=== ps2_key_receiver ===
ps2_key_receiver/placement_by_type.png
Bar = 50 µm.
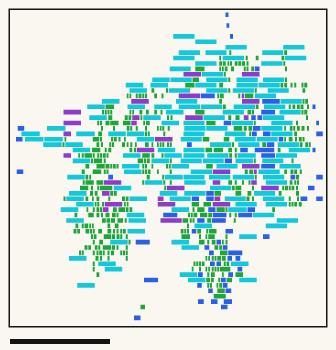

$ cat config.mk
export PLATFORM = sky130hd
export DESIGN_NAME = ps2_key_receiver
export DESIGN_NICKNAME = d
export VERILOG_FILES = /design/src/rtl/ps2_pkg.sv /design/src/rtl/ps2_frame_rx.sv /design/src/rtl/ps2_key_receiver.sv
export SDC_FILE = /design/constraint.sdc
export NUM_CORES = 1
export LEC_CHECK = 0
export ABC_AREA = 1
export CAP_MARGIN = 20
export CORE_UTILIZATION = 25
export CTS_CLUSTER_SIZE = 40
export DETAILED_ROUTE_END_ITERATION = 10
export SETUP_SLACK_MARGIN = 0.1
export SLEW_MARGIN = 20
export SYNTH_ARGS = -nofsm -noshare
export SYNTH_HDL_FRONTEND = slang
export SYNTH_SLANG_ARGS = --single-unit
$ cat constraint.sdc
create_clock -name clk -period 1.8 [get_ports clk]
set_input_delay 0.18 -clock clk [delete_from_list [all_inputs] [get_ports clk]]
set_output_delay 0.18 -clock clk [all_outputs]
set_load 0.005 [all_outputs]
$ cat src/rtl/ps2_pkg.sv
// Shared types and constants for the PS/2 keyboard receiver.
package ps2_pkg;

    typedef enum logic [1:0] {
        IDLE,
        DATA,
        PARITY,
        STOP
    } ps2_state_e;

    localparam logic [7:0] PS2_EXT_PREFIX = 8'hE0;
    localparam logic [7:0] PS2_BRK_PREFIX = 8'hF0;

    typedef struct packed {
        logic       ext;
        logic       brk;
        logic [7:0] code;
    } ps2_event_t;

endpackage

$ cat src/rtl/ps2_frame_rx.sv
// PS/2 pin synchroniser, falling-edge detect, 11-bit frame FSM and inactivity timeout.
// Parity is enforced only when PS2_PARITY_CHECK_EN is defined.
module ps2_frame_rx #(
    parameter int SYNC_STAGES    = 2,
    parameter int TIMEOUT_CYCLES = 50000
) (
    input  logic       clk,
    input  logic       reset,
    input  logic       ps2_clk,
    input  logic       ps2_data,
    output logic       byte_valid,
    output logic [7:0] byte_data,
    output logic       err
);
    import ps2_pkg::*;

    localparam int TW = $clog2(TIMEOUT_CYCLES + 1);
    localparam logic [TW-1:0] TIMEOUT_MAX = TW'(TIMEOUT_CYCLES);

    logic [SYNC_STAGES-1:0] clk_sync_q, clk_sync_d;
    logic [SYNC_STAGES-1:0] data_sync_q, data_sync_d;
    logic                   clk_prev_q, clk_prev_d;
    logic                   fall_q, fall_d;
    logic                   data_smp_q, data_smp_d;
    ps2_state_e             state_q, state_d;
    logic [2:0]             bit_idx_q, bit_idx_d;
    logic [7:0]             shift_q, shift_d;
    logic [TW-1:0]          tmo_cnt_q, tmo_cnt_d;
    logic                   byte_valid_q, byte_valid_d;
    logic                   err_q, err_d;
    logic                   clk_s;
    logic                   timeout;
    logic                   parity_ok;

    assign clk_s   = clk_sync_q[SYNC_STAGES-1];
    assign timeout = (state_q != IDLE) && (tmo_cnt_q == TIMEOUT_MAX);

`ifdef PS2_PARITY_CHECK_EN
    logic parity_q, parity_d;

    always_comb begin
        parity_d = parity_q;
        if (fall_q && state_q == PARITY) begin
            parity_d = data_smp_q;
        end
    end

    always_ff @(posedge clk or posedge reset) begin
        if (reset) begin
            parity_q <= 1'b0;
        end else begin
            parity_q <= parity_d;
        end
    end

    assign parity_ok = ^{shift_q, parity_q};
`else
    assign parity_ok = 1'b1;
`endif

    always_comb begin
        clk_sync_d   = {clk_sync_q[SYNC_STAGES-2:0], ps2_clk};
        data_sync_d  = {data_sync_q[SYNC_STAGES-2:0], ps2_data};
        clk_prev_d   = clk_s;
        fall_d       = clk_prev_q & ~clk_s;
        data_smp_d   = data_sync_q[SYNC_STAGES-1];

        state_d      = state_q;
        bit_idx_d    = bit_idx_q;
        shift_d      = shift_q;
        byte_valid_d = 1'b0;
        err_d        = 1'b0;

        // The counter only runs inside a frame and parks at its limit rather than wrapping.
        if (fall_q || state_q == IDLE) begin
            tmo_cnt_d = '0;
        end else if (tmo_cnt_q != TIMEOUT_MAX) begin
            tmo_cnt_d = tmo_cnt_q + TW'(1);
        end else begin
            tmo_cnt_d = tmo_cnt_q;
        end

        if (timeout) begin
            state_d = IDLE;
            err_d   = 1'b1;
        end else if (fall_q) begin
            case (state_q)
                IDLE: begin
                    if (!data_smp_q) begin
                        state_d   = DATA;
                        bit_idx_d = 3'd0;
                    end
                end
                DATA: begin
                    shift_d   = {data_smp_q, shift_q[7:1]};
                    bit_idx_d = bit_idx_q + 3'd1;
                    if (bit_idx_q == 3'd7) begin
                        state_d = PARITY;
                    end
                end
                PARITY: state_d = STOP;
                STOP: begin
                    state_d = IDLE;
                    if (data_smp_q && parity_ok) begin
                        byte_valid_d = 1'b1;
                    end else begin
                        err_d = 1'b1;
                    end
                end
                default: state_d = IDLE;
            endcase
        end
    end

    // Synchronisers reset to the idle-high line level so reset release never fakes a fall.
    always_ff @(posedge clk or posedge reset) begin
        if (reset) begin
            clk_sync_q   <= '1;
            data_sync_q  <= '1;
            clk_prev_q   <= 1'b1;
            fall_q       <= 1'b0;
            data_smp_q   <= 1'b1;
            state_q      <= IDLE;
            bit_idx_q    <= 3'd0;
            shift_q      <= 8'h00;
            tmo_cnt_q    <= '0;
            byte_valid_q <= 1'b0;
            err_q        <= 1'b0;
        end else begin
            clk_sync_q   <= clk_sync_d;
            data_sync_q  <= data_sync_d;
            clk_prev_q   <= clk_prev_d;
            fall_q       <= fall_d;
            data_smp_q   <= data_smp_d;
            state_q      <= state_d;
            bit_idx_q    <= bit_idx_d;
            shift_q      <= shift_d;
            tmo_cnt_q    <= tmo_cnt_d;
            byte_valid_q <= byte_valid_d;
            err_q        <= err_d;
        end
    end

    assign byte_valid = byte_valid_q;
    assign byte_data  = shift_q;
    assign err        = err_q;

endmodule

$ cat src/rtl/ps2_key_receiver.sv
// PS/2 keyboard receiver: folds E0/F0 prefixes into key events and queues them in a FWFT FIFO.
// Define PS2_PARITY_CHECK_EN to reject frames with bad parity.
module ps2_key_receiver #(
    parameter int SYNC_STAGES    = 2,
    parameter int TIMEOUT_CYCLES = 50000,
    parameter int FIFO_DEPTH     = 8
) (
    input  logic                            clk,
    input  logic                            reset,
    input  logic                            ps2_clk,
    input  logic                            ps2_data,
    output logic                            ev_valid,
    input  logic                            ev_ready,
    output logic [7:0]                      ev_code,
    output logic                            ev_break,
    output logic                            ev_ext,
    output logic                            frame_err,
    output logic                            overflow,
    output logic [$clog2(FIFO_DEPTH+1)-1:0] fifo_count
);
    import ps2_pkg::*;

    localparam int CW = $clog2(FIFO_DEPTH + 1);
    localparam int PW = $clog2(FIFO_DEPTH);

    logic       rx_valid;
    logic [7:0] rx_byte;
    logic       rx_err;

    ps2_frame_rx #(
        .SYNC_STAGES   (SYNC_STAGES),
        .TIMEOUT_CYCLES(TIMEOUT_CYCLES)
    ) u_frame_rx (
        .clk       (clk),
        .reset     (reset),
        .ps2_clk   (ps2_clk),
        .ps2_data  (ps2_data),
        .byte_valid(rx_valid),
        .byte_data (rx_byte),
        .err       (rx_err)
    );

    logic          ext_f_q, ext_f_d;
    logic          brk_f_q, brk_f_d;
    logic          push_q, push_d;
    ps2_event_t    push_ev_q, push_ev_d;
    ps2_event_t    mem_q [FIFO_DEPTH];
    logic [PW-1:0] wr_ptr_q, wr_ptr_d;
    logic [PW-1:0] rd_ptr_q, rd_ptr_d;
    logic [CW-1:0] count_q, count_d;
    logic          overflow_q, overflow_d;
    logic          full;
    logic          pop;
    logic          wr_en;
    ps2_event_t    head;

    always_comb begin
        ext_f_d   = ext_f_q;
        brk_f_d   = brk_f_q;
        push_d    = 1'b0;
        push_ev_d = push_ev_q;
        if (rx_err) begin
            ext_f_d = 1'b0;
            brk_f_d = 1'b0;
        end else if (rx_valid) begin
            if (rx_byte == PS2_EXT_PREFIX) begin
                ext_f_d = 1'b1;
            end else if (rx_byte == PS2_BRK_PREFIX) begin
                brk_f_d = 1'b1;
            end else begin
                push_d    = 1'b1;
                push_ev_d = {ext_f_q, brk_f_q, rx_byte};
                ext_f_d   = 1'b0;
                brk_f_d   = 1'b0;
            end
        end
    end

    // A push into a full FIFO still lands if the head leaves in the same cycle.
    always_comb begin
        full       = (count_q == CW'(FIFO_DEPTH));
        pop        = (count_q != '0) && ev_ready;
        wr_en      = push_q && (!full || pop);
        overflow_d = push_q && full && !pop;
        wr_ptr_d   = wr_en ? wr_ptr_q + PW'(1) : wr_ptr_q;
        rd_ptr_d   = pop ? rd_ptr_q + PW'(1) : rd_ptr_q;
        case ({wr_en, pop})
            2'b10:   count_d = count_q + CW'(1);
            2'b01:   count_d = count_q - CW'(1);
            default: count_d = count_q;
        endcase
    end

    always_ff @(posedge clk or posedge reset) begin
        if (reset) begin
            ext_f_q    <= 1'b0;
            brk_f_q    <= 1'b0;
            push_q     <= 1'b0;
            push_ev_q  <= '0;
            wr_ptr_q   <= '0;
            rd_ptr_q   <= '0;
            count_q    <= '0;
            overflow_q <= 1'b0;
        end else begin
            ext_f_q    <= ext_f_d;
            brk_f_q    <= brk_f_d;
            push_q     <= push_d;
            push_ev_q  <= push_ev_d;
            wr_ptr_q   <= wr_ptr_d;
            rd_ptr_q   <= rd_ptr_d;
            count_q    <= count_d;
            overflow_q <= overflow_d;
        end
    end

    always_ff @(posedge clk) begin
        if (wr_en) begin
            mem_q[wr_ptr_q] <= push_ev_q;
        end
    end

    assign head       = mem_q[rd_ptr_q];
    assign ev_valid   = (count_q != '0);
    assign ev_code    = ev_valid ? head.code : 8'h00;
    assign ev_break   = ev_valid ? head.brk : 1'b0;
    assign ev_ext     = ev_valid ? head.ext : 1'b0;
    assign frame_err  = rx_err;
    assign overflow   = overflow_q;
    assign fifo_count = count_q;

endmodule

=== adc_joy_scan_flat ===
**config.mk**
```make
export PLATFORM = sky130hd
export DESIGN_NAME = adc_joy_scan_flat
export DESIGN_NICKNAME = d
export VERILOG_FILES = /design/src/rtl/adc_joy_scan_if.sv /design/src/rtl/adc_joy_scan.sv /design/src/flat_wrapper.sv
export SDC_FILE = /design/constraint.sdc
export NUM_CORES = 1
export LEC_CHECK = 0
export CAP_MARGIN = 40
export CORE_ASPECT_RATIO = 0.9
export CORE_UTILIZATION = 52
export CTS_CLUSTER_DIAMETER = 50
export CTS_CLUSTER_SIZE = 12
export DETAILED_ROUTE_END_ITERATION = 10
export GPL_TIMING_DRIVEN = 0
export PLACE_DENSITY = 0.77
export SYNTH_ARGS = -nofsm -noshare
export SYNTH_HDL_FRONTEND = slang
export SYNTH_SLANG_ARGS = --single-unit
export TNS_END_PERCENT = 100
```
**constraint.sdc**
```tcl
create_clock -name clk_clk -period 2.7 [get_ports clk_clk]
set_input_delay 0.54 -clock clk_clk [delete_from_list [all_inputs] [get_ports clk_clk]]
set_output_delay 0.54 -clock clk_clk [all_outputs]
set_load 0.1 [all_outputs]
```
**src/rtl/adc_joy_scan_if.sv**
```systemverilog
// Avalon-ST command/response bundle between the joystick scan sequencer and the modular ADC.
// The scan sequencer is the master: it sources commands and sinks responses.
interface adc_joy_scan_if;
  logic        cmd_valid;
  logic [4:0]  cmd_channel;
  logic        cmd_sop;
  logic        cmd_eop;
  logic        cmd_ready;
  logic        rsp_valid;
  logic [4:0]  rsp_channel;
  logic [11:0] rsp_data;
  logic        rsp_sop;
  logic        rsp_eop;

  modport master (
    output cmd_valid, cmd_channel, cmd_sop, cmd_eop,
    input  cmd_ready, rsp_valid, rsp_channel, rsp_data, rsp_sop, rsp_eop
  );

  modport slave (
    input  cmd_valid, cmd_channel, cmd_sop, cmd_eop,
    output cmd_ready, rsp_valid, rsp_channel, rsp_data, rsp_sop, rsp_eop
  );
endinterface

```
**src/rtl/adc_joy_scan.sv**
```systemverilog
// Joystick scan sequencer: alternately converts X and Y on the modular ADC, averages
// 2^AVG_SHIFT samples per axis and publishes filtered positions plus a one-hot direction.
module adc_joy_scan #(
  parameter int CH_X      = 1,
  parameter int CH_Y      = 2,
  parameter int SCAN_DIV  = 50000,
  parameter int AVG_SHIFT = 2,
  parameter int CENTER    = 2048,
  parameter int DEADBAND  = 512,
  parameter int TIMEOUT   = 1024
) (
  input  logic                 clk_clk,
  input  logic                 reset_reset_n,
  adc_joy_scan_if.master       adc,
  output logic [11:0]          x_val,
  output logic [11:0]          y_val,
  output logic [3:0]           dir,
  output logic                 sample_stb,
  output logic [7:0]           err_cnt
);

  localparam int TW  = (SCAN_DIV > 1) ? $clog2(SCAN_DIV) : 1;
  localparam int OW  = $clog2(TIMEOUT + 1);
  localparam int NW  = AVG_SHIFT + 1;
  localparam int AW  = 12 + AVG_SHIFT;

  localparam logic [TW-1:0]      TICK_LAST    = TW'(SCAN_DIV - 1);
  localparam logic [OW-1:0]      TIMEOUT_LAST = OW'(TIMEOUT - 1);
  localparam logic [NW-1:0]      N_TARGET     = NW'(1 << AVG_SHIFT);
  localparam logic [4:0]         CHX          = 5'(CH_X);
  localparam logic [4:0]         CHY          = 5'(CH_Y);
  localparam logic [11:0]        CENTER_U     = 12'(CENTER);
  localparam logic signed [12:0] CENTER_S     = 13'(CENTER);
  localparam logic [12:0]        DEADBAND_U   = 13'(DEADBAND);

  typedef enum logic [2:0] {S_IDLE, S_CMD, S_WAIT, S_NEXT, S_UPDATE} state_t;

  state_t         r_state;
  logic [TW-1:0]  r_tickCnt;
  logic           r_tick;
  logic           r_cmdValid;
  logic [4:0]     r_cmdChan;
  logic           r_axisY;
  logic [AW-1:0]  r_acc;
  logic [NW-1:0]  r_n;
  logic [OW-1:0]  r_timer;
  logic [11:0]    r_yNew;

  logic [4:0]          w_chan;
  logic                w_rspHit;
  logic [AW-1:0]       w_accSum;
  logic [NW-1:0]       w_nNext;
  logic [11:0]         w_avg;
  logic signed [12:0]  w_dx, w_dy;
  logic [12:0]         w_ax, w_ay;
  logic                w_actX, w_actY;
  logic [3:0]          w_dir;
  logic                w_unusedSopEop;

  assign adc.cmd_valid   = r_cmdValid;
  assign adc.cmd_sop     = r_cmdValid;
  assign adc.cmd_eop     = r_cmdValid;
  assign adc.cmd_channel = r_cmdChan;
  assign w_unusedSopEop  = adc.rsp_sop ^ adc.rsp_eop;

  assign w_chan   = r_axisY ? CHY : CHX;
  assign w_rspHit = adc.rsp_valid && (adc.rsp_channel == w_chan);
  assign w_accSum = r_acc + AW'(adc.rsp_data);
  assign w_nNext  = r_n + 1'b1;
  assign w_avg    = 12'(r_acc >> AVG_SHIFT);

  // Direction is judged on the committed X and the freshly averaged Y, so y_val and dir land together.
  assign w_dx   = $signed({1'b0, x_val}) - CENTER_S;
  assign w_dy   = $signed({1'b0, r_yNew}) - CENTER_S;
  assign w_ax   = w_dx[12] ? 13'(-w_dx) : 13'(w_dx);
  assign w_ay   = w_dy[12] ? 13'(-w_dy) : 13'(w_dy);
  assign w_actX = w_ax > DEADBAND_U;
  assign w_actY = w_ay > DEADBAND_U;

  always_comb begin
    w_dir = 4'b0000;
    if (w_actX && (!w_actY || (w_ax >= w_ay)))
      w_dir = w_dx[12] ? 4'b0010 : 4'b0001;
    else if (w_actY)
      w_dir = w_dy[12] ? 4'b0100 : 4'b1000;
  end

  always_ff @(posedge clk_clk or negedge reset_reset_n) begin
    if (!reset_reset_n) begin
      r_tickCnt <= '0;
      r_tick    <= 1'b0;
    end else if (r_tickCnt == TICK_LAST) begin
      r_tickCnt <= '0;
      r_tick    <= 1'b1;
    end else begin
      r_tickCnt <= r_tickCnt + 1'b1;
      r_tick    <= 1'b0;
    end
  end

  // Ticks that arrive outside IDLE are simply ignored; a slow scan just skips a period.
  always_ff @(posedge clk_clk or negedge reset_reset_n) begin
    if (!reset_reset_n) begin
      r_state    <= S_IDLE;
      r_cmdValid <= 1'b0;
      r_cmdChan  <= CHX;
      r_axisY    <= 1'b0;
      r_acc      <= '0;
      r_n        <= '0;
      r_timer    <= '0;
      r_yNew     <= CENTER_U;
      x_val      <= CENTER_U;
      y_val      <= CENTER_U;
      dir        <= 4'b0000;
      sample_stb <= 1'b0;
      err_cnt    <= 8'd0;
    end else begin
      sample_stb <= 1'b0;
      case (r_state)
        S_IDLE: begin
          if (r_tick) begin
            r_axisY    <= 1'b0;
            r_acc      <= '0;
            r_n        <= '0;
            r_cmdValid <= 1'b1;
            r_cmdChan  <= CHX;
            r_state    <= S_CMD;
          end
        end
        S_CMD: begin
          if (adc.cmd_ready) begin
            r_cmdValid <= 1'b0;
            r_timer    <= '0;
            r_state    <= S_WAIT;
          end
        end
        S_WAIT: begin
          if (w_rspHit) begin
            r_acc <= w_accSum;
            r_n   <= w_nNext;
            if (w_nNext == N_TARGET) begin
              r_state <= S_NEXT;
            end else begin
              r_cmdValid <= 1'b1;
              r_state    <= S_CMD;
            end
          end else if (r_timer == TIMEOUT_LAST) begin
            if (err_cnt != 8'hFF)
              err_cnt <= err_cnt + 1'b1;
            r_cmdValid <= 1'b1;
            r_state    <= S_CMD;
          end else begin
            r_timer <= r_timer + 1'b1;
          end
        end
        S_NEXT: begin
          if (!r_axisY) begin
            x_val      <= w_avg;
            r_axisY    <= 1'b1;
            r_acc      <= '0;
            r_n        <= '0;
            r_cmdValid <= 1'b1;
            r_cmdChan  <= CHY;
            r_state    <= S_CMD;
          end else begin
            r_yNew  <= w_avg;
            r_state <= S_UPDATE;
          end
        end
        S_UPDATE: begin
          y_val      <= r_yNew;
          dir        <= w_dir;
          sample_stb <= 1'b1;
          r_state    <= S_IDLE;
        end
        default: r_state <= S_IDLE;
      endcase
    end
  end

endmodule

```
**src/flat_wrapper.sv**
```systemverilog
// flat-port wrapper written by rule: the top's interface ports become plain ports
module adc_joy_scan_flat 
#(
  parameter int CH_X      = 1,
  parameter int CH_Y      = 2,
  parameter int SCAN_DIV  = 50000,
  parameter int AVG_SHIFT = 2,
  parameter int CENTER    = 2048,
  parameter int DEADBAND  = 512,
  parameter int TIMEOUT   = 1024
)
  (clk_clk, reset_reset_n, x_val, y_val, dir, sample_stb, err_cnt, adc_cmd_valid, adc_cmd_channel, adc_cmd_sop, adc_cmd_eop, adc_cmd_ready, adc_rsp_valid, adc_rsp_channel, adc_rsp_data, adc_rsp_sop, adc_rsp_eop);
  adc_joy_scan_if adc_i ();
  input  logic clk_clk;
  input  logic reset_reset_n;
  output logic [11:0] x_val;
  output logic [11:0] y_val;
  output logic [3:0] dir;
  output logic sample_stb;
  output logic [7:0] err_cnt;
  output wire logic [$bits(adc_i.cmd_valid)-1:0] adc_cmd_valid;
  output wire logic [$bits(adc_i.cmd_channel)-1:0] adc_cmd_channel;
  output wire logic [$bits(adc_i.cmd_sop)-1:0] adc_cmd_sop;
  output wire logic [$bits(adc_i.cmd_eop)-1:0] adc_cmd_eop;
  input wire logic [$bits(adc_i.cmd_ready)-1:0] adc_cmd_ready;
  input wire logic [$bits(adc_i.rsp_valid)-1:0] adc_rsp_valid;
  input wire logic [$bits(adc_i.rsp_channel)-1:0] adc_rsp_channel;
  input wire logic [$bits(adc_i.rsp_data)-1:0] adc_rsp_data;
  input wire logic [$bits(adc_i.rsp_sop)-1:0] adc_rsp_sop;
  input wire logic [$bits(adc_i.rsp_eop)-1:0] adc_rsp_eop;
  assign adc_cmd_valid = adc_i.cmd_valid;
  assign adc_cmd_channel = adc_i.cmd_channel;
  assign adc_cmd_sop = adc_i.cmd_sop;
  assign adc_cmd_eop = adc_i.cmd_eop;
  assign adc_i.cmd_ready = adc_cmd_ready;
  assign adc_i.rsp_valid = adc_rsp_valid;
  assign adc_i.rsp_channel = adc_rsp_channel;
  assign adc_i.rsp_data = adc_rsp_data;
  assign adc_i.rsp_sop = adc_rsp_sop;
  assign adc_i.rsp_eop = adc_rsp_eop;
  adc_joy_scan #(.CH_X(CH_X), .CH_Y(CH_Y), .SCAN_DIV(SCAN_DIV), .AVG_SHIFT(AVG_SHIFT), .CENTER(CENTER), .DEADBAND(DEADBAND), .TIMEOUT(TIMEOUT)) u_core (.clk_clk(clk_clk), .reset_reset_n(reset_reset_n), .adc(adc_i), .x_val(x_val), .y_val(y_val), .dir(dir), .sample_stb(sample_stb), .err_cnt(err_cnt));
endmodule
```
ps2_key_receiver/congestion.png
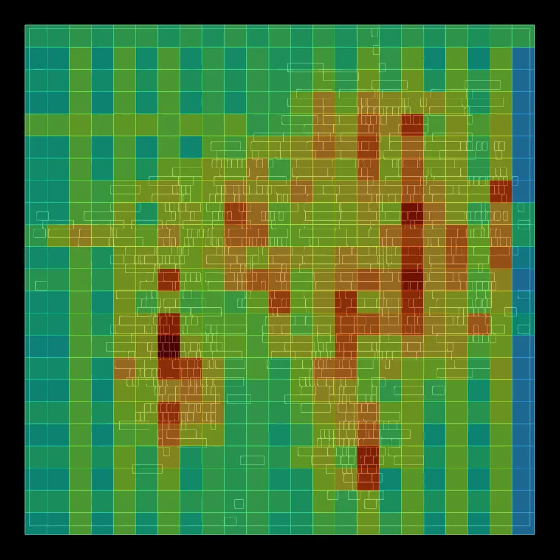
met2 GRT Util: 17.34%
fin util: 33.01%
gr busiest metal: met2
met1 Resource Use GR: 12.69%

Notes on ps2_key_receiver/placement_by_type.png above:
colour	class	cells
blue	other buffers and delay cells	71
green	combinational and other logic	426
cyan	flops	142
purple	clock drivers and dummy loads	32
Site Rows: 57
core area: 24,180 µm²
flop share of the area: 49.67%

==> impl_metrics.tcl, ps2_key_receiver <==
# place-and-route summary
set metrics [dict create \
    drt-met1-wl_mm 5.772 \
    h-tree-depth 4 \
    clk_latency_ns 0.43 \
    fin_area_um2 7980 \
    edf_count 80 \
    taps 324 \
    hold_path_class "in2async" \
    dp_hpwl_mm 8.287 \
    cts_tree "yes" \
    inv_count 47 \
    logic_gates 379 \
    drive_above_1_share_pct 22.50 \
    grt.overflow.total 0 \
    synth.avg_cell_area_um2 10.50 \
    placedCellCount 946 \
    cp-end-kind "output port" \
    finalMaxSlewViolations 0 \
    dr.pass1.iters 4 \
    hold_viol_final 0 \
    die_w_um 158.8 \
    synth.area.top_cells "edfxtp_1 (39%), dfrtp_1 (23%), nand2_1 (6.1%)" \
    cts_buffers 17 \
    worstMarginPinSlew_ns 0.4999 \
    violations "negative setup slack" \
    place_congestion 0.7900 \
    postCtsHoldBufs 0 \
    fin_tns_setup_ns -1.474 \
    setup_viol_count_final 10 \
    power_frac_seq_pct 36.6 \
    p_total_w 0.01139 \
    fin_ws_ns -0.1904 \
    layout.nonclk_buf_share_pct 9.768 \
    status "complete, but fails checks" \
    regMostFlops "mem_q" \
]
ps2_key_receiver: worst max-delay path, stage by stage (launching register included):
cell and delay [ns]:
dfrtp_2 0.46, buf_12 0.17, mux2i_2 0.23, o22ai_1 0.09
nor2_1 0.15, nor2_1 0.07, clkdlybuf4s15_1 0.20
ps2_key_receiver: power by group through the flow:
stage,combinational (W),sequential [W],clock [W]
global route,0.00406,0.00422,0.00380
finish,0.00363,0.00417,0.00359
detailed placement,0.00326,0.00420,0
CTS,0.00341,0.00416,0.00366
floorplan,0.00189,0.00414,0
global placement,0.00321,0.00419,0
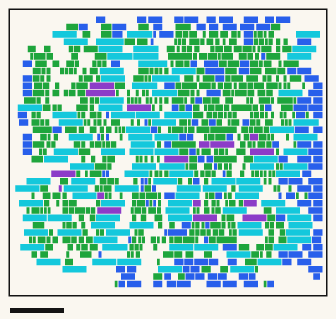
adc_joy_scan_flat/placement_by_type.png
Bar = 20 µm.
colour	class	cells
cyan	flops	101
green	combinational and other logic	538
purple	clock drivers and dummy loads	16
blue	other buffers and delay cells	157

==> impl_metrics.tcl, adc_joy_scan_flat <==
# place-and-route summary
set metrics [dict create \
    synth.avg_cell_area_um2 9.158 \
    critical-path-top-delay-family "AND-OR/OR-AND gates" \
    grtUsageMet2_pct 45.39 \
    max_slew_margin_pct 44.19 \
    place_ws_ns -0.3881 \
    p_comb_w 0.00431 \
    p_per_area_nw_per_um2 929.9 \
    worstSetupPathDepth 13 \
    p_total_w 0.007657 \
    clk_latency_ns 0.35 \
    lay_top_count "nand2_1" \
    setup_viol_count_final 4 \
    grt_max_degree 67 \
    comb-cell-share_pct 42.46 \
    synth.area.top_cells "dfrtp_1 (39%), ha_1 (6.5%), nand2_1 (5.8%)" \
    wl_per_cell_um 16.21 \
    largest_reg_flops 16 \
    cp-end-kind "flop" \
    status "complete, but fails checks" \
    drt_iter0_drc 408 \
    grt_pass1_wl_mm 26.04 \
    fin_ws_ns -0.1180 \
    swShare_pct 44.39 \
    layout.nonclk_buf_share_pct 19.50 \
    violations "negative setup slack" \
]
adc_joy_scan_flat: repair_timing:
| item | in CTS | in global routing |
|---|---|---|
| gates resized | 8 | 11 |
| cloned | 0 | 0 |
| endpoints found under the setup margin | 4 | 6 |
| hold buffers | 0 | 0 |
| buffers inserted | 11 | 3 |
| pin swaps | 8 | 8 |
adc_joy_scan_flat: logic make-up after synthesis:
group	count (synthesis)	synth area share, %
buffers and inverters	60	4.460
AOI/OAI and AO/OA	153	16.04
muxes	17	2.987
and+or+nand+nor	265	22.26
other	2	0.1211
adders and majority gates	33	6.781
DFF	101	40.85
xor gates and xnor gates	46	6.499

==> notes/layouts.md <==
Pictures saved along the way, in no particular order.

Gate-type map.
shot_01.png
Bar = 50 µm.
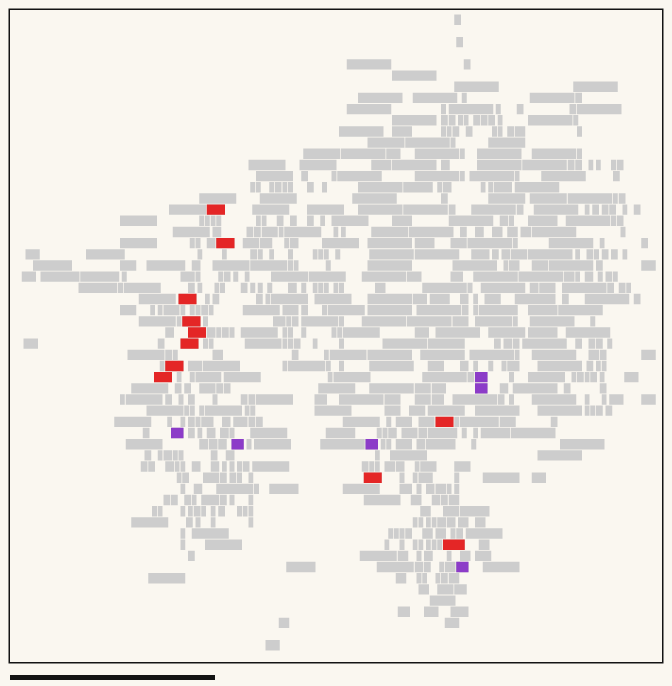
shot_02.png
Bar = 20 µm.
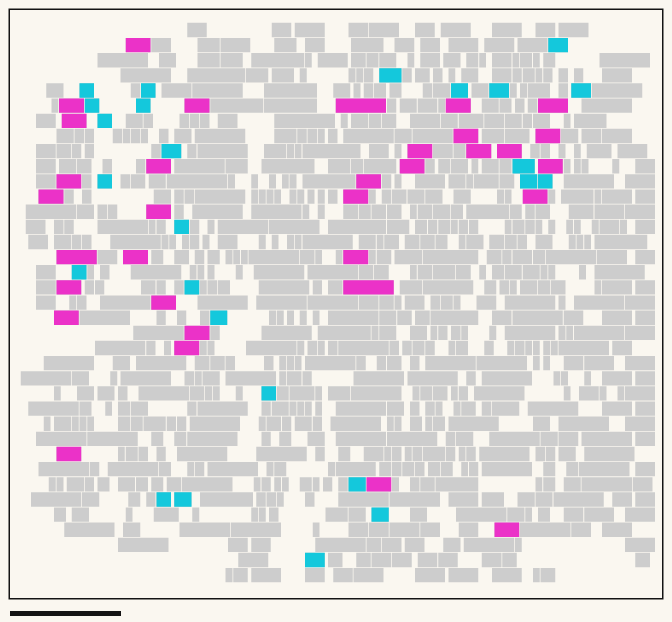
Of these, largest die: shot_01.png
For ps2_key_receiver, see shot_01.png.
For adc_joy_scan_flat, see shot_02.png.

Key to shot_01.png:
colour	family	cells	most used
purple	XOR/XNOR gates	6	xor2_1
red	adder and majority cells	11	ha_1


=== led_sequencer ===
$ cat config.mk
export PLATFORM = sky130hd
export DESIGN_NAME = led_sequencer
export DESIGN_NICKNAME = d
export VERILOG_FILES = /design/src/rtl/led_sequencer.sv
export SDC_FILE = /design/constraint.sdc
export NUM_CORES = 1
export LEC_CHECK = 0
export CORE_MARGIN = 1
export CORE_UTILIZATION = 50
export CTS_CLUSTER_DIAMETER = 50
export DETAILED_ROUTE_END_ITERATION = 10
export PLACE_DENSITY = 0.78
export SYNTH_ARGS = -nofsm -noshare
export SYNTH_HDL_FRONTEND = slang
export SYNTH_SLANG_ARGS = --single-unit
$ cat constraint.sdc
create_clock -name clock -period 5.6 [get_ports clock]
set_input_delay 1.4 -clock clock [delete_from_list [all_inputs] [get_ports clock]]
set_output_delay 1.4 -clock clock [all_outputs]
set_load 0.005 [all_outputs]
$ cat src/rtl/led_sequencer.sv
// LED pattern sequencer: IDLE/RUN/PAUSE control with a prescaled tick that
// steps a 4-bit pattern as count-up, count-down, rotate-left or blink.
module led_sequencer #(
   parameter int unsigned TICK_DIV = 100000000
) (
   input  logic       clock,
   input  logic       n_reset,
   input  logic       cfg_valid,
   input  logic [1:0] cfg_mode,
   output logic       cfg_ready,
   input  logic       start,
   input  logic       pause,
   output logic [3:0] led,
   output logic       tick,
   output logic [1:0] state
);

   typedef enum logic [1:0] {
      S_IDLE  = 2'b00,
      S_RUN   = 2'b01,
      S_PAUSE = 2'b10,
      S_BAD   = 2'b11
   } state_t;

   typedef enum logic [1:0] {
      M_UP    = 2'b00,
      M_DOWN  = 2'b01,
      M_ROT   = 2'b10,
      M_BLINK = 2'b11
   } mode_t;

   localparam logic [26:0] TERM = 27'(TICK_DIV - 1);

   state_t      cur_state;
   state_t      nxt_state;
   mode_t       mode;
   logic [26:0] prescaler;
   logic        terminal;
   logic        cfg_take;
   logic [3:0]  load_led;
   logic [3:0]  step_led;

   assign cfg_ready = (cur_state == S_IDLE);
   assign state     = cur_state;
   assign cfg_take  = cfg_valid && cfg_ready;
   assign terminal  = (cur_state == S_RUN) && (prescaler == TERM);

   // Pause has priority over start in every state.
   always_comb begin
      nxt_state = cur_state;
      case (cur_state)
         S_IDLE:  if (start && !pause) nxt_state = S_RUN;
         S_RUN:   if (pause) nxt_state = S_PAUSE;
         S_PAUSE: begin
            if (pause)      nxt_state = S_IDLE;
            else if (start) nxt_state = S_RUN;
         end
         default: nxt_state = S_IDLE;
      endcase
   end

   always_comb begin
      load_led = 4'b0000;
      case (mode_t'(cfg_mode))
         M_UP:    load_led = 4'b0000;
         M_DOWN:  load_led = 4'b1111;
         M_ROT:   load_led = 4'b0001;
         M_BLINK: load_led = 4'b0000;
         default: load_led = 4'b0000;
      endcase
   end

   always_comb begin
      step_led = led;
      case (mode)
         M_UP:    step_led = led + 4'd1;
         M_DOWN:  step_led = led - 4'd1;
         M_ROT:   step_led = {led[2:0], led[3]};
         M_BLINK: step_led = ~led;
         default: step_led = led;
      endcase
   end

   always_ff @(posedge clock or negedge n_reset) begin
      if (!n_reset) begin
         cur_state <= S_IDLE;
         mode      <= M_UP;
         led       <= '0;
         tick      <= 1'b0;
         prescaler <= '0;
      end else begin
         cur_state <= nxt_state;
         tick      <= terminal;
         case (cur_state)
            S_RUN:   prescaler <= terminal ? '0 : prescaler + 27'd1;
            S_PAUSE: prescaler <= prescaler;
            default: prescaler <= '0;
         endcase
         if (cfg_take) begin
            mode <= mode_t'(cfg_mode);
            led  <= load_led;
         end else if (terminal) begin
            led <= step_led;
         end
      end
   end

endmodule

=== serial_deserializer_flat ===
`src/rtl/serial_deserializer_if.sv`:
```
// Bundle of the serial intake and parallel output handshakes of serial_deserializer.
// slave is the deserializer side; master is the link front end / word consumer side.
interface serial_deserializer_if #(
  parameter int WIDTH = 8
);
  localparam int CW = $clog2(WIDTH + 1);

  logic             serial_in;
  logic             serial_valid;
  logic             serial_ready;
  logic             abort;
  logic [WIDTH-1:0] data_out;
  logic             data_valid;
  logic             data_ready;
  logic             parity_err;
  logic [CW-1:0]    bit_count;

  modport slave (
    input  serial_in, serial_valid, abort, data_ready,
    output serial_ready, data_out, data_valid, parity_err, bit_count
  );

  modport master (
    output serial_in, serial_valid, abort, data_ready,
    input  serial_ready, data_out, data_valid, parity_err, bit_count
  );
endinterface

```
`src/rtl/serial_deserializer.sv`:
```
// Bit-serial receiver assembling WIDTH-bit words, with one word of buffering behind the output register.
// Optional even-parity bit per frame when SERIAL_DESER_PARITY_EN is defined.
module serial_deserializer #(
  parameter int WIDTH     = 8,
  parameter int MSB_FIRST = 1
) (
  input  logic                  clock,
  input  logic                  reset_L,
  serial_deserializer_if.slave  bus
);
  localparam int CW = $clog2(WIDTH + 1);
  localparam logic [CW-1:0] LAST_DATA = CW'(WIDTH - 1);

`ifdef SERIAL_DESER_PARITY_EN
  typedef enum logic [1:0] {COLLECT = 2'd0, PARITY = 2'd1, STALL = 2'd2} state_t;
`else
  typedef enum logic [0:0] {COLLECT = 1'b0, STALL = 1'b1} state_t;
`endif

  state_t           state_q, state_d;
  logic [WIDTH-1:0] asm_q, asm_d;
  logic [WIDTH-1:0] out_q, out_d;
  logic [CW-1:0]    cnt_q, cnt_d;
  logic             valid_q, valid_d;
  logic             perr_q, perr_d;
  logic             stallPerr_q, stallPerr_d;

  logic             accept;
  logic             drain;
  logic             outFree;
  logic [WIDTH-1:0] shifted;
  logic             frameEnd;
  logic [WIDTH-1:0] frameWord;
  logic             framePerr;

  assign accept  = bus.serial_valid && bus.serial_ready;
  assign drain   = valid_q && bus.data_ready;
  assign outFree = !valid_q || drain;

  generate
    if (MSB_FIRST != 0) begin : gMsbFirst
      assign shifted = {asm_q[WIDTH-2:0], bus.serial_in};
    end else begin : gLsbFirst
      assign shifted = {bus.serial_in, asm_q[WIDTH-1:1]};
    end
  endgenerate

  // Next-state: frame collection, then either load the output register or park the word in asm.
  always_comb begin
    state_d     = state_q;
    asm_d       = asm_q;
    cnt_d       = cnt_q;
    out_d       = out_q;
    valid_d     = valid_q;
    perr_d      = perr_q;
    stallPerr_d = stallPerr_q;
    frameEnd    = 1'b0;
    frameWord   = asm_q;
    framePerr   = 1'b0;

    if (drain) begin
      valid_d = 1'b0;
    end

    if (bus.abort) begin
      state_d = COLLECT;
      cnt_d   = '0;
    end else begin
      case (state_q)
        COLLECT: begin
          if (accept) begin
            asm_d = shifted;
            if (cnt_q == LAST_DATA) begin
`ifdef SERIAL_DESER_PARITY_EN
              state_d = PARITY;
              cnt_d   = cnt_q + CW'(1);
`else
              frameEnd  = 1'b1;
              frameWord = shifted;
`endif
            end else begin
              cnt_d = cnt_q + CW'(1);
            end
          end
        end
`ifdef SERIAL_DESER_PARITY_EN
        PARITY: begin
          if (accept) begin
            frameEnd  = 1'b1;
            frameWord = asm_q;
            framePerr = ^{asm_q, bus.serial_in};
          end
        end
`endif
        STALL: begin
          if (drain) begin
            out_d   = asm_q;
            perr_d  = stallPerr_q;
            valid_d = 1'b1;
            state_d = COLLECT;
            cnt_d   = '0;
          end
        end
        default: begin
          state_d = COLLECT;
        end
      endcase

      // A drain on this same edge frees the output register for the new word.
      if (frameEnd) begin
        cnt_d = '0;
        if (outFree) begin
          out_d   = frameWord;
          perr_d  = framePerr;
          valid_d = 1'b1;
          state_d = COLLECT;
        end else begin
          stallPerr_d = framePerr;
          state_d     = STALL;
        end
      end
    end
  end

  always_ff @(posedge clock or negedge reset_L) begin
    if (!reset_L) begin
      state_q     <= COLLECT;
      asm_q       <= '0;
      cnt_q       <= '0;
      out_q       <= '0;
      valid_q     <= 1'b0;
      perr_q      <= 1'b0;
      stallPerr_q <= 1'b0;
    end else begin
      state_q     <= state_d;
      asm_q       <= asm_d;
      cnt_q       <= cnt_d;
      out_q       <= out_d;
      valid_q     <= valid_d;
      perr_q      <= perr_d;
      stallPerr_q <= stallPerr_d;
    end
  end

  assign bus.serial_ready = (state_q != STALL);
  assign bus.data_out     = out_q;
  assign bus.data_valid   = valid_q;
  assign bus.parity_err   = perr_q;
  assign bus.bit_count    = cnt_q;
endmodule

```
`src/flat_wrapper.sv`:
```
// flat-port wrapper written by rule: the top's interface ports become plain ports
module serial_deserializer_flat 
#(
  parameter int WIDTH     = 8,
  parameter int MSB_FIRST = 1
)
  (clock, reset_L, bus_serial_in, bus_serial_valid, bus_abort, bus_data_ready, bus_serial_ready, bus_data_out, bus_data_valid, bus_parity_err, bus_bit_count);
  serial_deserializer_if #(.WIDTH(WIDTH)) bus_i ();
  input  logic clock;
  input  logic reset_L;
  input wire logic [$bits(bus_i.serial_in)-1:0] bus_serial_in;
  input wire logic [$bits(bus_i.serial_valid)-1:0] bus_serial_valid;
  input wire logic [$bits(bus_i.abort)-1:0] bus_abort;
  input wire logic [$bits(bus_i.data_ready)-1:0] bus_data_ready;
  output wire logic [$bits(bus_i.serial_ready)-1:0] bus_serial_ready;
  output wire logic [$bits(bus_i.data_out)-1:0] bus_data_out;
  output wire logic [$bits(bus_i.data_valid)-1:0] bus_data_valid;
  output wire logic [$bits(bus_i.parity_err)-1:0] bus_parity_err;
  output wire logic [$bits(bus_i.bit_count)-1:0] bus_bit_count;
  assign bus_i.serial_in = bus_serial_in;
  assign bus_i.serial_valid = bus_serial_valid;
  assign bus_i.abort = bus_abort;
  assign bus_i.data_ready = bus_data_ready;
  assign bus_serial_ready = bus_i.serial_ready;
  assign bus_data_out = bus_i.data_out;
  assign bus_data_valid = bus_i.data_valid;
  assign bus_parity_err = bus_i.parity_err;
  assign bus_bit_count = bus_i.bit_count;
  serial_deserializer #(.WIDTH(WIDTH), .MSB_FIRST(MSB_FIRST)) u_core (.clock(clock), .reset_L(reset_L), .bus(bus_i));
endmodule
```
`config.mk`:
```
export PLATFORM = sky130hd
export DESIGN_NAME = serial_deserializer_flat
export DESIGN_NICKNAME = d
export VERILOG_FILES = /design/src/rtl/serial_deserializer_if.sv /design/src/rtl/serial_deserializer.sv /design/src/flat_wrapper.sv
export SDC_FILE = /design/constraint.sdc
export NUM_CORES = 1
export LEC_CHECK = 0
export CAP_MARGIN = 10
export CORE_MARGIN = 3
export CORE_UTILIZATION = 54
export DETAILED_ROUTE_END_ITERATION = 16
export PLACE_DENSITY = 0.8
export SLEW_MARGIN = 0
export SYNTH_ARGS = -nofsm -noshare
export SYNTH_HDL_FRONTEND = slang
export SYNTH_SLANG_ARGS = --single-unit
```
`constraint.sdc`:
```
create_clock -name clock -period 5.1 [get_ports clock]
set_input_delay 1.02 -clock clock [delete_from_list [all_inputs] [get_ports clock]]
set_output_delay 1.02 -clock clock [all_outputs]
set_load 0.005 [all_outputs]
```
=== trans_m ===
**src/rtl/trans_m_pkg.sv**
```systemverilog
// Shared constants and element type for the row negation unit (trans_m).
// Element 0 sits at the MSB end of every packed row bus.
package trans_m_pkg;

  localparam int N_ELEM_DEF = 5;
  localparam int ELEM_W_DEF = 8;

  typedef logic signed [ELEM_W_DEF-1:0] elem_t;

  localparam elem_t ELEM_MIN = 8'h80;

endpackage

```
**src/rtl/trans_m_neg_elem.sv**
```systemverilog
// Purpose: two's complement negation of one signed element with overflow flag.
// Latency: combinational. Backpressure: none. Optional: TRANS_M_SAT_EN clamps -MIN to +MAX.
module trans_m_neg_elem
  import trans_m_pkg::*;
#(
  parameter int ELEM_W = ELEM_W_DEF
) (
  input  logic [ELEM_W-1:0] i_elem,
  output logic [ELEM_W-1:0] o_neg,
  output logic              o_ovf
);

  localparam logic [ELEM_W-1:0] L_MIN = {1'b1, {(ELEM_W-1){1'b0}}};

  logic [ELEM_W-1:0] w_wrap;

  assign w_wrap = ~i_elem + {{(ELEM_W-1){1'b0}}, 1'b1};
  // Only the most negative value has no positive counterpart.
  assign o_ovf  = (i_elem == L_MIN);

`ifdef TRANS_M_SAT_EN
  assign o_neg = o_ovf ? ~L_MIN : w_wrap;
`else
  assign o_neg = w_wrap;
`endif

endmodule

```
**src/rtl/trans_m.sv**
```systemverilog
// Purpose: registered row-wise negation with per-element overflow (TRANS_M_SAT_EN selects saturation).
// Latency: 1 cycle, one row accepted every cycle. Backpressure: none, no ready; outputs hold when idle.
module trans_m
  import trans_m_pkg::*;
#(
  parameter int N_ELEM = N_ELEM_DEF,
  parameter int ELEM_W = ELEM_W_DEF
) (
  input  logic                     clk,
  input  logic                     rst_n,
  input  logic                     in_valid,
  input  logic [N_ELEM*ELEM_W-1:0] m_1,
  output logic [N_ELEM*ELEM_W-1:0] m_out,
  output logic                     out_valid,
  output logic                     ovf,
  output logic [N_ELEM-1:0]        ovf_elem
);

  logic [N_ELEM*ELEM_W-1:0] w_neg_row;
  logic [N_ELEM-1:0]        w_ovf_elem;

  logic [N_ELEM*ELEM_W-1:0] r_m_out;
  logic                     r_out_valid;
  logic                     r_ovf;
  logic [N_ELEM-1:0]        r_ovf_elem;

  // Lane g maps to element g; flags follow the row bus ordering (element 0 at MSB).
  for (genvar g = 0; g < N_ELEM; g++) begin : g_lane
    localparam int LSB = (N_ELEM - 1 - g) * ELEM_W;
    trans_m_neg_elem #(.ELEM_W(ELEM_W)) u_neg (
      .i_elem (m_1[LSB +: ELEM_W]),
      .o_neg  (w_neg_row[LSB +: ELEM_W]),
      .o_ovf  (w_ovf_elem[N_ELEM-1-g])
    );
  end

  always_ff @(posedge clk or negedge rst_n) begin
    if (!rst_n) begin
      r_m_out     <= '0;
      r_out_valid <= 1'b0;
      r_ovf       <= 1'b0;
      r_ovf_elem  <= '0;
    end else begin
      r_out_valid <= in_valid;
      if (in_valid) begin
        r_m_out    <= w_neg_row;
        r_ovf_elem <= w_ovf_elem;
        r_ovf      <= |w_ovf_elem;
      end
    end
  end

  assign m_out     = r_m_out;
  assign out_valid = r_out_valid;
  assign ovf       = r_ovf;
  assign ovf_elem  = r_ovf_elem;

endmodule

```
**config.mk**
```make
export PLATFORM = sky130hd
export DESIGN_NAME = trans_m
export DESIGN_NICKNAME = d
export VERILOG_FILES = /design/src/rtl/trans_m_pkg.sv /design/src/rtl/trans_m_neg_elem.sv /design/src/rtl/trans_m.sv
export SDC_FILE = /design/constraint.sdc
export NUM_CORES = 1
export LEC_CHECK = 0
export CAP_MARGIN = 20
export CORE_MARGIN = 1
export CORE_UTILIZATION = 40
export DETAILED_ROUTE_END_ITERATION = 10
export PLACE_DENSITY = 0.75
export SLEW_MARGIN = 5
export SYNTH_ARGS = -nofsm -noshare
export SYNTH_HDL_FRONTEND = slang
export SYNTH_SLANG_ARGS = --single-unit
export TNS_END_PERCENT = 20
```
**constraint.sdc**
```tcl
create_clock -name clk -period 0.8 [get_ports clk]
set_input_delay 0.12 -clock clk [delete_from_list [all_inputs] [get_ports clk]]
set_output_delay 0.12 -clock clk [all_outputs]
set_load 0.005 [all_outputs]
```
=== div_seq_32x16 ===
File: config.mk
export PLATFORM = sky130hd
export DESIGN_NAME = div_seq_32x16
export DESIGN_NICKNAME = d
export VERILOG_FILES = /design/src/rtl/div_seq_32x16_pkg.sv /design/src/rtl/div_step.sv /design/src/rtl/div_seq_32x16.sv
export SDC_FILE = /design/constraint.sdc
export NUM_CORES = 1
export LEC_CHECK = 0
export CORE_AREA = 2 2 116 118
export CTS_CLUSTER_SIZE = 30
export DETAILED_ROUTE_END_ITERATION = 7
export DIE_AREA = 0 0 118 120
export HOLD_SLACK_MARGIN = 0.08
export PLACE_DENSITY = 0.49
export RECOVER_POWER = 100
export SETUP_SLACK_MARGIN = 0.1
export SYNTH_ARGS = -nofsm -noshare
export SYNTH_HDL_FRONTEND = slang
export SYNTH_SLANG_ARGS = --single-unit
File: constraint.sdc
create_clock -name i_clk -period 6.25 [get_ports i_clk]
set_clock_uncertainty 0.1 [all_clocks]
set_input_delay 0.625 -clock i_clk [delete_from_list [all_inputs] [get_ports i_clk]]
set_output_delay 0.625 -clock i_clk [all_outputs]
set_load 0.005 [all_outputs]
File: src/rtl/div_seq_32x16_pkg.sv
// Shared constants and state encoding for the 32/16 sequential divider.
package div_seq_32x16_pkg;

  localparam int unsigned DIV_W = 16;

  // Quotient reported for both error cases.
  localparam logic [DIV_W-1:0] ERR_QUOT = 16'hFFFF;

  typedef enum logic [1:0] {
    StIdle = 2'd0,
    StCalc = 2'd1,
    StDone = 2'd2
  } state_e;

endpackage

File: src/rtl/div_step.sv
// One restoring-division step: 17-bit trial subtract of the divisor.
module div_step
  import div_seq_32x16_pkg::*;
(
  input  logic [DIV_W:0]   i_trial,
  input  logic [DIV_W-1:0] i_divisor,
  output logic [DIV_W:0]   o_diff,
  output logic             o_borrow
);

  logic [DIV_W+1:0] w_full;

  // Extra top bit captures the borrow (negative result).
  assign w_full   = {1'b0, i_trial} - {2'b00, i_divisor};
  assign o_diff   = w_full[DIV_W:0];
  assign o_borrow = w_full[DIV_W+1];

endmodule

File: src/rtl/div_seq_32x16.sv
// Radix-2 restoring divider, 32-bit dividend by 16-bit divisor, one quotient bit per cycle.
module div_seq_32x16
  import div_seq_32x16_pkg::*;
(
  input  logic              i_clk,
  input  logic              i_rst_n,
  input  logic              i_start,
  input  logic [31:0]       i_dividend,
  input  logic [DIV_W-1:0]  i_divisor,
  output logic              o_busy,
  output logic              o_done,
  output logic [DIV_W-1:0]  o_quotient,
  output logic [DIV_W-1:0]  o_remainder,
  output logic              o_div_by_zero,
  output logic              o_overflow
);

  state_e           r_state, w_state_nxt;
  logic [DIV_W-1:0] r_dvs;
  // r_rem holds the partial remainder; r_quo shifts dividend bits out (MSB first)
  // while quotient bits shift in at the bottom, ending as the quotient.
  logic [DIV_W-1:0] r_rem, r_quo;
  logic [4:0]       r_cnt;
  logic             r_dbz, r_ovf;

  logic             w_accept, w_err_dbz, w_err_ovf, w_last, w_borrow;
  logic [DIV_W:0]   w_trial, w_diff;
  logic             w_unused_msb;

  assign w_accept  = (r_state == StIdle) && i_start;
  assign w_err_dbz = (i_divisor == '0);
  assign w_err_ovf = (i_dividend[31:16] >= i_divisor);
  assign w_last    = (r_cnt == 5'd15);
  assign w_trial   = {r_rem, r_quo[DIV_W-1]};

  div_step u_div_step (
    .i_trial   (w_trial),
    .i_divisor (r_dvs),
    .o_diff    (w_diff),
    .o_borrow  (w_borrow)
  );

  // A non-negative trial result is always below the divisor, so its MSB is zero.
  assign w_unused_msb = w_diff[DIV_W];

  // State register with synchronous reset.
  always_ff @(posedge i_clk) begin
    if (!i_rst_n) r_state <= StIdle;
    else          r_state <= w_state_nxt;
  end

  // Next-state and status outputs.
  always_comb begin
    w_state_nxt = r_state;
    o_busy      = 1'b0;
    o_done      = 1'b0;
    case (r_state)
      StIdle: begin
        if (i_start) w_state_nxt = (w_err_dbz || w_err_ovf) ? StDone : StCalc;
      end
      StCalc: begin
        o_busy = 1'b1;
        if (w_last) w_state_nxt = StDone;
      end
      StDone: begin
        o_done      = 1'b1;
        w_state_nxt = StIdle;
      end
      default: w_state_nxt = StIdle;
    endcase
  end

  // Datapath: loads only on an accepted start, updates only while calculating.
  always_ff @(posedge i_clk) begin
    if (!i_rst_n) begin
      r_dvs <= '0;
      r_rem <= '0;
      r_quo <= '0;
      r_cnt <= '0;
      r_dbz <= 1'b0;
      r_ovf <= 1'b0;
    end else if (w_accept) begin
      r_dvs <= i_divisor;
      r_cnt <= '0;
      if (w_err_dbz) begin
        r_dbz <= 1'b1;
        r_ovf <= 1'b0;
        r_quo <= ERR_QUOT;
        r_rem <= i_dividend[DIV_W-1:0];
      end else if (w_err_ovf) begin
        r_dbz <= 1'b0;
        r_ovf <= 1'b1;
        r_quo <= ERR_QUOT;
        r_rem <= '0;
      end else begin
        r_dbz <= 1'b0;
        r_ovf <= 1'b0;
        r_rem <= i_dividend[31:16];
        r_quo <= i_dividend[DIV_W-1:0];
      end
    end else if (r_state == StCalc) begin
      r_cnt <= r_cnt + 5'd1;
      r_quo <= {r_quo[DIV_W-2:0], ~w_borrow};
      // On borrow keep the shifted value (restore), else take the difference.
      r_rem <= w_borrow ? w_trial[DIV_W-1:0] : w_diff[DIV_W-1:0];
    end
  end

  assign o_quotient    = r_quo;
  assign o_remainder   = r_rem;
  assign o_div_by_zero = r_dbz;
  assign o_overflow    = r_ovf;

endmodule

=== vga_sync ===
File: src/rtl/vga_pkg.sv
// Timing constants and coordinate type for the 640x480@60 Hz VGA sync generator.
package vga_pkg;
    localparam int unsigned H_VISIBLE = 32'd640;
    localparam int unsigned H_FP      = 32'd16;
    localparam int unsigned H_SYNC    = 32'd96;
    localparam int unsigned H_BP      = 32'd48;
    localparam int unsigned V_VISIBLE = 32'd480;
    localparam int unsigned V_FP      = 32'd10;
    localparam int unsigned V_SYNC    = 32'd2;
    localparam int unsigned V_BP      = 32'd33;
    localparam int unsigned H_TOTAL   = H_VISIBLE + H_FP + H_SYNC + H_BP;
    localparam int unsigned V_TOTAL   = V_VISIBLE + V_FP + V_SYNC + V_BP;
    localparam int unsigned COORD_W   = 32'd10;

    typedef logic [COORD_W-1:0] coord_t;

    function automatic logic in_window(input coord_t v, input coord_t lo, input coord_t hi);
        return (v >= lo) && (v <= hi);
    endfunction
endpackage

File: src/rtl/vga_pix_div.sv
// Pixel-rate divider: tick_o is high for one clk out of every PIX_DIV clks.
module vga_pix_div #(
    parameter int unsigned PIX_DIV = 32'd4
) (
    input  logic clk_i,
    input  logic rst_ni,
    output logic tick_o
);
    localparam int unsigned      DIV_W   = (PIX_DIV > 32'd1) ? $clog2(PIX_DIV) : 32'd1;
    localparam logic [DIV_W-1:0] DIV_MAX = DIV_W'(PIX_DIV - 32'd1);

    logic [DIV_W-1:0] div_q;
    logic [DIV_W-1:0] div_d;
    logic             tick_s;

    // Next divider value, wrapping at PIX_DIV-1.
    always_comb begin
        tick_s = (div_q == DIV_MAX);
        if (tick_s) begin
            div_d = '0;
        end else begin
            div_d = div_q + DIV_W'(1);
        end
    end

    // Divider state.
    always_ff @(posedge clk_i or negedge rst_ni) begin
        if (!rst_ni) begin
            div_q <= '0;
        end else begin
            div_q <= div_d;
        end
    end

    assign tick_o = tick_s;
endmodule

File: src/rtl/vga_sync.sv
// VGA timing generator: pixel strobe, raster coordinates and HSYNC/VSYNC delayed to match vga_frame.
// Optional feature macro: VGA_SYNC_FRAME_CNT_EN adds the o_frame_cnt output.
module vga_sync #(
    parameter int unsigned PIX_DIV   = 32'd4,
    parameter int unsigned H_VISIBLE = vga_pkg::H_VISIBLE,
    parameter int unsigned H_FP      = vga_pkg::H_FP,
    parameter int unsigned H_SYNC    = vga_pkg::H_SYNC,
    parameter int unsigned H_BP      = vga_pkg::H_BP,
    parameter int unsigned V_VISIBLE = vga_pkg::V_VISIBLE,
    parameter int unsigned V_FP      = vga_pkg::V_FP,
    parameter int unsigned V_SYNC    = vga_pkg::V_SYNC,
    parameter int unsigned V_BP      = vga_pkg::V_BP
) (
    input  logic            clk,
    input  logic            rst,
    output logic            o_pix_valid,
    output vga_pkg::coord_t o_col,
    output vga_pkg::coord_t o_row,
    output logic            o_hsync,
    output logic            o_vsync,
    output logic            o_frame_start
`ifdef VGA_SYNC_FRAME_CNT_EN
    ,
    output logic [15:0]     o_frame_cnt
`endif
);
    import vga_pkg::*;

    localparam coord_t H_LAST   = coord_t'(H_VISIBLE + H_FP + H_SYNC + H_BP - 32'd1);
    localparam coord_t V_LAST   = coord_t'(V_VISIBLE + V_FP + V_SYNC + V_BP - 32'd1);
    localparam coord_t H_VIS_C  = coord_t'(H_VISIBLE);
    localparam coord_t V_VIS_C  = coord_t'(V_VISIBLE);
    localparam coord_t HS_FIRST = coord_t'(H_VISIBLE + H_FP);
    localparam coord_t HS_LAST  = coord_t'(H_VISIBLE + H_FP + H_SYNC - 32'd1);
    localparam coord_t VS_FIRST = coord_t'(V_VISIBLE + V_FP);
    localparam coord_t VS_LAST  = coord_t'(V_VISIBLE + V_FP + V_SYNC - 32'd1);

    logic   tick_s;
    coord_t h_q, h_d, v_q, v_d;
    coord_t col_q, col_d, row_q, row_d;
    logic   pix_valid_q, pix_valid_d;
    logic   frame_start_q, frame_start_d;
    logic   hs1_q, hs1_d, vs1_q, vs1_d;
    logic   hs2_q, vs2_q;

    vga_pix_div #(.PIX_DIV(PIX_DIV)) u_pix_div (
        .clk_i  (clk),
        .rst_ni (rst),
        .tick_o (tick_s)
    );

    // Raster advance and stage-1 decode of the position being left on this tick.
    always_comb begin
        h_d           = h_q;
        v_d           = v_q;
        col_d         = col_q;
        row_d         = row_q;
        hs1_d         = hs1_q;
        vs1_d         = vs1_q;
        pix_valid_d   = 1'b0;
        frame_start_d = 1'b0;
        if (tick_s) begin
            col_d         = h_q;
            row_d         = v_q;
            pix_valid_d   = (h_q < H_VIS_C) && (v_q < V_VIS_C);
            frame_start_d = (h_q == '0) && (v_q == '0);
            hs1_d         = ~in_window(h_q, HS_FIRST, HS_LAST);
            vs1_d         = ~in_window(v_q, VS_FIRST, VS_LAST);
            if (h_q == H_LAST) begin
                h_d = '0;
                if (v_q == V_LAST) begin
                    v_d = '0;
                end else begin
                    v_d = v_q + coord_t'(1);
                end
            end else begin
                h_d = h_q + coord_t'(1);
            end
        end else begin
            pix_valid_d   = 1'b0;
            frame_start_d = 1'b0;
        end
    end

    // Counters, stage-1 outputs, and a second sync stage lining up with vga_frame's RGB register.
    always_ff @(posedge clk or negedge rst) begin
        if (!rst) begin
            h_q           <= '0;
            v_q           <= '0;
            col_q         <= '0;
            row_q         <= '0;
            pix_valid_q   <= 1'b0;
            frame_start_q <= 1'b0;
            hs1_q         <= 1'b1;
            vs1_q         <= 1'b1;
            hs2_q         <= 1'b1;
            vs2_q         <= 1'b1;
        end else begin
            h_q           <= h_d;
            v_q           <= v_d;
            col_q         <= col_d;
            row_q         <= row_d;
            pix_valid_q   <= pix_valid_d;
            frame_start_q <= frame_start_d;
            hs1_q         <= hs1_d;
            vs1_q         <= vs1_d;
            hs2_q         <= hs1_q;
            vs2_q         <= vs1_q;
        end
    end

    assign o_pix_valid   = pix_valid_q;
    assign o_col         = col_q;
    assign o_row         = row_q;
    assign o_hsync       = hs2_q;
    assign o_vsync       = vs2_q;
    assign o_frame_start = frame_start_q;

`ifdef VGA_SYNC_FRAME_CNT_EN
    logic [15:0] frame_cnt_q, frame_cnt_d;
    logic        first_seen_q, first_seen_d;

    // The first (0,0) after reset opens frame 0 and is not counted.
    always_comb begin
        if (frame_start_d && first_seen_q) begin
            frame_cnt_d = frame_cnt_q + 16'd1;
        end else begin
            frame_cnt_d = frame_cnt_q;
        end
        first_seen_d = first_seen_q | frame_start_d;
    end

    // Frame counter state.
    always_ff @(posedge clk or negedge rst) begin
        if (!rst) begin
            frame_cnt_q  <= 16'd0;
            first_seen_q <= 1'b0;
        end else begin
            frame_cnt_q  <= frame_cnt_d;
            first_seen_q <= first_seen_d;
        end
    end

    assign o_frame_cnt = frame_cnt_q;
`endif
endmodule
File: config.mk
export PLATFORM = sky130hd
export DESIGN_NAME = vga_sync
export DESIGN_NICKNAME = d
export VERILOG_FILES = /design/src/rtl/vga_pkg.sv /design/src/rtl/vga_pix_div.sv /design/src/rtl/vga_sync.sv
export SDC_FILE = /design/constraint.sdc
export NUM_CORES = 1
export LEC_CHECK = 0
export ABC_AREA = 1
export ABC_CLOCK_PERIOD_IN_PS = 1700
export CAP_MARGIN = 0
export CORE_MARGIN = 10
export CORE_UTILIZATION = 25
export DETAILED_ROUTE_END_ITERATION = 8
export GPL_ROUTABILITY_DRIVEN = 0
export SYNTH_ARGS = -nofsm -noshare
export SYNTH_HDL_FRONTEND = slang
export SYNTH_HIERARCHICAL = 1
export SYNTH_SLANG_ARGS = --single-unit
File: constraint.sdc
create_clock -name clk -period 1.7 [get_ports clk]
set_input_delay 0.425 -clock clk [delete_from_list [all_inputs] [get_ports clk]]
set_output_delay 0.425 -clock clk [all_outputs]
set_load 0.01 [all_outputs]
vga_sync/placement_by_type.png
Bar = 20 µm.
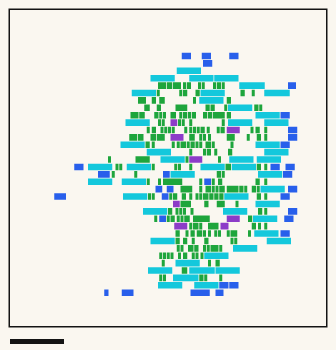
colour	class	cells
green	combinational and other logic	214
blue	other buffers and delay cells	32
cyan	flops	48
purple	clock drivers and dummy loads	8
Site Rows: 35
fin util: 30.85%
flop share of the area: 42.92%

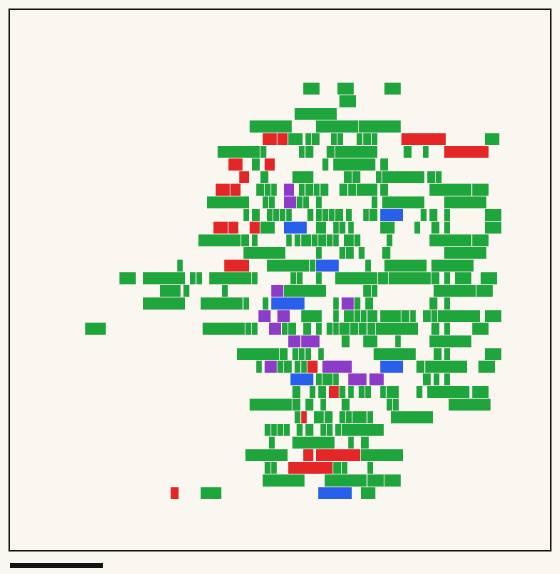
vga_sync/sizes.png
Bar = 20 µm.
colour	size	cells	share	most used
green	_0 and _1 cells	262	87%	nand2_1
red	_2 cells	20	6.6%	nand2_2
purple	_3 and _4 cells	13	4.3%	buf_4
blue	_6 and larger	7	2.3%	clkbuf_8

==> impl_metrics.tcl, vga_sync <==
# place-and-route summary
set metrics [dict create \
    drive_above_1_share_pct 13.25 \
    synth.area.top_cells "dfrtp_1 (48%), nand2_1 (11%), o21ai_0 (5.8%)" \
    top_area_cell "dfrtp_1" \
    wl_met2_mm 2.082 \
    cts_resized 2 \
    xor_area_share_pct 1.893 \
    finalWirelength_mm 4.942 \
    ioPinCount 26 \
    initial_core_util_pct 25.40 \
    logic_family "simple AND/OR/NAND/NOR gates" \
    inv_count 31 \
    ys_area_um2 2313 \
    critical-path-top-delay-family "buffers and inverters" \
    status "finished clean" \
    combPwrFrac_pct 1.5 \
    synth_flop_count 48 \
    die_h_um 116.2 \
    synthSimpleGateAreaFrac_pct 27.26 \
    pg_clk_w 0.000715 \
    placedCellCount 405 \
    drc 0 \
    hold_path_class "in2async" \
    via_per_inst 4.366 \
    vias 1803 \
    warnings 28 \
    holdWs_ns 0.03069 \
    period_needed_ns 1.658 \
    finalMaxSlewViolations 0 \
    worstSetupStartpoint "o_row[3]" \
    cp-end-kind "output port" \
    cpMaxStageDelayCell "clkdlybuf4s50_1" \
]
-- vga_sync: cell usage after synthesis --
cell	count
a21oi_1	3
a31oi_1	1
buf_2	2
buf_4	1
buf_6	2
clkbuf_1	4
dfrtp_1	44
dfstp_2	4
ha_1	5
inv_1	29
inv_2	1
inv_4	1
nand2_1	68
nand2_2	6
nand3_1	20
nand3_4	1
nand4_1	7
nor2_1	26
nor2_4	2
nor2_8	1
nor3_1	2
nor3b_1	1
nor4_1	1
o21ai_0	27
o21ai_1	1
o21ai_2	4
or2_2	2
xnor2_1	1
xor2_1	4
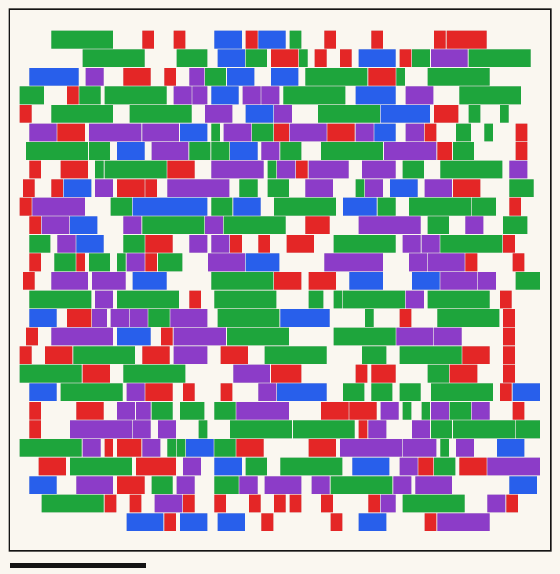
trans_m/sizes.png
Bar = 20 µm.
colour	size	cells	share	most used
blue	_6 and larger	42	12%	buf_6
green	_0 and _1 cells	113	32%	dfrtp_1
purple	_3 and _4 cells	94	27%	buf_4
red	_2 cells	104	29%	clkbuf_2
Layout Cell Area excl Fill: 4148 µm²
Non-clock buffers: 156

==> impl_metrics.tcl, trans_m <==
# place-and-route summary
set metrics [dict create \
    place_ws_ns -1.183 \
    worstSetupPathDepth 7 \
    setup_viol_count_final 74 \
    yosysWarnings 0 \
    utilization_pct 73.96 \
    cp.required_ns 1.02 \
    status "complete, but fails checks" \
    io_buffers 89 \
    synth_flop_count 47 \
    violations "negative setup slack" \
    finalCritPeriodShare_pct 153.4 \
    fin_ws_ns -0.4270 \
    crit_path_end "ovf" \
    regArea_um2 1176 \
    hold-path-endpoint "m_out[24]" \
    logic_family "multiplexers" \
    power_frac_seq_pct 45.4 \
    nets 401 \
    finalMaxSlewViolations 0 \
]
-- trans_m: power groups by stage --
stage / Clock, W / Sequential, W / Combinational, W
2_1_floorplan: 0 / 0.00282 / 0.000475
3_3_place_gp: 0 / 0.00280 / 0.00161
3_5_place_dp: 0 / 0.00281 / 0.00164
4_1_cts: 0.00171 / 0.00276 / 0.00167
5_1_grt: 0.00180 / 0.00279 / 0.00180
6_report: 0.00166 / 0.00276 / 0.00166
-- trans_m: metal layers --
metal / up-vias / GRT usage, %
met5: - / 0
li1: 988 / -
met1: 1004 / 24.23
met3: 16 / 5.977
met4: 0 / 7.818
met2: 68 / 38.45
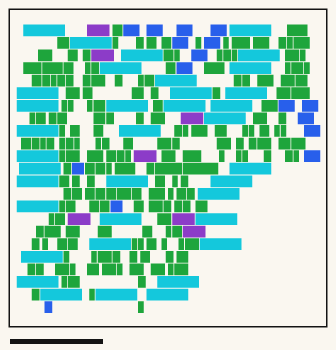
led_sequencer/placement_by_type.png
Bar = 20 µm.
colour	class	cells
blue	other buffers and delay cells	16
cyan	flops	36
green	combinational and other logic	196
purple	clock drivers and dummy loads	7
flop share of the area: 37.13%
Layout Cell Area excl Fill: 2426 µm²
fin util: 58.95%

==> impl_metrics.tcl, led_sequencer <==
# place-and-route summary
set metrics [dict create \
    status "finished clean" \
    rows 23 \
    synth_flop_count 36 \
    start_kind "flop" \
    power.leakage_nw 0.9991 \
    hold_path_class "reg2reg" \
    clkSlewWorstSetupHoldPaths_ns 0.07 \
    drive_above_1_share_pct 7.843 \
    drt_iter0_drc 75 \
    peakVddDrop_mv 0.1508 \
    swShare_pct 28.09 \
    clockRootBuffer "clkbuf_8" \
    dp_hpwl_mm 3.087 \
    chipArea_um2 4666 \
    holdWs_ns 0.5166 \
    syn_area_um2 2198 \
    max_freq_ghz 0.3580 \
    place_ws_ns 3.089 \
    combPwrFrac_pct 19.0 \
    intPower_w 0.0004407 \
    worstMarginPinSlew_ns 1.125 \
    p_comb_w 0.000116 \
    critPathMaxStageDelay_ns 0.52 \
    hold_viol_final 0 \
    period_needed_ns 2.793 \
    ys_types 51 \
    synth_top_cell_by_count "dfrtp_1" \
    grt.overflow.total 0 \
    cts_buffer_depth 2 \
    worstSetupPathDepth 2 \
    mux_share_pct 4.269 \
    syn_inst 245 \
    largest_reg_flops 27 \
    ioPinCount 15 \
    cp.required_ns 4.20 \
    crit_chain "nor2_1, clkdlybuf4s50_1" \
    dominant_cells "multi-input combinational cells" \
    grt_pass1_wl_mm 7.307 \
]
[led_sequencer: per-layer routing]
metal | track usage (%) | part of all wire (%)
met5 | 0 | 0
met3 | 3.500 | 3.0
met4 | 9.375 | 1.7
met1 | 30.97 | 48
met2 | 31.50 | 47
[led_sequencer: worst paths after layout]
path | start | endpoint | slack (ns)
min in group asynchronous | n_reset | prescaler[13] | 1.18
hold reg to reg | prescaler[16] | prescaler[16] | 0.52
hold / removal | prescaler[16] | prescaler[16] | 0.52
max in group asynchronous | n_reset | prescaler[26] | 3.93
setup reg to reg | prescaler[13] | prescaler[22] | 3.16
setup / recovery | state[0] | cfg_ready | 2.81
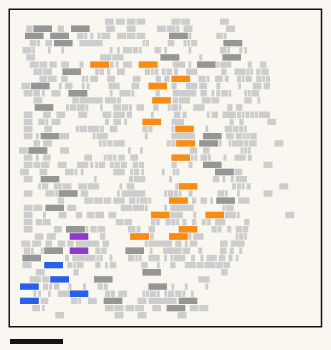
div_seq_32x16/flops_by_reg.png
Bar = 20 µm. Other sequential cells in the stronger grey, the rest of the logic in the fainter grey.
colour	name in the netlist	flops
purple	`r_state`	2
orange	`o_remainder`	16
blue	`r_cnt`	5

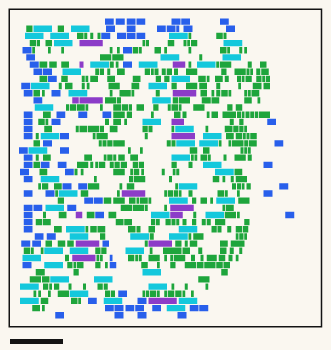
div_seq_32x16/placement_by_type.png
Bar = 20 µm.
colour	class	cells
cyan	flops	57
blue	other buffers and delay cells	90
green	combinational and other logic	408
purple	clock drivers and dummy loads	16
Layout Cell Area excl Fill: 5150 µm²
Site Rows: 42
flop share of the area: 22.16%
fin util: 39.68%
core area: 12,980 µm²

==> impl_metrics.tcl, div_seq_32x16 <==
# place-and-route summary
set metrics [dict create \
    fin_cells 747 \
    worst-r2r-cell-count 11 \
    antenna_found_initial 0 \
    clock_power_share_pct 27.9 \
    rsz0062_at_grt "false" \
    fill_cells 1373 \
    ff_count 57 \
    dominant_cells "multi-input combinational cells" \
    cts_tree "yes" \
    comb-cell-share_pct 47.35 \
    intPower_w 0.001127 \
    holdWs_ns 0.3578 \
    violations "max-capacitance violations, max-slew violations" \
    status "complete, but fails checks" \
    critical-path-top-delay-family "buffers and inverters" \
    met3_usage_pct 4.990 \
    critical_path_class "in2reg" \
    synth_flop_count 57 \
    clock_buffer_count 12 \
    ys_cells 489 \
    finalMaxSlewViolations 54 \
    p_per_area_nw_per_um2 354.0 \
    grt_pass1_wl_mm 20.08 \
    r2r-end "o_remainder[12]" \
    synth_top_cell_by_count "nand2_1" \
    fin_ws_ns 2.731 \
    h-tree-depth 3 \
    r2r_slack_ns 3.29 \
    dr.pass1.iters 4 \
    p_total_w 0.001823 \
    drv_cap 1 \
    hold_viol_final 0 \
    clk_share_pct 6.147 \
]
[div_seq_32x16: kinds of logic after synthesis]
group	after synthesis	share of synthesized area, %
AND-OR/OR-AND	161	29.93
XOR/XNOR	12	2.748
adder cells (fa/ha/maj)	35	11.65
buffers and inverters	64	6.477
flip-flops	57	29.83
multiplexers	3	0.8505
AND/OR/NAND/NOR	157	18.52
[div_seq_32x16: power groups by stage]
stage	sequential, W	clock (W)	combinational, W
finish	0.000478	0.000509	0.000836
detailed placement	0.000487	0	0.000855
floorplan	0.000471	0	0.000572
global route	0.000488	0.000534	0.000932
global placement	0.000489	0	0.000850
CTS	0.000481	0.000519	0.000861
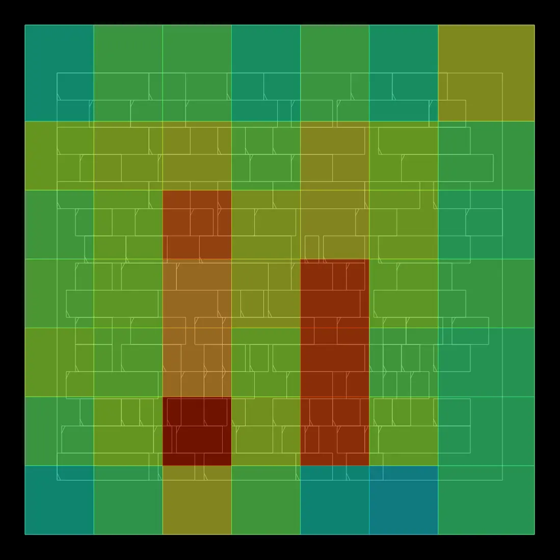
serial_deserializer_flat/congestion.png
gr busiest metal: met2
met1 Resource Use GR: 23.66%
GRT Overall Usage: 18.21%
met3 Use GR: 3.790%

==> impl_metrics.tcl, serial_deserializer_flat <==
# place-and-route summary
set metrics [dict create \
    crit_path_end "u_core.bus.data_out[0]" \
    num_antenna_cells 0 \
    antenna_found_initial 0 \
    cts_setup_buffers 0 \
    flop_cell "dfrtp_1" \
    worst-r2r-cell-count 4 \
    period_needed_ns 2.658 \
    die_w_um 51.05 \
    setup_viol_count_final 0 \
    synthSimpleGateAreaFrac_pct 9.589 \
    holdWs_ns 0.5214 \
    top_area_cell "dfrtp_1" \
    placed_area_um2 1313 \
    critical_path_class "in2reg" \
    critPathMaxFanout 9 \
    cts_buffers 3 \
    syn_inst 84 \
    logic_gates 56 \
    timing.rr.start "u_core.state_q" \
    finalCritPeriodShare_pct 52.11 \
    initial_core_util_pct 60.21 \
    finalMaxSlewViolations 0 \
    io_buffers 20 \
    min_from "u_core.bus.parity_err" \
    nets 114 \
    clk_latency_ns 0.30 \
    crit_chain "clkdlybuf4s50_1, and4bb_1, a22oi_1, or3b_1, mux2_4" \
    max_freq_ghz 0.3763 \
    crit_arrival_ns 2.86 \
    rows 15 \
    cts_sinks 23 \
    clkSlewWorstSetupHoldPaths_ns 0.12 \
    top_area_share_pct 52.51 \
    status "finished clean" \
    ys_cells 84 \
    clock_buffer_count 3 \
    via_per_inst 5.664 \
    synthAoiAreaFrac_pct 6.963 \
    regArea_um2 575.6 \
    warnings 26 \
    drt-met1-wl_um 894 \
    crit_buf_inv 1 \
    drt_iter0_drc 10 \
]
## serial_deserializer_flat: cell usage in the layout, fill, tap and decap left out, types with 2 or more instances in the layout
master           instances
inv_1                    3
nand2b_1                 4
dfrtp_1                 23
nand2_1                  4
mux2_4                   8
clkbuf_4                 3
mux2_2                  16
clkdlybuf4s50_1         20
nand3_1                  3
o21ai_0                  6
and2_1                   2
a21oi_1                  2
## serial_deserializer_flat: metrics by stage
stage | util [%] | instances
3_5_place_dp | 72.10 | 127
6_report | 73.61 | 131
5_1_grt | 73.61 | 131
3_3_place_gp | 72.10 | 127
2_1_floorplan | - | 84
4_1_cts | 73.61 | 131

=== entrada_digito ===
entrada_digito/congestion.png
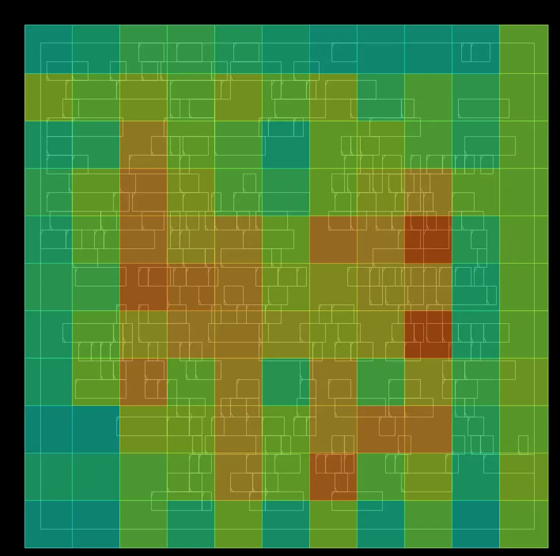

[src/rtl/entrada_digito.sv]
// Digit-entry front end for the combination lock: synchronises switches and button,
// debounces the button and strobes once per press. Optional macro: BCD_FILTER_EN.
module entrada_digito #(
  parameter int unsigned DEBOUNCE_CYCLES = 250000,
  parameter int unsigned CNT_W           = 20
) (
  input  logic       clk,
  input  logic       reset,
  input  logic       insere_btn,
  input  logic [3:0] numero_sw,
  output logic [3:0] numero,
  output logic       digito_valido,
  output logic       ocupado,
  output logic       erro
);

  typedef enum logic [1:0] {
    OCIOSO,
    CONFIRMA_PRESS,
    PRESSIONADO,
    CONFIRMA_SOLTA
  } state_t;

  localparam logic [CNT_W-1:0] LIMIT = CNT_W'(DEBOUNCE_CYCLES);
  localparam logic [CNT_W-1:0] ONE   = CNT_W'(1);

  logic             btn_m, btn_s;
  logic [3:0]       sw_m, sw_s;
  state_t           state, state_next;
  logic [CNT_W-1:0] cnt, cnt_next;
  logic             accept;
  logic             bcd_ok;

`ifdef BCD_FILTER_EN
  assign bcd_ok = (sw_s <= 4'd9);
`else
  assign bcd_ok = 1'b1;
`endif

  always_ff @(posedge clk) begin
    if (reset) begin
      btn_m <= 1'b0;
      btn_s <= 1'b0;
      sw_m  <= '0;
      sw_s  <= '0;
    end else begin
      btn_m <= insere_btn;
      btn_s <= btn_m;
      sw_m  <= numero_sw;
      sw_s  <= sw_m;
    end
  end

  // cnt holds how many consecutive cycles btn_s has disagreed with the settled level
  always_comb begin
    state_next = state;
    cnt_next   = cnt;
    accept     = 1'b0;
    unique case (state)
      OCIOSO: begin
        if (btn_s) begin
          if (LIMIT == ONE) begin
            accept     = 1'b1;
            state_next = PRESSIONADO;
            cnt_next   = '0;
          end else begin
            state_next = CONFIRMA_PRESS;
            cnt_next   = ONE;
          end
        end
      end
      CONFIRMA_PRESS: begin
        if (!btn_s) begin
          state_next = OCIOSO;
          cnt_next   = '0;
        end else if (cnt + ONE == LIMIT) begin
          accept     = 1'b1;
          state_next = PRESSIONADO;
          cnt_next   = '0;
        end else begin
          cnt_next = cnt + ONE;
        end
      end
      PRESSIONADO: begin
        if (!btn_s) begin
          if (LIMIT == ONE) begin
            state_next = OCIOSO;
            cnt_next   = '0;
          end else begin
            state_next = CONFIRMA_SOLTA;
            cnt_next   = ONE;
          end
        end
      end
      CONFIRMA_SOLTA: begin
        if (btn_s) begin
          state_next = PRESSIONADO;
          cnt_next   = '0;
        end else if (cnt + ONE == LIMIT) begin
          state_next = OCIOSO;
          cnt_next   = '0;
        end else begin
          cnt_next = cnt + ONE;
        end
      end
      default: begin
        state_next = OCIOSO;
        cnt_next   = '0;
      end
    endcase
  end

  always_ff @(posedge clk) begin
    if (reset) begin
      state         <= OCIOSO;
      cnt           <= '0;
      numero        <= '0;
      digito_valido <= 1'b0;
      erro          <= 1'b0;
    end else begin
      state         <= state_next;
      cnt           <= cnt_next;
      digito_valido <= accept & bcd_ok;
      erro          <= accept & ~bcd_ok;
      if (accept && bcd_ok) numero <= sw_s;
    end
  end

  assign ocupado = (state != OCIOSO);

endmodule
[config.mk]
export PLATFORM = sky130hd
export DESIGN_NAME = entrada_digito
export DESIGN_NICKNAME = d
export VERILOG_FILES = /design/src/rtl/entrada_digito.sv
export SDC_FILE = /design/constraint.sdc
export NUM_CORES = 1
export LEC_CHECK = 0
export CAP_MARGIN = 0
export CORE_MARGIN = 2
export CORE_UTILIZATION = 37
export CTS_BUF_LIST = sky130_fd_sc_hd__clkbuf_4
export CTS_CLUSTER_DIAMETER = 150
export DETAILED_ROUTE_END_ITERATION = 12
export GPL_TIMING_DRIVEN = 0
export HOLD_SLACK_MARGIN = 0.15
export PLACE_DENSITY_LB_ADDON = 0.12
export SYNTH_ARGS = -nofsm -noshare
export SYNTH_HDL_FRONTEND = slang
export SYNTH_SLANG_ARGS = --single-unit
[constraint.sdc]
create_clock -name clk -period 6.1 [get_ports clk]
set_input_delay 1.22 -clock clk [delete_from_list [all_inputs] [get_ports clk]]
set_output_delay 1.22 -clock clk [all_outputs]
set_load 0.005 [all_outputs]
=== interconnect_sfft_to_butterfly ===
`config.mk`:
```
export PLATFORM = sky130hd
export DESIGN_NAME = interconnect_sfft_to_butterfly
export DESIGN_NICKNAME = d
export VERILOG_FILES = /design/src/rtl/sfft_pkg.sv /design/src/rtl/sfft_half_buffer.sv /design/src/rtl/interconnect_sfft_to_butterfly.sv
export SDC_FILE = /design/constraint.sdc
export NUM_CORES = 1
export LEC_CHECK = 0
export ABC_CLOCK_PERIOD_IN_PS = 2900
export CAP_MARGIN = 10
export CORE_ASPECT_RATIO = 1.25
export CORE_MARGIN = 3
export CORE_UTILIZATION = 25
export CTS_CLUSTER_DIAMETER = 200
export CTS_CLUSTER_SIZE = 12
export DETAILED_ROUTE_END_ITERATION = 8
export GPL_TIMING_DRIVEN = 0
export HOLD_SLACK_MARGIN = 0.06
export SLEW_MARGIN = 10
export SYNTH_ARGS = -nofsm -noshare
export SYNTH_HDL_FRONTEND = slang
export SYNTH_SLANG_ARGS = --single-unit
```
`constraint.sdc`:
```
create_clock -name i_clk -period 2.9 [get_ports i_clk]
set_input_delay 0.435 -clock i_clk [delete_from_list [all_inputs] [get_ports i_clk]]
set_output_delay 0.435 -clock i_clk [all_outputs]
set_load 0.02 [all_outputs]
```
`src/rtl/sfft_pkg.sv`:
```
// Shared definitions for the half-size sub-FFT interconnect and butterfly stages.
package sfft_pkg;

  typedef enum logic {
    S_FILL_EVEN = 1'b0,
    S_PAIR      = 1'b1
  } sfft_state_e;

  localparam int unsigned SFFT_SIZE_BUFFER_DEF   = 1;
  localparam int unsigned SFFT_DATA_FFT_SIZE_DEF = 16;

  function automatic int unsigned sfft_nfft(input int unsigned size_buffer);
    return 32'd1 << size_buffer;
  endfunction

  function automatic int unsigned sfft_half_depth(input int unsigned size_buffer);
    return sfft_nfft(size_buffer) >> 1;
  endfunction

  // A depth-1 half buffer still needs a 1-bit address to stay a legal array index.
  function automatic int unsigned sfft_buf_addr_w(input int unsigned size_buffer);
    return (size_buffer > 1) ? size_buffer - 1 : 1;
  endfunction

endpackage

```
`src/rtl/sfft_half_buffer.sv`:
```
// Even-half result store: synchronous write, combinational read so the read data
// can be captured in the same output register as the matching odd sample.
module sfft_half_buffer #(
  parameter int unsigned ADDR_W = 1,
  parameter int unsigned DATA_W = 32
) (
  input  logic              i_clk,
  input  logic              i_wr_en,
  input  logic [ADDR_W-1:0] i_wr_addr,
  input  logic [DATA_W-1:0] i_wr_data,
  input  logic [ADDR_W-1:0] i_rd_addr,
  output logic [DATA_W-1:0] o_rd_data
);

  logic [DATA_W-1:0] r_mem [0:(1<<ADDR_W)-1];

  always_ff @(posedge i_clk) begin
    if (i_wr_en) r_mem[i_wr_addr] <= i_wr_data;
  end

  assign o_rd_data = r_mem[i_rd_addr];

endmodule

```
`src/rtl/interconnect_sfft_to_butterfly.sv`:
```
// Pairs the even-half and odd-half results of the shared sub-FFT and hands
// {E[k], O[k], k} to the final radix-2 butterfly through a single-entry register.
//
//   state       | meaning
//   S_FILL_EVEN | storing E[0..NFFT/2-1] into the half buffer
//   S_PAIR      | each accepted O[k] is joined with buffered E[k] and presented
module interconnect_sfft_to_butterfly
  import sfft_pkg::*;
#(
  parameter int unsigned SIZE_BUFFER   = SFFT_SIZE_BUFFER_DEF,
  parameter int unsigned DATA_FFT_SIZE = SFFT_DATA_FFT_SIZE_DEF
) (
  input  logic                     i_clk,
  input  logic                     i_reset_n,
  input  logic [DATA_FFT_SIZE-1:0] i_in_data_i,
  input  logic [DATA_FFT_SIZE-1:0] i_in_data_q,
  input  logic                     i_valid,
  output logic                     o_wayt_data,
  output logic [DATA_FFT_SIZE-1:0] o_even_i,
  output logic [DATA_FFT_SIZE-1:0] o_even_q,
  output logic [DATA_FFT_SIZE-1:0] o_odd_i,
  output logic [DATA_FFT_SIZE-1:0] o_odd_q,
  output logic [SIZE_BUFFER-1:0]   o_index,
  output logic                     o_outvalid,
  output logic                     o_last,
  input  logic                     i_butterfly_ready
);

  localparam int unsigned LP_HALF   = sfft_half_depth(SIZE_BUFFER);
  localparam int unsigned LP_ADDR_W = sfft_buf_addr_w(SIZE_BUFFER);
  localparam logic [SIZE_BUFFER-1:0] LP_LAST = SIZE_BUFFER'(LP_HALF - 1);

  sfft_state_e                r_state;
  sfft_state_e                w_state_nxt;
  logic [SIZE_BUFFER-1:0]     r_counter;
  logic                       w_accept;
  logic                       w_cnt_last;
  logic                       w_wr_en;
  logic                       w_load;
  logic [LP_ADDR_W-1:0]       w_addr;
  logic [2*DATA_FFT_SIZE-1:0] w_rd_data;

  assign w_accept   = i_valid & o_wayt_data;
  assign w_cnt_last = (r_counter == LP_LAST);
  assign w_wr_en    = w_accept & (r_state == S_FILL_EVEN);
  assign w_load     = w_accept & (r_state == S_PAIR);
  assign w_addr     = r_counter[LP_ADDR_W-1:0];

  sfft_half_buffer #(
    .ADDR_W (LP_ADDR_W),
    .DATA_W (2*DATA_FFT_SIZE)
  ) u_half_buffer (
    .i_clk     (i_clk),
    .i_wr_en   (w_wr_en),
    .i_wr_addr (w_addr),
    .i_wr_data ({i_in_data_i, i_in_data_q}),
    .i_rd_addr (w_addr),
    .o_rd_data (w_rd_data)
  );

  always_ff @(posedge i_clk or negedge i_reset_n) begin
    if (!i_reset_n) r_state <= S_FILL_EVEN;
    else            r_state <= w_state_nxt;
  end

  always_comb begin
    w_state_nxt = r_state;
    case (r_state)
      S_FILL_EVEN: if (w_accept && w_cnt_last) w_state_nxt = S_PAIR;
      S_PAIR:      if (w_accept && w_cnt_last) w_state_nxt = S_FILL_EVEN;
      default:     w_state_nxt = S_FILL_EVEN;
    endcase
  end

  // Only pairing can be back-pressured; even samples never touch the output register.
  always_comb begin
    o_wayt_data = 1'b1;
    if (r_state == S_PAIR) o_wayt_data = !o_outvalid | i_butterfly_ready;
  end

  always_ff @(posedge i_clk or negedge i_reset_n) begin
    if (!i_reset_n) begin
      r_counter <= '0;
    end else if (w_accept) begin
      r_counter <= w_cnt_last ? '0 : r_counter + SIZE_BUFFER'(1);
    end
  end

  always_ff @(posedge i_clk or negedge i_reset_n) begin
    if (!i_reset_n) begin
      o_even_i   <= '0;
      o_even_q   <= '0;
      o_odd_i    <= '0;
      o_odd_q    <= '0;
      o_index    <= '0;
      o_outvalid <= 1'b0;
      o_last     <= 1'b0;
    end else if (w_load) begin
      o_even_i   <= w_rd_data[2*DATA_FFT_SIZE-1:DATA_FFT_SIZE];
      o_even_q   <= w_rd_data[DATA_FFT_SIZE-1:0];
      o_odd_i    <= i_in_data_i;
      o_odd_q    <= i_in_data_q;
      o_index    <= r_counter;
      o_outvalid <= 1'b1;
      o_last     <= w_cnt_last;
    end else if (i_butterfly_ready) begin
      o_outvalid <= 1'b0;
      o_last     <= 1'b0;
    end
  end

endmodule

```
=== mem_access_unit ===
$ cat config.mk
export PLATFORM = sky130hd
export DESIGN_NAME = mem_access_unit
export DESIGN_NICKNAME = d
export VERILOG_FILES = /design/src/rtl/mem_access_unit.sv
export SDC_FILE = /design/constraint.sdc
export NUM_CORES = 2
export LEC_CHECK = 0
export CAP_MARGIN = 20
export CORE_MARGIN = 2
export CORE_UTILIZATION = 63
export CTS_BUF_LIST = sky130_fd_sc_hd__clkbuf_4 sky130_fd_sc_hd__clkbuf_8 sky130_fd_sc_hd__clkbuf_16
export DETAILED_ROUTE_END_ITERATION = 12
export GPL_TIMING_DRIVEN = 1
export PLACE_DENSITY = 0.84
export SLEW_MARGIN = 5
export SYNTH_ARGS = -nofsm -noshare
export SYNTH_HDL_FRONTEND = slang
export SYNTH_SLANG_ARGS = --single-unit
$ cat constraint.sdc
create_clock -name clk -period 6.8 [get_ports clk]
set_input_delay 1.7 -clock clk [delete_from_list [all_inputs] [get_ports clk]]
set_output_delay 1.7 -clock clk [all_outputs]
set_load 0.03 [all_outputs]
$ cat src/rtl/mem_access_unit.sv
// mem_access_unit: parametrised MAR/MDR sequencer moving one word between the datapath and an on-chip data RAM
// Optional feature macro: MEM_ACCESS_AUTO_INC_EN (MAR post-increment on leaving DONE)
// Ports:
//   clk        system clock, rising edge
//   rst        asynchronous active-low reset
//   start      access request, sampled in IDLE only
//   wr_rdn     1 = write, 0 = read, sampled with start
//   addr_hold  1 = reuse current MAR instead of addr_in
//   addr_in    access address
//   wr_data    write data, loaded into MDR when a write is accepted
//   mar_sclr   synchronous MAR clear, IDLE only, overrides load/hold
//   busy       high in ADDR, WAIT, XFER
//   done       one-cycle pulse in DONE or ERR
//   err        one-cycle pulse in ERR (address out of range)
//   rd_data    MDR contents
//   mar_m      MAR monitor
//   mdr_m      MDR monitor, identical to rd_data
module mem_access_unit #(
   parameter int DATA_WIDTH  = 8,
   parameter int ADDR_WIDTH  = 8,
   parameter int MEM_DEPTH   = 256,
   parameter int WAIT_STATES = 1
) (
   input  logic                  clk,
   input  logic                  rst,
   input  logic                  start,
   input  logic                  wr_rdn,
   input  logic                  addr_hold,
   input  logic [ADDR_WIDTH-1:0] addr_in,
   input  logic [DATA_WIDTH-1:0] wr_data,
   input  logic                  mar_sclr,
   output logic                  busy,
   output logic                  done,
   output logic                  err,
   output logic [DATA_WIDTH-1:0] rd_data,
   output logic [ADDR_WIDTH-1:0] mar_m,
   output logic [DATA_WIDTH-1:0] mdr_m
);
   localparam logic [2:0] S_IDLE = 3'd0;
   localparam logic [2:0] S_ADDR = 3'd1;
   localparam logic [2:0] S_WAIT = 3'd2;
   localparam logic [2:0] S_XFER = 3'd3;
   localparam logic [2:0] S_DONE = 3'd4;
   localparam logic [2:0] S_ERR  = 3'd5;
   localparam int IW = MEM_DEPTH > 1 ? $clog2(MEM_DEPTH) : 1;

   logic [2:0]            state_q, state_d;
   logic [ADDR_WIDTH-1:0] mar_q, mar_d;
   logic [DATA_WIDTH-1:0] mdr_q, mdr_d;
   logic                  wr_q, wr_d;
   logic [3:0]            cnt_q, cnt_d;
   logic [DATA_WIDTH-1:0] ram [MEM_DEPTH];
   logic [DATA_WIDTH-1:0] ram_rd_q;
   logic                  in_range;

   assign in_range = 32'(mar_q) < MEM_DEPTH;
   assign busy     = state_q == S_ADDR || state_q == S_WAIT || state_q == S_XFER;
   assign done     = state_q == S_DONE || state_q == S_ERR;
   assign err      = state_q == S_ERR;
   assign rd_data  = mdr_q;
   assign mdr_m    = mdr_q;
   assign mar_m    = mar_q;

   always_comb begin
      state_d = state_q;
      mar_d   = mar_q;
      mdr_d   = mdr_q;
      wr_d    = wr_q;
      cnt_d   = cnt_q;
      case (state_q)
         S_IDLE: begin
            if (start) begin
               mar_d   = addr_hold ? mar_q : addr_in;
               mdr_d   = wr_rdn ? wr_data : mdr_q;
               wr_d    = wr_rdn;
               state_d = S_ADDR;
            end
            if (mar_sclr) mar_d = '0;
         end
         S_ADDR: begin
            cnt_d   = 4'(WAIT_STATES - 1);
            state_d = !in_range ? S_ERR : (WAIT_STATES == 0) ? S_XFER : S_WAIT;
         end
         S_WAIT: begin
            cnt_d   = cnt_q - 4'd1;
            state_d = cnt_q == 4'd0 ? S_XFER : S_WAIT;
         end
         S_XFER: begin
            // ram_rd_q was registered from the stable MAR during ADDR/WAIT
            mdr_d   = wr_q ? mdr_q : ram_rd_q;
            state_d = S_DONE;
         end
         S_DONE: begin
`ifdef MEM_ACCESS_AUTO_INC_EN
            mar_d   = mar_q + 1'b1;
`endif
            state_d = S_IDLE;
         end
         default: state_d = S_IDLE;
      endcase
   end

   always_ff @(posedge clk or negedge rst) begin
      if (!rst) begin
         state_q <= S_IDLE;
         mar_q   <= '0;
         mdr_q   <= '0;
         wr_q    <= 1'b0;
         cnt_q   <= '0;
      end else begin
         state_q <= state_d;
         mar_q   <= mar_d;
         mdr_q   <= mdr_d;
         wr_q    <= wr_d;
         cnt_q   <= cnt_d;
      end
   end

   // RAM is not reset; gating the write with rst keeps an aborted access from landing
   always_ff @(posedge clk) begin
      if (rst && state_q == S_XFER && wr_q) ram[mar_q[IW-1:0]] <= mdr_q;
      if (in_range) ram_rd_q <= ram[mar_q[IW-1:0]];
   end
endmodule

=== mem_map_controller ===
## src/rtl/mem_map_controller.sv

```systemverilog
// rtl/mem_map_controller.sv - data-side req/ready memory controller for BRAM, PRAM and N I/O channels
module mem_map_controller #(
  parameter int                DATA_W    = 16,
  parameter int                ADDR_W    = 16,
  parameter int                INSTR_W   = 18,
  parameter int                N_IO      = 4,
  parameter logic [ADDR_W-1:0] PRAM_ADDR = 16'h0000,
  parameter logic [ADDR_W-1:0] IO_BASE   = 16'h2000,
  parameter int                TIMEOUT   = 16
) (
  input  logic                   clk,
  input  logic                   rst_n,
  input  logic                   cpu_req,
  input  logic                   cpu_we,
  input  logic [ADDR_W-1:0]      cpu_addr,
  input  logic [DATA_W-1:0]      cpu_wdata,
  output logic [DATA_W-1:0]      cpu_rdata,
  output logic                   cpu_ready,
  input  logic [ADDR_W-1:0]      cpu_iaddr,
  output logic [INSTR_W-1:0]     cpu_instr,
  output logic [ADDR_W-1:0]      main_iaddr,
  input  logic [INSTR_W-1:0]     main_instr,
  output logic [ADDR_W-1:0]      main_addr,
  output logic [DATA_W-1:0]      main_wdata,
  output logic                   main_we,
  input  logic [DATA_W-1:0]      main_rdata,
  output logic [DATA_W-1:0]      pram_q,
  output logic                   pram_we,
  output logic [N_IO-1:0]        io_sel,
  output logic                   io_we,
  output logic [DATA_W-1:0]      io_wdata,
  input  logic [N_IO-1:0]        io_ack,
  input  logic [N_IO*DATA_W-1:0] io_rdata,
  output logic                   err,
  input  logic                   err_clr
);

  typedef enum logic [2:0] {
    S_IDLE    = 3'd0,
    S_ACCESS  = 3'd1,
    S_WAIT    = 3'd2,
    S_IO_WAIT = 3'd3,
    S_RESP    = 3'd4
  } state_t;

  state_t              r_state;
  state_t              w_next;

  logic [DATA_W-1:0]   r_cpu_rdata;
  logic                r_cpu_ready;
  logic [ADDR_W-1:0]   r_main_addr;
  logic [DATA_W-1:0]   r_main_wdata;
  logic                r_main_we;
  logic [DATA_W-1:0]   r_pram_q;
  logic                r_pram_we;
  logic [N_IO-1:0]     r_io_sel;
  logic                r_io_we;
  logic [DATA_W-1:0]   r_io_wdata;
  logic                r_err;
  logic [7:0]          r_tcnt;
  logic                r_is_pram;

  logic [ADDR_W-1:0]   w_io_off;
  logic [N_IO-1:0]     w_io_onehot;
  logic                w_is_io;
  logic                w_is_pram;
  logic                w_accept;
  logic                w_ack_hit;
  logic                w_timeout;
  logic                w_io_done;
  logic                w_err_set;
  logic [DATA_W-1:0]   w_io_rdata;

  // Instruction fetch is a pure pass-through, untouched by the FSM or reset.
  assign main_iaddr = cpu_iaddr;
  assign cpu_instr  = main_instr;

  assign cpu_rdata  = r_cpu_rdata;
  assign cpu_ready  = r_cpu_ready;
  assign main_addr  = r_main_addr;
  assign main_wdata = r_main_wdata;
  assign main_we    = r_main_we;
  assign pram_q     = r_pram_q;
  assign pram_we    = r_pram_we;
  assign io_sel     = r_io_sel;
  assign io_we      = r_io_we;
  assign io_wdata   = r_io_wdata;
  assign err        = r_err;

  // Address decode: the I/O window has priority over the PRAM register.
  always_comb begin
    w_io_off    = cpu_addr - IO_BASE;
    w_is_io     = (cpu_addr >= IO_BASE) && (w_io_off < ADDR_W'(N_IO));
    w_is_pram   = !w_is_io && (cpu_addr == PRAM_ADDR);
    w_io_onehot = '0;
    for (int i = 0; i < N_IO; i++) begin
      w_io_onehot[i] = (w_io_off == ADDR_W'(i));
    end
  end

  // Read data of the currently selected channel and completion qualifiers.
  always_comb begin
    w_io_rdata = '0;
    for (int i = 0; i < N_IO; i++) begin
      if (r_io_sel[i]) begin
        w_io_rdata = w_io_rdata | io_rdata[i*DATA_W +: DATA_W];
      end
    end
    w_accept  = (r_state == S_IDLE) && cpu_req;
    w_ack_hit = |(io_ack & r_io_sel);
    w_timeout = (r_tcnt == 8'(TIMEOUT - 1));
    w_io_done = (r_state == S_IO_WAIT) && (w_ack_hit || w_timeout);
    w_err_set = (r_state == S_IO_WAIT) && !w_ack_hit && w_timeout;
  end

  // Next-state logic.
  always_comb begin
    w_next = r_state;
    case (r_state)
      S_IDLE:    if (cpu_req) w_next = w_is_io ? S_IO_WAIT : S_ACCESS;
      S_ACCESS:  w_next = S_WAIT;
      S_WAIT:    w_next = S_RESP;
      S_IO_WAIT: if (w_io_done) w_next = S_RESP;
      S_RESP:    w_next = S_IDLE;
      default:   w_next = S_IDLE;
    endcase
  end

  // State register.
  always_ff @(posedge clk or negedge rst_n) begin
    if (!rst_n) r_state <= S_IDLE;
    else        r_state <= w_next;
  end

  // Datapath: strobes, latched request, response capture and timeout counter.
  always_ff @(posedge clk or negedge rst_n) begin
    if (!rst_n) begin
      r_cpu_rdata  <= '0;
      r_cpu_ready  <= 1'b0;
      r_main_addr  <= '0;
      r_main_wdata <= '0;
      r_main_we    <= 1'b0;
      r_pram_q     <= '0;
      r_pram_we    <= 1'b0;
      r_io_sel     <= '0;
      r_io_we      <= 1'b0;
      r_io_wdata   <= '0;
      r_tcnt       <= '0;
      r_is_pram    <= 1'b0;
    end else begin
      r_main_we <= 1'b0;
      r_pram_we <= 1'b0;
      // I/O completes ready on the completion edge; memory paths raise it
      // one edge after capture so ready overlaps the first IDLE cycle.
      r_cpu_ready <= w_io_done || ((r_state == S_RESP) && !r_cpu_ready);
      if (w_accept) begin
        if (w_is_io) begin
          r_io_sel   <= w_io_onehot;
          r_io_we    <= cpu_we;
          r_io_wdata <= cpu_wdata;
          r_tcnt     <= '0;
        end else begin
          r_is_pram    <= w_is_pram;
          r_main_addr  <= cpu_addr;
          r_main_wdata <= cpu_wdata;
          if (w_is_pram) begin
            r_pram_we <= cpu_we;
            if (cpu_we) r_pram_q <= cpu_wdata;
          end else begin
            r_main_we <= cpu_we;
          end
        end
      end
      if (r_state == S_WAIT) begin
        r_cpu_rdata <= r_is_pram ? r_pram_q : main_rdata;
      end
      if (r_state == S_IO_WAIT) begin
        if (w_ack_hit) begin
          r_cpu_rdata <= w_io_rdata;
          r_io_sel    <= '0;
          r_io_we     <= 1'b0;
        end else if (w_timeout) begin
          r_cpu_rdata <= '1;
          r_io_sel    <= '0;
          r_io_we     <= 1'b0;
        end else begin
          r_tcnt <= r_tcnt + 8'd1;
        end
      end
    end
  end

  // Sticky timeout flag; a set on the same edge as a clear wins.
  always_ff @(posedge clk or negedge rst_n) begin
    if (!rst_n)         r_err <= 1'b0;
    else if (w_err_set) r_err <= 1'b1;
    else if (err_clr)   r_err <= 1'b0;
  end

endmodule

```

## config.mk

```make
export PLATFORM = sky130hd
export DESIGN_NAME = mem_map_controller
export DESIGN_NICKNAME = d
export VERILOG_FILES = /design/src/rtl/mem_map_controller.sv
export SDC_FILE = /design/constraint.sdc
export NUM_CORES = 1
export LEC_CHECK = 0
export ABC_AREA = 1
export ABC_CLOCK_PERIOD_IN_PS = 1400
export CORE_AREA = 2 2 108 110
export DETAILED_ROUTE_END_ITERATION = 8
export DIE_AREA = 0 0 110 112
export DONT_BUFFER_PORTS = 1
export PLACE_DENSITY = 0.65
export SETUP_SLACK_MARGIN = 0.2
export SLEW_MARGIN = 20
export SYNTH_ARGS = -nofsm -noshare
export SYNTH_HDL_FRONTEND = slang
export SYNTH_SLANG_ARGS = --single-unit
```

## constraint.sdc

```tcl
create_clock -name clk -period 1.4 [get_ports clk]
set_clock_uncertainty 0.05 [all_clocks]
set_input_delay 0.28 -clock clk [delete_from_list [all_inputs] [get_ports clk]]
set_output_delay 0.28 -clock clk [all_outputs]
set_load 0.1 [all_outputs]
```

interconnect_sfft_to_butterfly/logic_types.png
Bar = 20 µm.
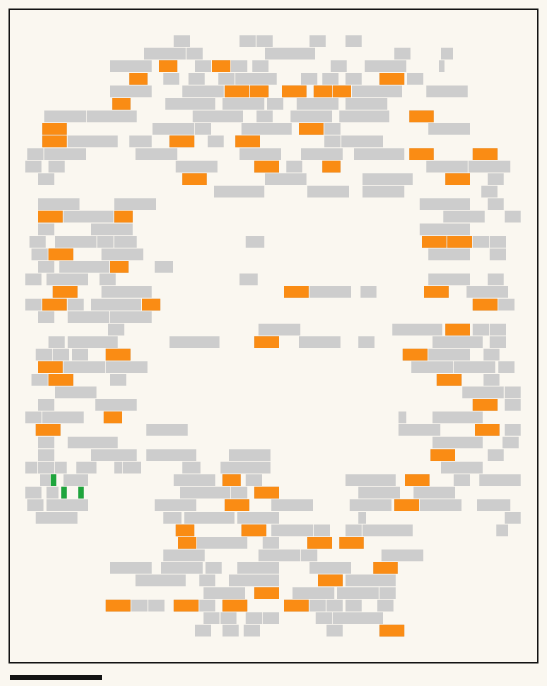
colour	family	cells	most used
orange	multiplexers	64	mux2_4
green	inverters	3	inv_1

==> impl_metrics.tcl, interconnect_sfft_to_butterfly <==
# place-and-route summary
set metrics [dict create \
    critical_path_class "in2out" \
    ys_cells 180 \
    lay_top_count "clkdlybuf4s50_1" \
    lay_top_cells "clkdlybuf4s50_1 (101), dfrtp_1 (66), mux2_4 (49), edfxtp_1 (32), mux2_2 (15)" \
    drive_above_1_share_pct 30.90 \
    status "finished clean" \
    synth_seq_share_pct 71.26 \
    warnings 27 \
    cts_setup_buffers 0 \
    flop_cell "dfrtp_1" \
    io_buffers 102 \
    place_congestion 0.6554 \
    drv_cap 0 \
    top_area_share_pct 45.05 \
    fin_tns_setup_ns 0 \
    worstSetupStartpoint "i_butterfly_ready" \
    top_area_cell "dfrtp_1" \
    drt_iter0_drc 39 \
    start_kind "primary input" \
    rsz0062_at_grt "false" \
    top_cells_by_count "dfrtp_1 (66), mux2_4 (49), edfxtp_1 (32)" \
    hold_depth 1 \
    sh_seq_area_pct 49.14 \
    syn_inst 180 \
    place_ws_ns 0.6116 \
    dominant_cells "registers" \
    met3_length_um 476 \
    intPower_w 0.004491 \
    min_from "u_half_buffer.r_mem[0][3]" \
    wl_per_cell_um 15.79 \
    num_antenna_cells 0 \
    grt.overflow.total 0 \
    finalWirelength_mm 7.517 \
    yosysWarnings 0 \
    finalClockSkew_ns 0.006417 \
    core_um2 14050 \
    synth_top_cell_by_count "dfrtp_1" \
    utilization_pct 37.83 \
    drt-met1-wl_mm 3.159 \
    placedCellCount 459 \
    logic_gates 70 \
]
[interconnect_sfft_to_butterfly: critical path: stages]
cell	delay, ns
clkdlybuf4s50_1	0.46
nand3b_1	0.12
clkdlybuf4s50_1	0.61
[interconnect_sfft_to_butterfly: power groups by stage]
stage               logic (W)  registers (W)  clock network [W]
floorplan            0.000992        0.00287                  0
global placement      0.00279        0.00232                  0
detailed placement    0.00285        0.00233                  0
CTS                   0.00286        0.00231            0.00143
global route          0.00295        0.00239            0.00149
finish                0.00280        0.00230            0.00138
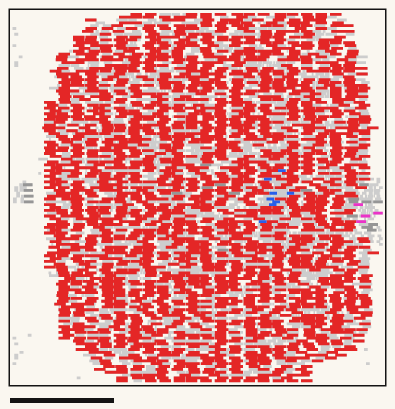
mem_access_unit/flops_by_reg.png
Bar = 100 µm. Other sequential cells in the stronger grey, the rest of the logic in the fainter grey.
colour	name in the netlist	flops
blue	`ram_rd_q`	8
magenta	`cnt_q`	4
red	`ram`	2,048
not coloured	20

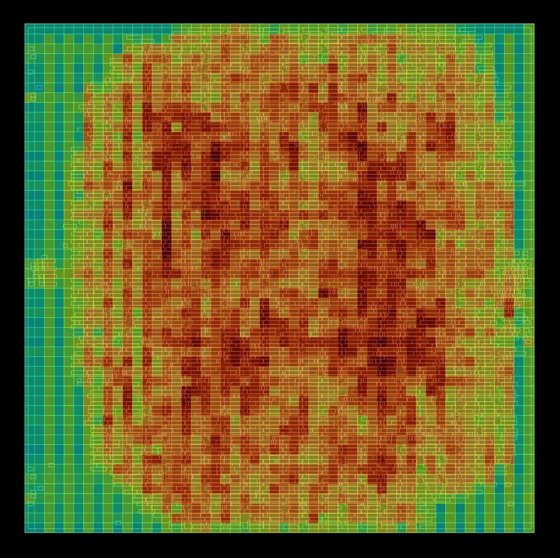
mem_access_unit/congestion.png
met2 GRT Util: 51.59%
wire per inst: 39.16 µm

==> impl_metrics.tcl, mem_access_unit <==
# place-and-route summary
set metrics [dict create \
    status "finished clean" \
    syn2layout_area_growth_pct 11.30 \
    utilization_pct 70.51 \
    crit_path_end "ram[215][7]" \
    peakVddDrop_mv 0.3599 \
    async_flop_share_pct 1.154 \
    cts_resized 0 \
    grt-busiest-layer "met2" \
    timing.rr.start "state_q[0]" \
    placed_area_um2 81770 \
    intPower_w 0.02507 \
    critPathMaxStageDelay_ns 1.05 \
    antenna_found_initial 3 \
    start_kind "primary input" \
    lay_top_count "edfxtp_1" \
    combPwrFrac_pct 22.3 \
    critical-path-top-delay-family "simple AND/OR/NAND/NOR gates" \
    rows 130 \
    top_cells_by_count "edfxtp_1 (2,048), mux4_2 (512), nor2_1 (270)" \
    nets 3744 \
    fin_ws_ns 1.553 \
    place_ws_ns 1.405 \
    dp_hpwl_mm 110.1 \
    grtUsageMet1_pct 45.19 \
    postCtsHoldBufs 0 \
    synth.area.top_cells "edfxtp_1 (77%), mux4_2 (15%), a22oi_1 (2.4%)" \
    cp.required_ns 7.25 \
    finalMaxSlewViolations 0 \
    fin_area_um2 88420 \
    crit_chain "clkdlybuf4s50_1, nand3_1, nor3_1, nand2_1, buf_4, nor2_1" \
    fin_cells 5531 \
    critPathMaxFanout 9 \
    setup_viol_count_final 0 \
    max_slew_margin_pct 17.94 \
    worstMarginPinSlew_ns 1.215 \
    cp-end-kind "flop" \
]
==> mem_access_unit: cells by family after synthesis <==
group | share of synthesized area, %
AND/OR/NAND/NOR | 1.747
adder cells (fa/ha/maj) | 0.03149
AND-OR/OR-AND | 3.827
multiplexers | 14.63
XOR/XNOR | 0.01103
buffers and inverters | 1.388
flip-flops | 78.37
==> mem_access_unit: registers in the layout, summed over array words and instances, names as in the netlist <==
name	cells
wr_q	1
cnt_q	4
mar_m	8
ram	2048
mdr_m	8
state_q	3
ram_rd_q	8
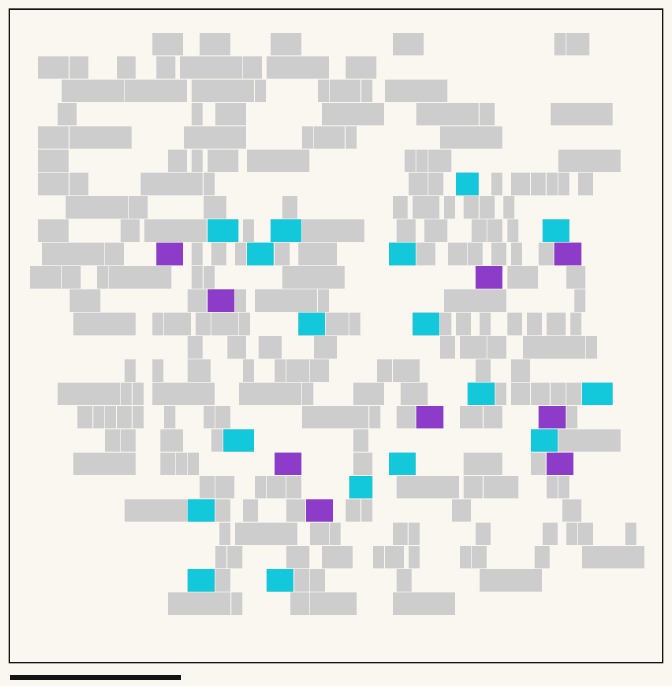
entrada_digito/logic_types.png
Bar = 20 µm.
colour	family	cells	most used
cyan	AND-OR and OR-AND gates	17	a211o_1
purple	XOR/XNOR gates	9	xor2_1

Notes on entrada_digito/congestion.png above:
met2 GRT Util: 23.84%
GRT Overall Usage: 15.38%
met3 Use GR: 3.199%

==> impl_metrics.tcl, entrada_digito <==
# place-and-route summary
set metrics [dict create \
    grt.overflow.total 0 \
    logic_gates 181 \
    start_kind "flop" \
    sh_seq_area_pct 33.85 \
    top_area_cell "dfxtp_1" \
    fin_ws_ns 3.084 \
    power.leakage_nw 0.8410 \
    hold_viol_final 0 \
    grt_pass1_wl_mm 7.196 \
    synth_top_cell_by_count "dfxtp_1" \
    chipArea_um2 5787 \
    hold_path_class "reg2reg" \
    comb_area_um2 1099 \
    peakVddDrop_mv 0.09785 \
    nets 264 \
    p_per_area_nw_per_um2 183.5 \
    critical-path-top-delay-family "buffers and inverters" \
    warnings 26 \
    r2r-end "cnt[16]" \
    grt_max_degree 14 \
    flop_cell "dfxtp_1" \
    p_comb_w 0.0000161 \
    drt-met1-wl_mm 2.161 \
    lay_top_cells "dfxtp_1 (37), nand2_1 (36), nand3_1 (20), nor2_1 (15), clkdlybuf4s50_1 (12)" \
    io_buffers 12 \
    swShare_pct 25.71 \
    cts_sinks 37 \
    dp_hpwl_mm 2.896 \
    crit_arrival_ns 1.80 \
    yosysWarnings 0 \
    initial_core_util_pct 37.87 \
    p_total_w 0.0004015 \
    cts_tree "yes" \
    syn_area_um2 1922 \
    die_w_um 76.07 \
    critPathMaxFanout 10 \
    rsz0062_at_grt "false" \
    syn_inst 237 \
    status "finished clean" \
    highest_layer "met4" \
    fill_cells 542 \
    cts_resized 0 \
    h-tree-depth 2 \
]
-- entrada_digito: kinds of logic (layout without fill, tap and decap cells) --
logic type	after synthesis	count (layout)	share of synthesized area, %
other	1	1	0.1951
buffers and inverters	19	39	4.296
AND-OR/OR-AND	37	37	13.80
XOR/XNOR	9	9	4.101
adder cells (fa/ha/maj)	1	1	0.6509
flip-flops	37	37	38.54
AND/OR/NAND/NOR	128	128	35.81
multiplexers	5	5	2.604
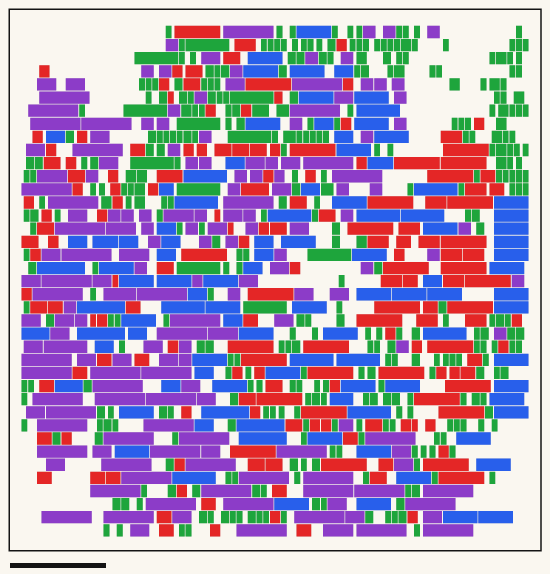
mem_map_controller/sizes.png
Bar = 20 µm.
colour	size	cells	share	most used
blue	_6 and larger	101	13%	buf_12
green	_0 and _1 cells	372	46%	nand2_1
red	_2 cells	162	20%	nand2_2
purple	_3 and _4 cells	167	21%	dfrtp_4
area growth from synthesis to layout: 58.97%
PnR worst setup slack: -0.1656 ns
Non-clock buffers: 139
Layout Cell Area excl Fill: 8503 µm²

==> impl_metrics.tcl, mem_map_controller <==
# place-and-route summary
set metrics [dict create \
    status "complete, but fails checks" \
    violations "negative hold slack, negative setup slack" \
    drv_cap 0 \
    period_needed_ns 1.566 \
    r2r-end "pram_q[5]" \
    synth.avg_cell_area_um2 7.512 \
    cp_common_cell "nor2_4" \
    yosysWarnings 0 \
    hold_viol_final 101 \
    met3_length_mm 1.576 \
    seq_cell_power_w 0.00849 \
    utilization_pct 76.09 \
    cp.required_ns 1.59 \
    drive_above_1_share_pct 53.62 \
    syn_nets 869 \
    clockRootBuffer "clkbuf_16" \
    setup_viol_count_final 101 \
    holdWs_ns -0.4339 \
    die_h_um 112 \
    clk_latency_ns 0.35 \
    antenna_found_initial 0 \
    place_congestion 0.8236 \
    io_buffers 0 \
    lay_top_cells "nand2_1 (157), inv_1 (68), dfrtp_4 (56), buf_4 (54), buf_12 (51)" \
    grt-busiest-layer "met2" \
    syn_inst 712 \
    fin_ws_ns -0.1656 \
    cp-end-kind "flop" \
    core_um2 11170 \
    finalCritPeriodShare_pct 111.8 \
]
mem_map_controller: layout make-up:
class	count	area (µm²)
inverters	79	334.1
flip-flops and latches	101	2780
fillers	724	2671
multi-input cells	467	2962
well taps	143	178.9
repair buffers	139	1962
clock inverters	5	43.79
clock buffers	11	242.7
mem_map_controller: cells by family after synthesis:
| kind of cell | Yosys count | synth area share [%] |
|---|---|---|
| and+or+nand+nor | 365 | 28.65 |
| buffers and inverters | 146 | 13.64 |
| DFF | 101 | 47.25 |
| AOI/OAI and AO/OA | 98 | 9.988 |
| adders and majority gates | 2 | 0.4678 |


==> screenshots <==
Congestion heat map.
picture 1
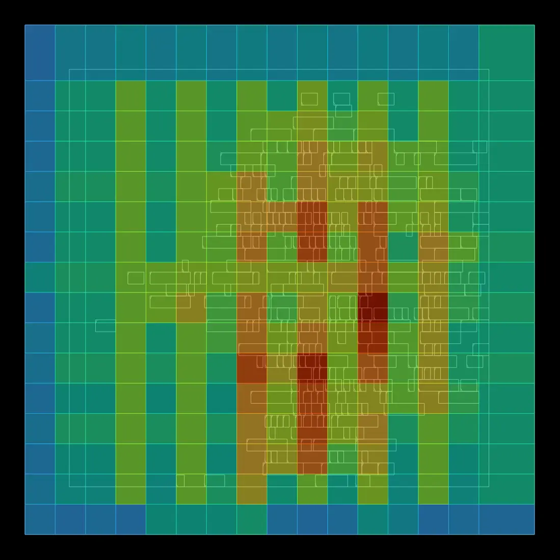
picture 2
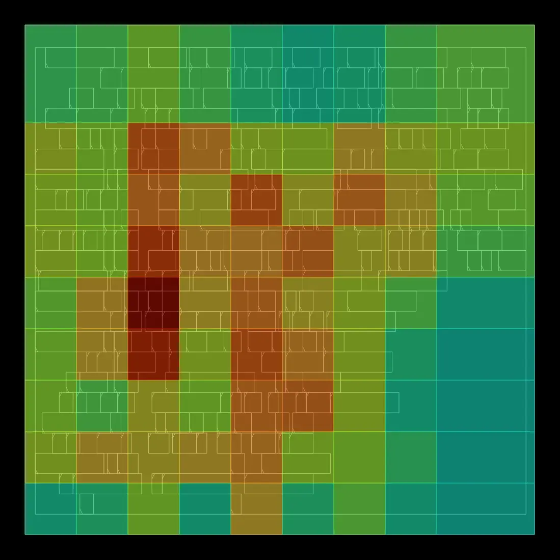
picture 3
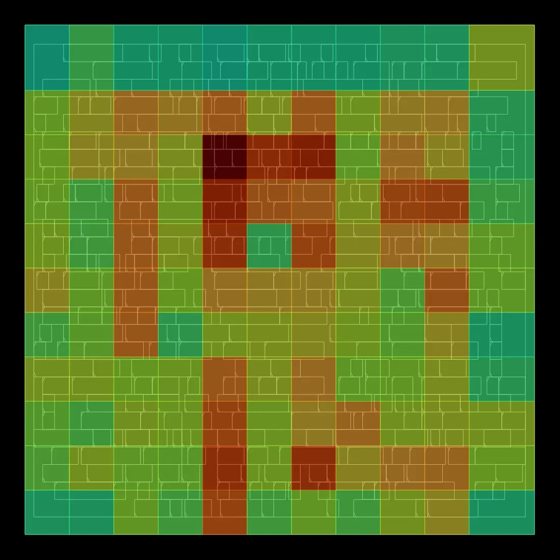
picture 4
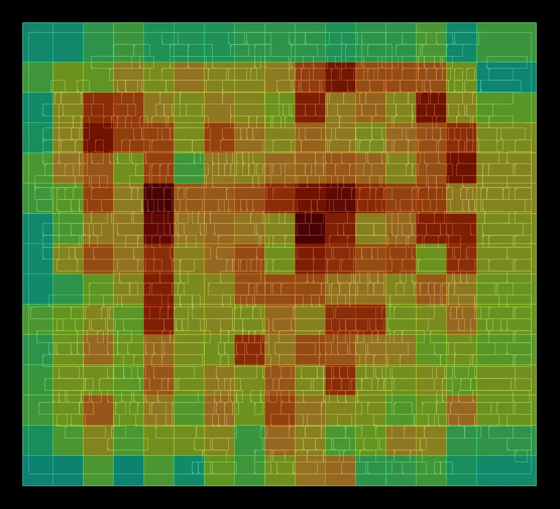
picture 5
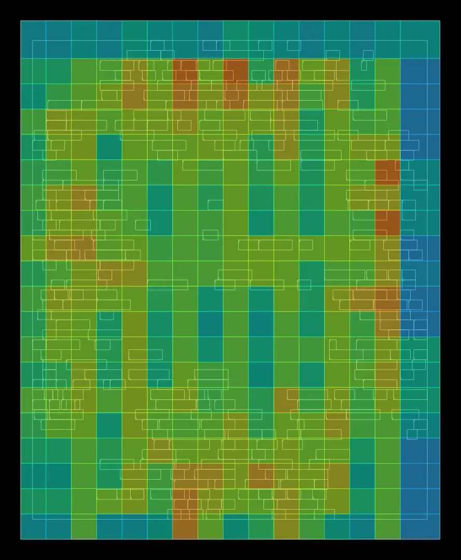
picture 6
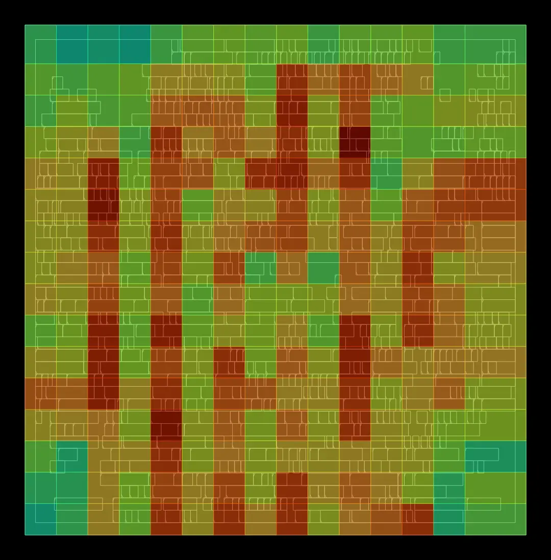
adc_joy_scan_flat -> picture 4
trans_m -> picture 3
vga_sync -> picture 1
interconnect_sfft_to_butterfly -> picture 5
led_sequencer -> picture 2
mem_map_controller -> picture 6
The one with the most wire per cell is picture 6.
The one with the lowest track usage is picture 1.


==> screenshots <==
Where the registers sit.
Bar = 20 µm. Other sequential cells in the stronger grey, the rest of the logic in the fainter grey.
Plate I
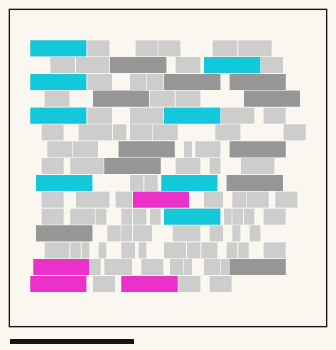
Plate II
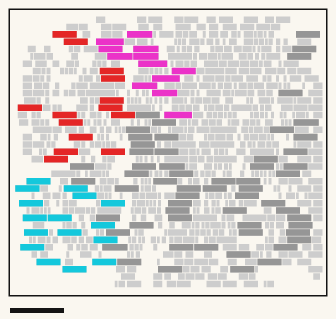
Plate III
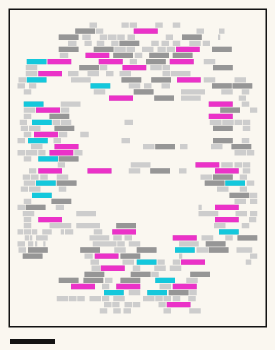
Plate IV
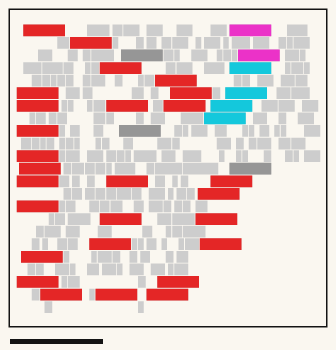
Plate V
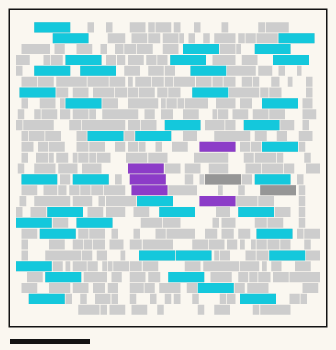
Plate VI
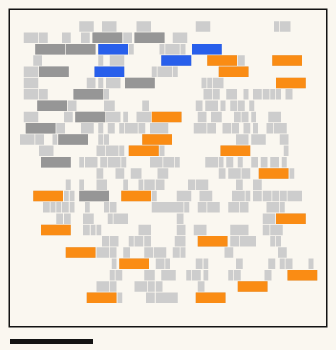
Of these, fewest sequential cells: Plate I
Of these, largest die: Plate III
Plate III -> interconnect_sfft_to_butterfly
Plate II -> adc_joy_scan_flat
Plate IV -> led_sequencer
Plate I -> serial_deserializer_flat
Plate V -> trans_m
Plate VI -> entrada_digito

Key to Plate IV:
colour	name in the netlist	flops
red	`prescaler`	27
cyan	`led`	4
magenta	`mode`	2
not coloured	3

No activity file was given, so power comes from the tool's default toggle rates.
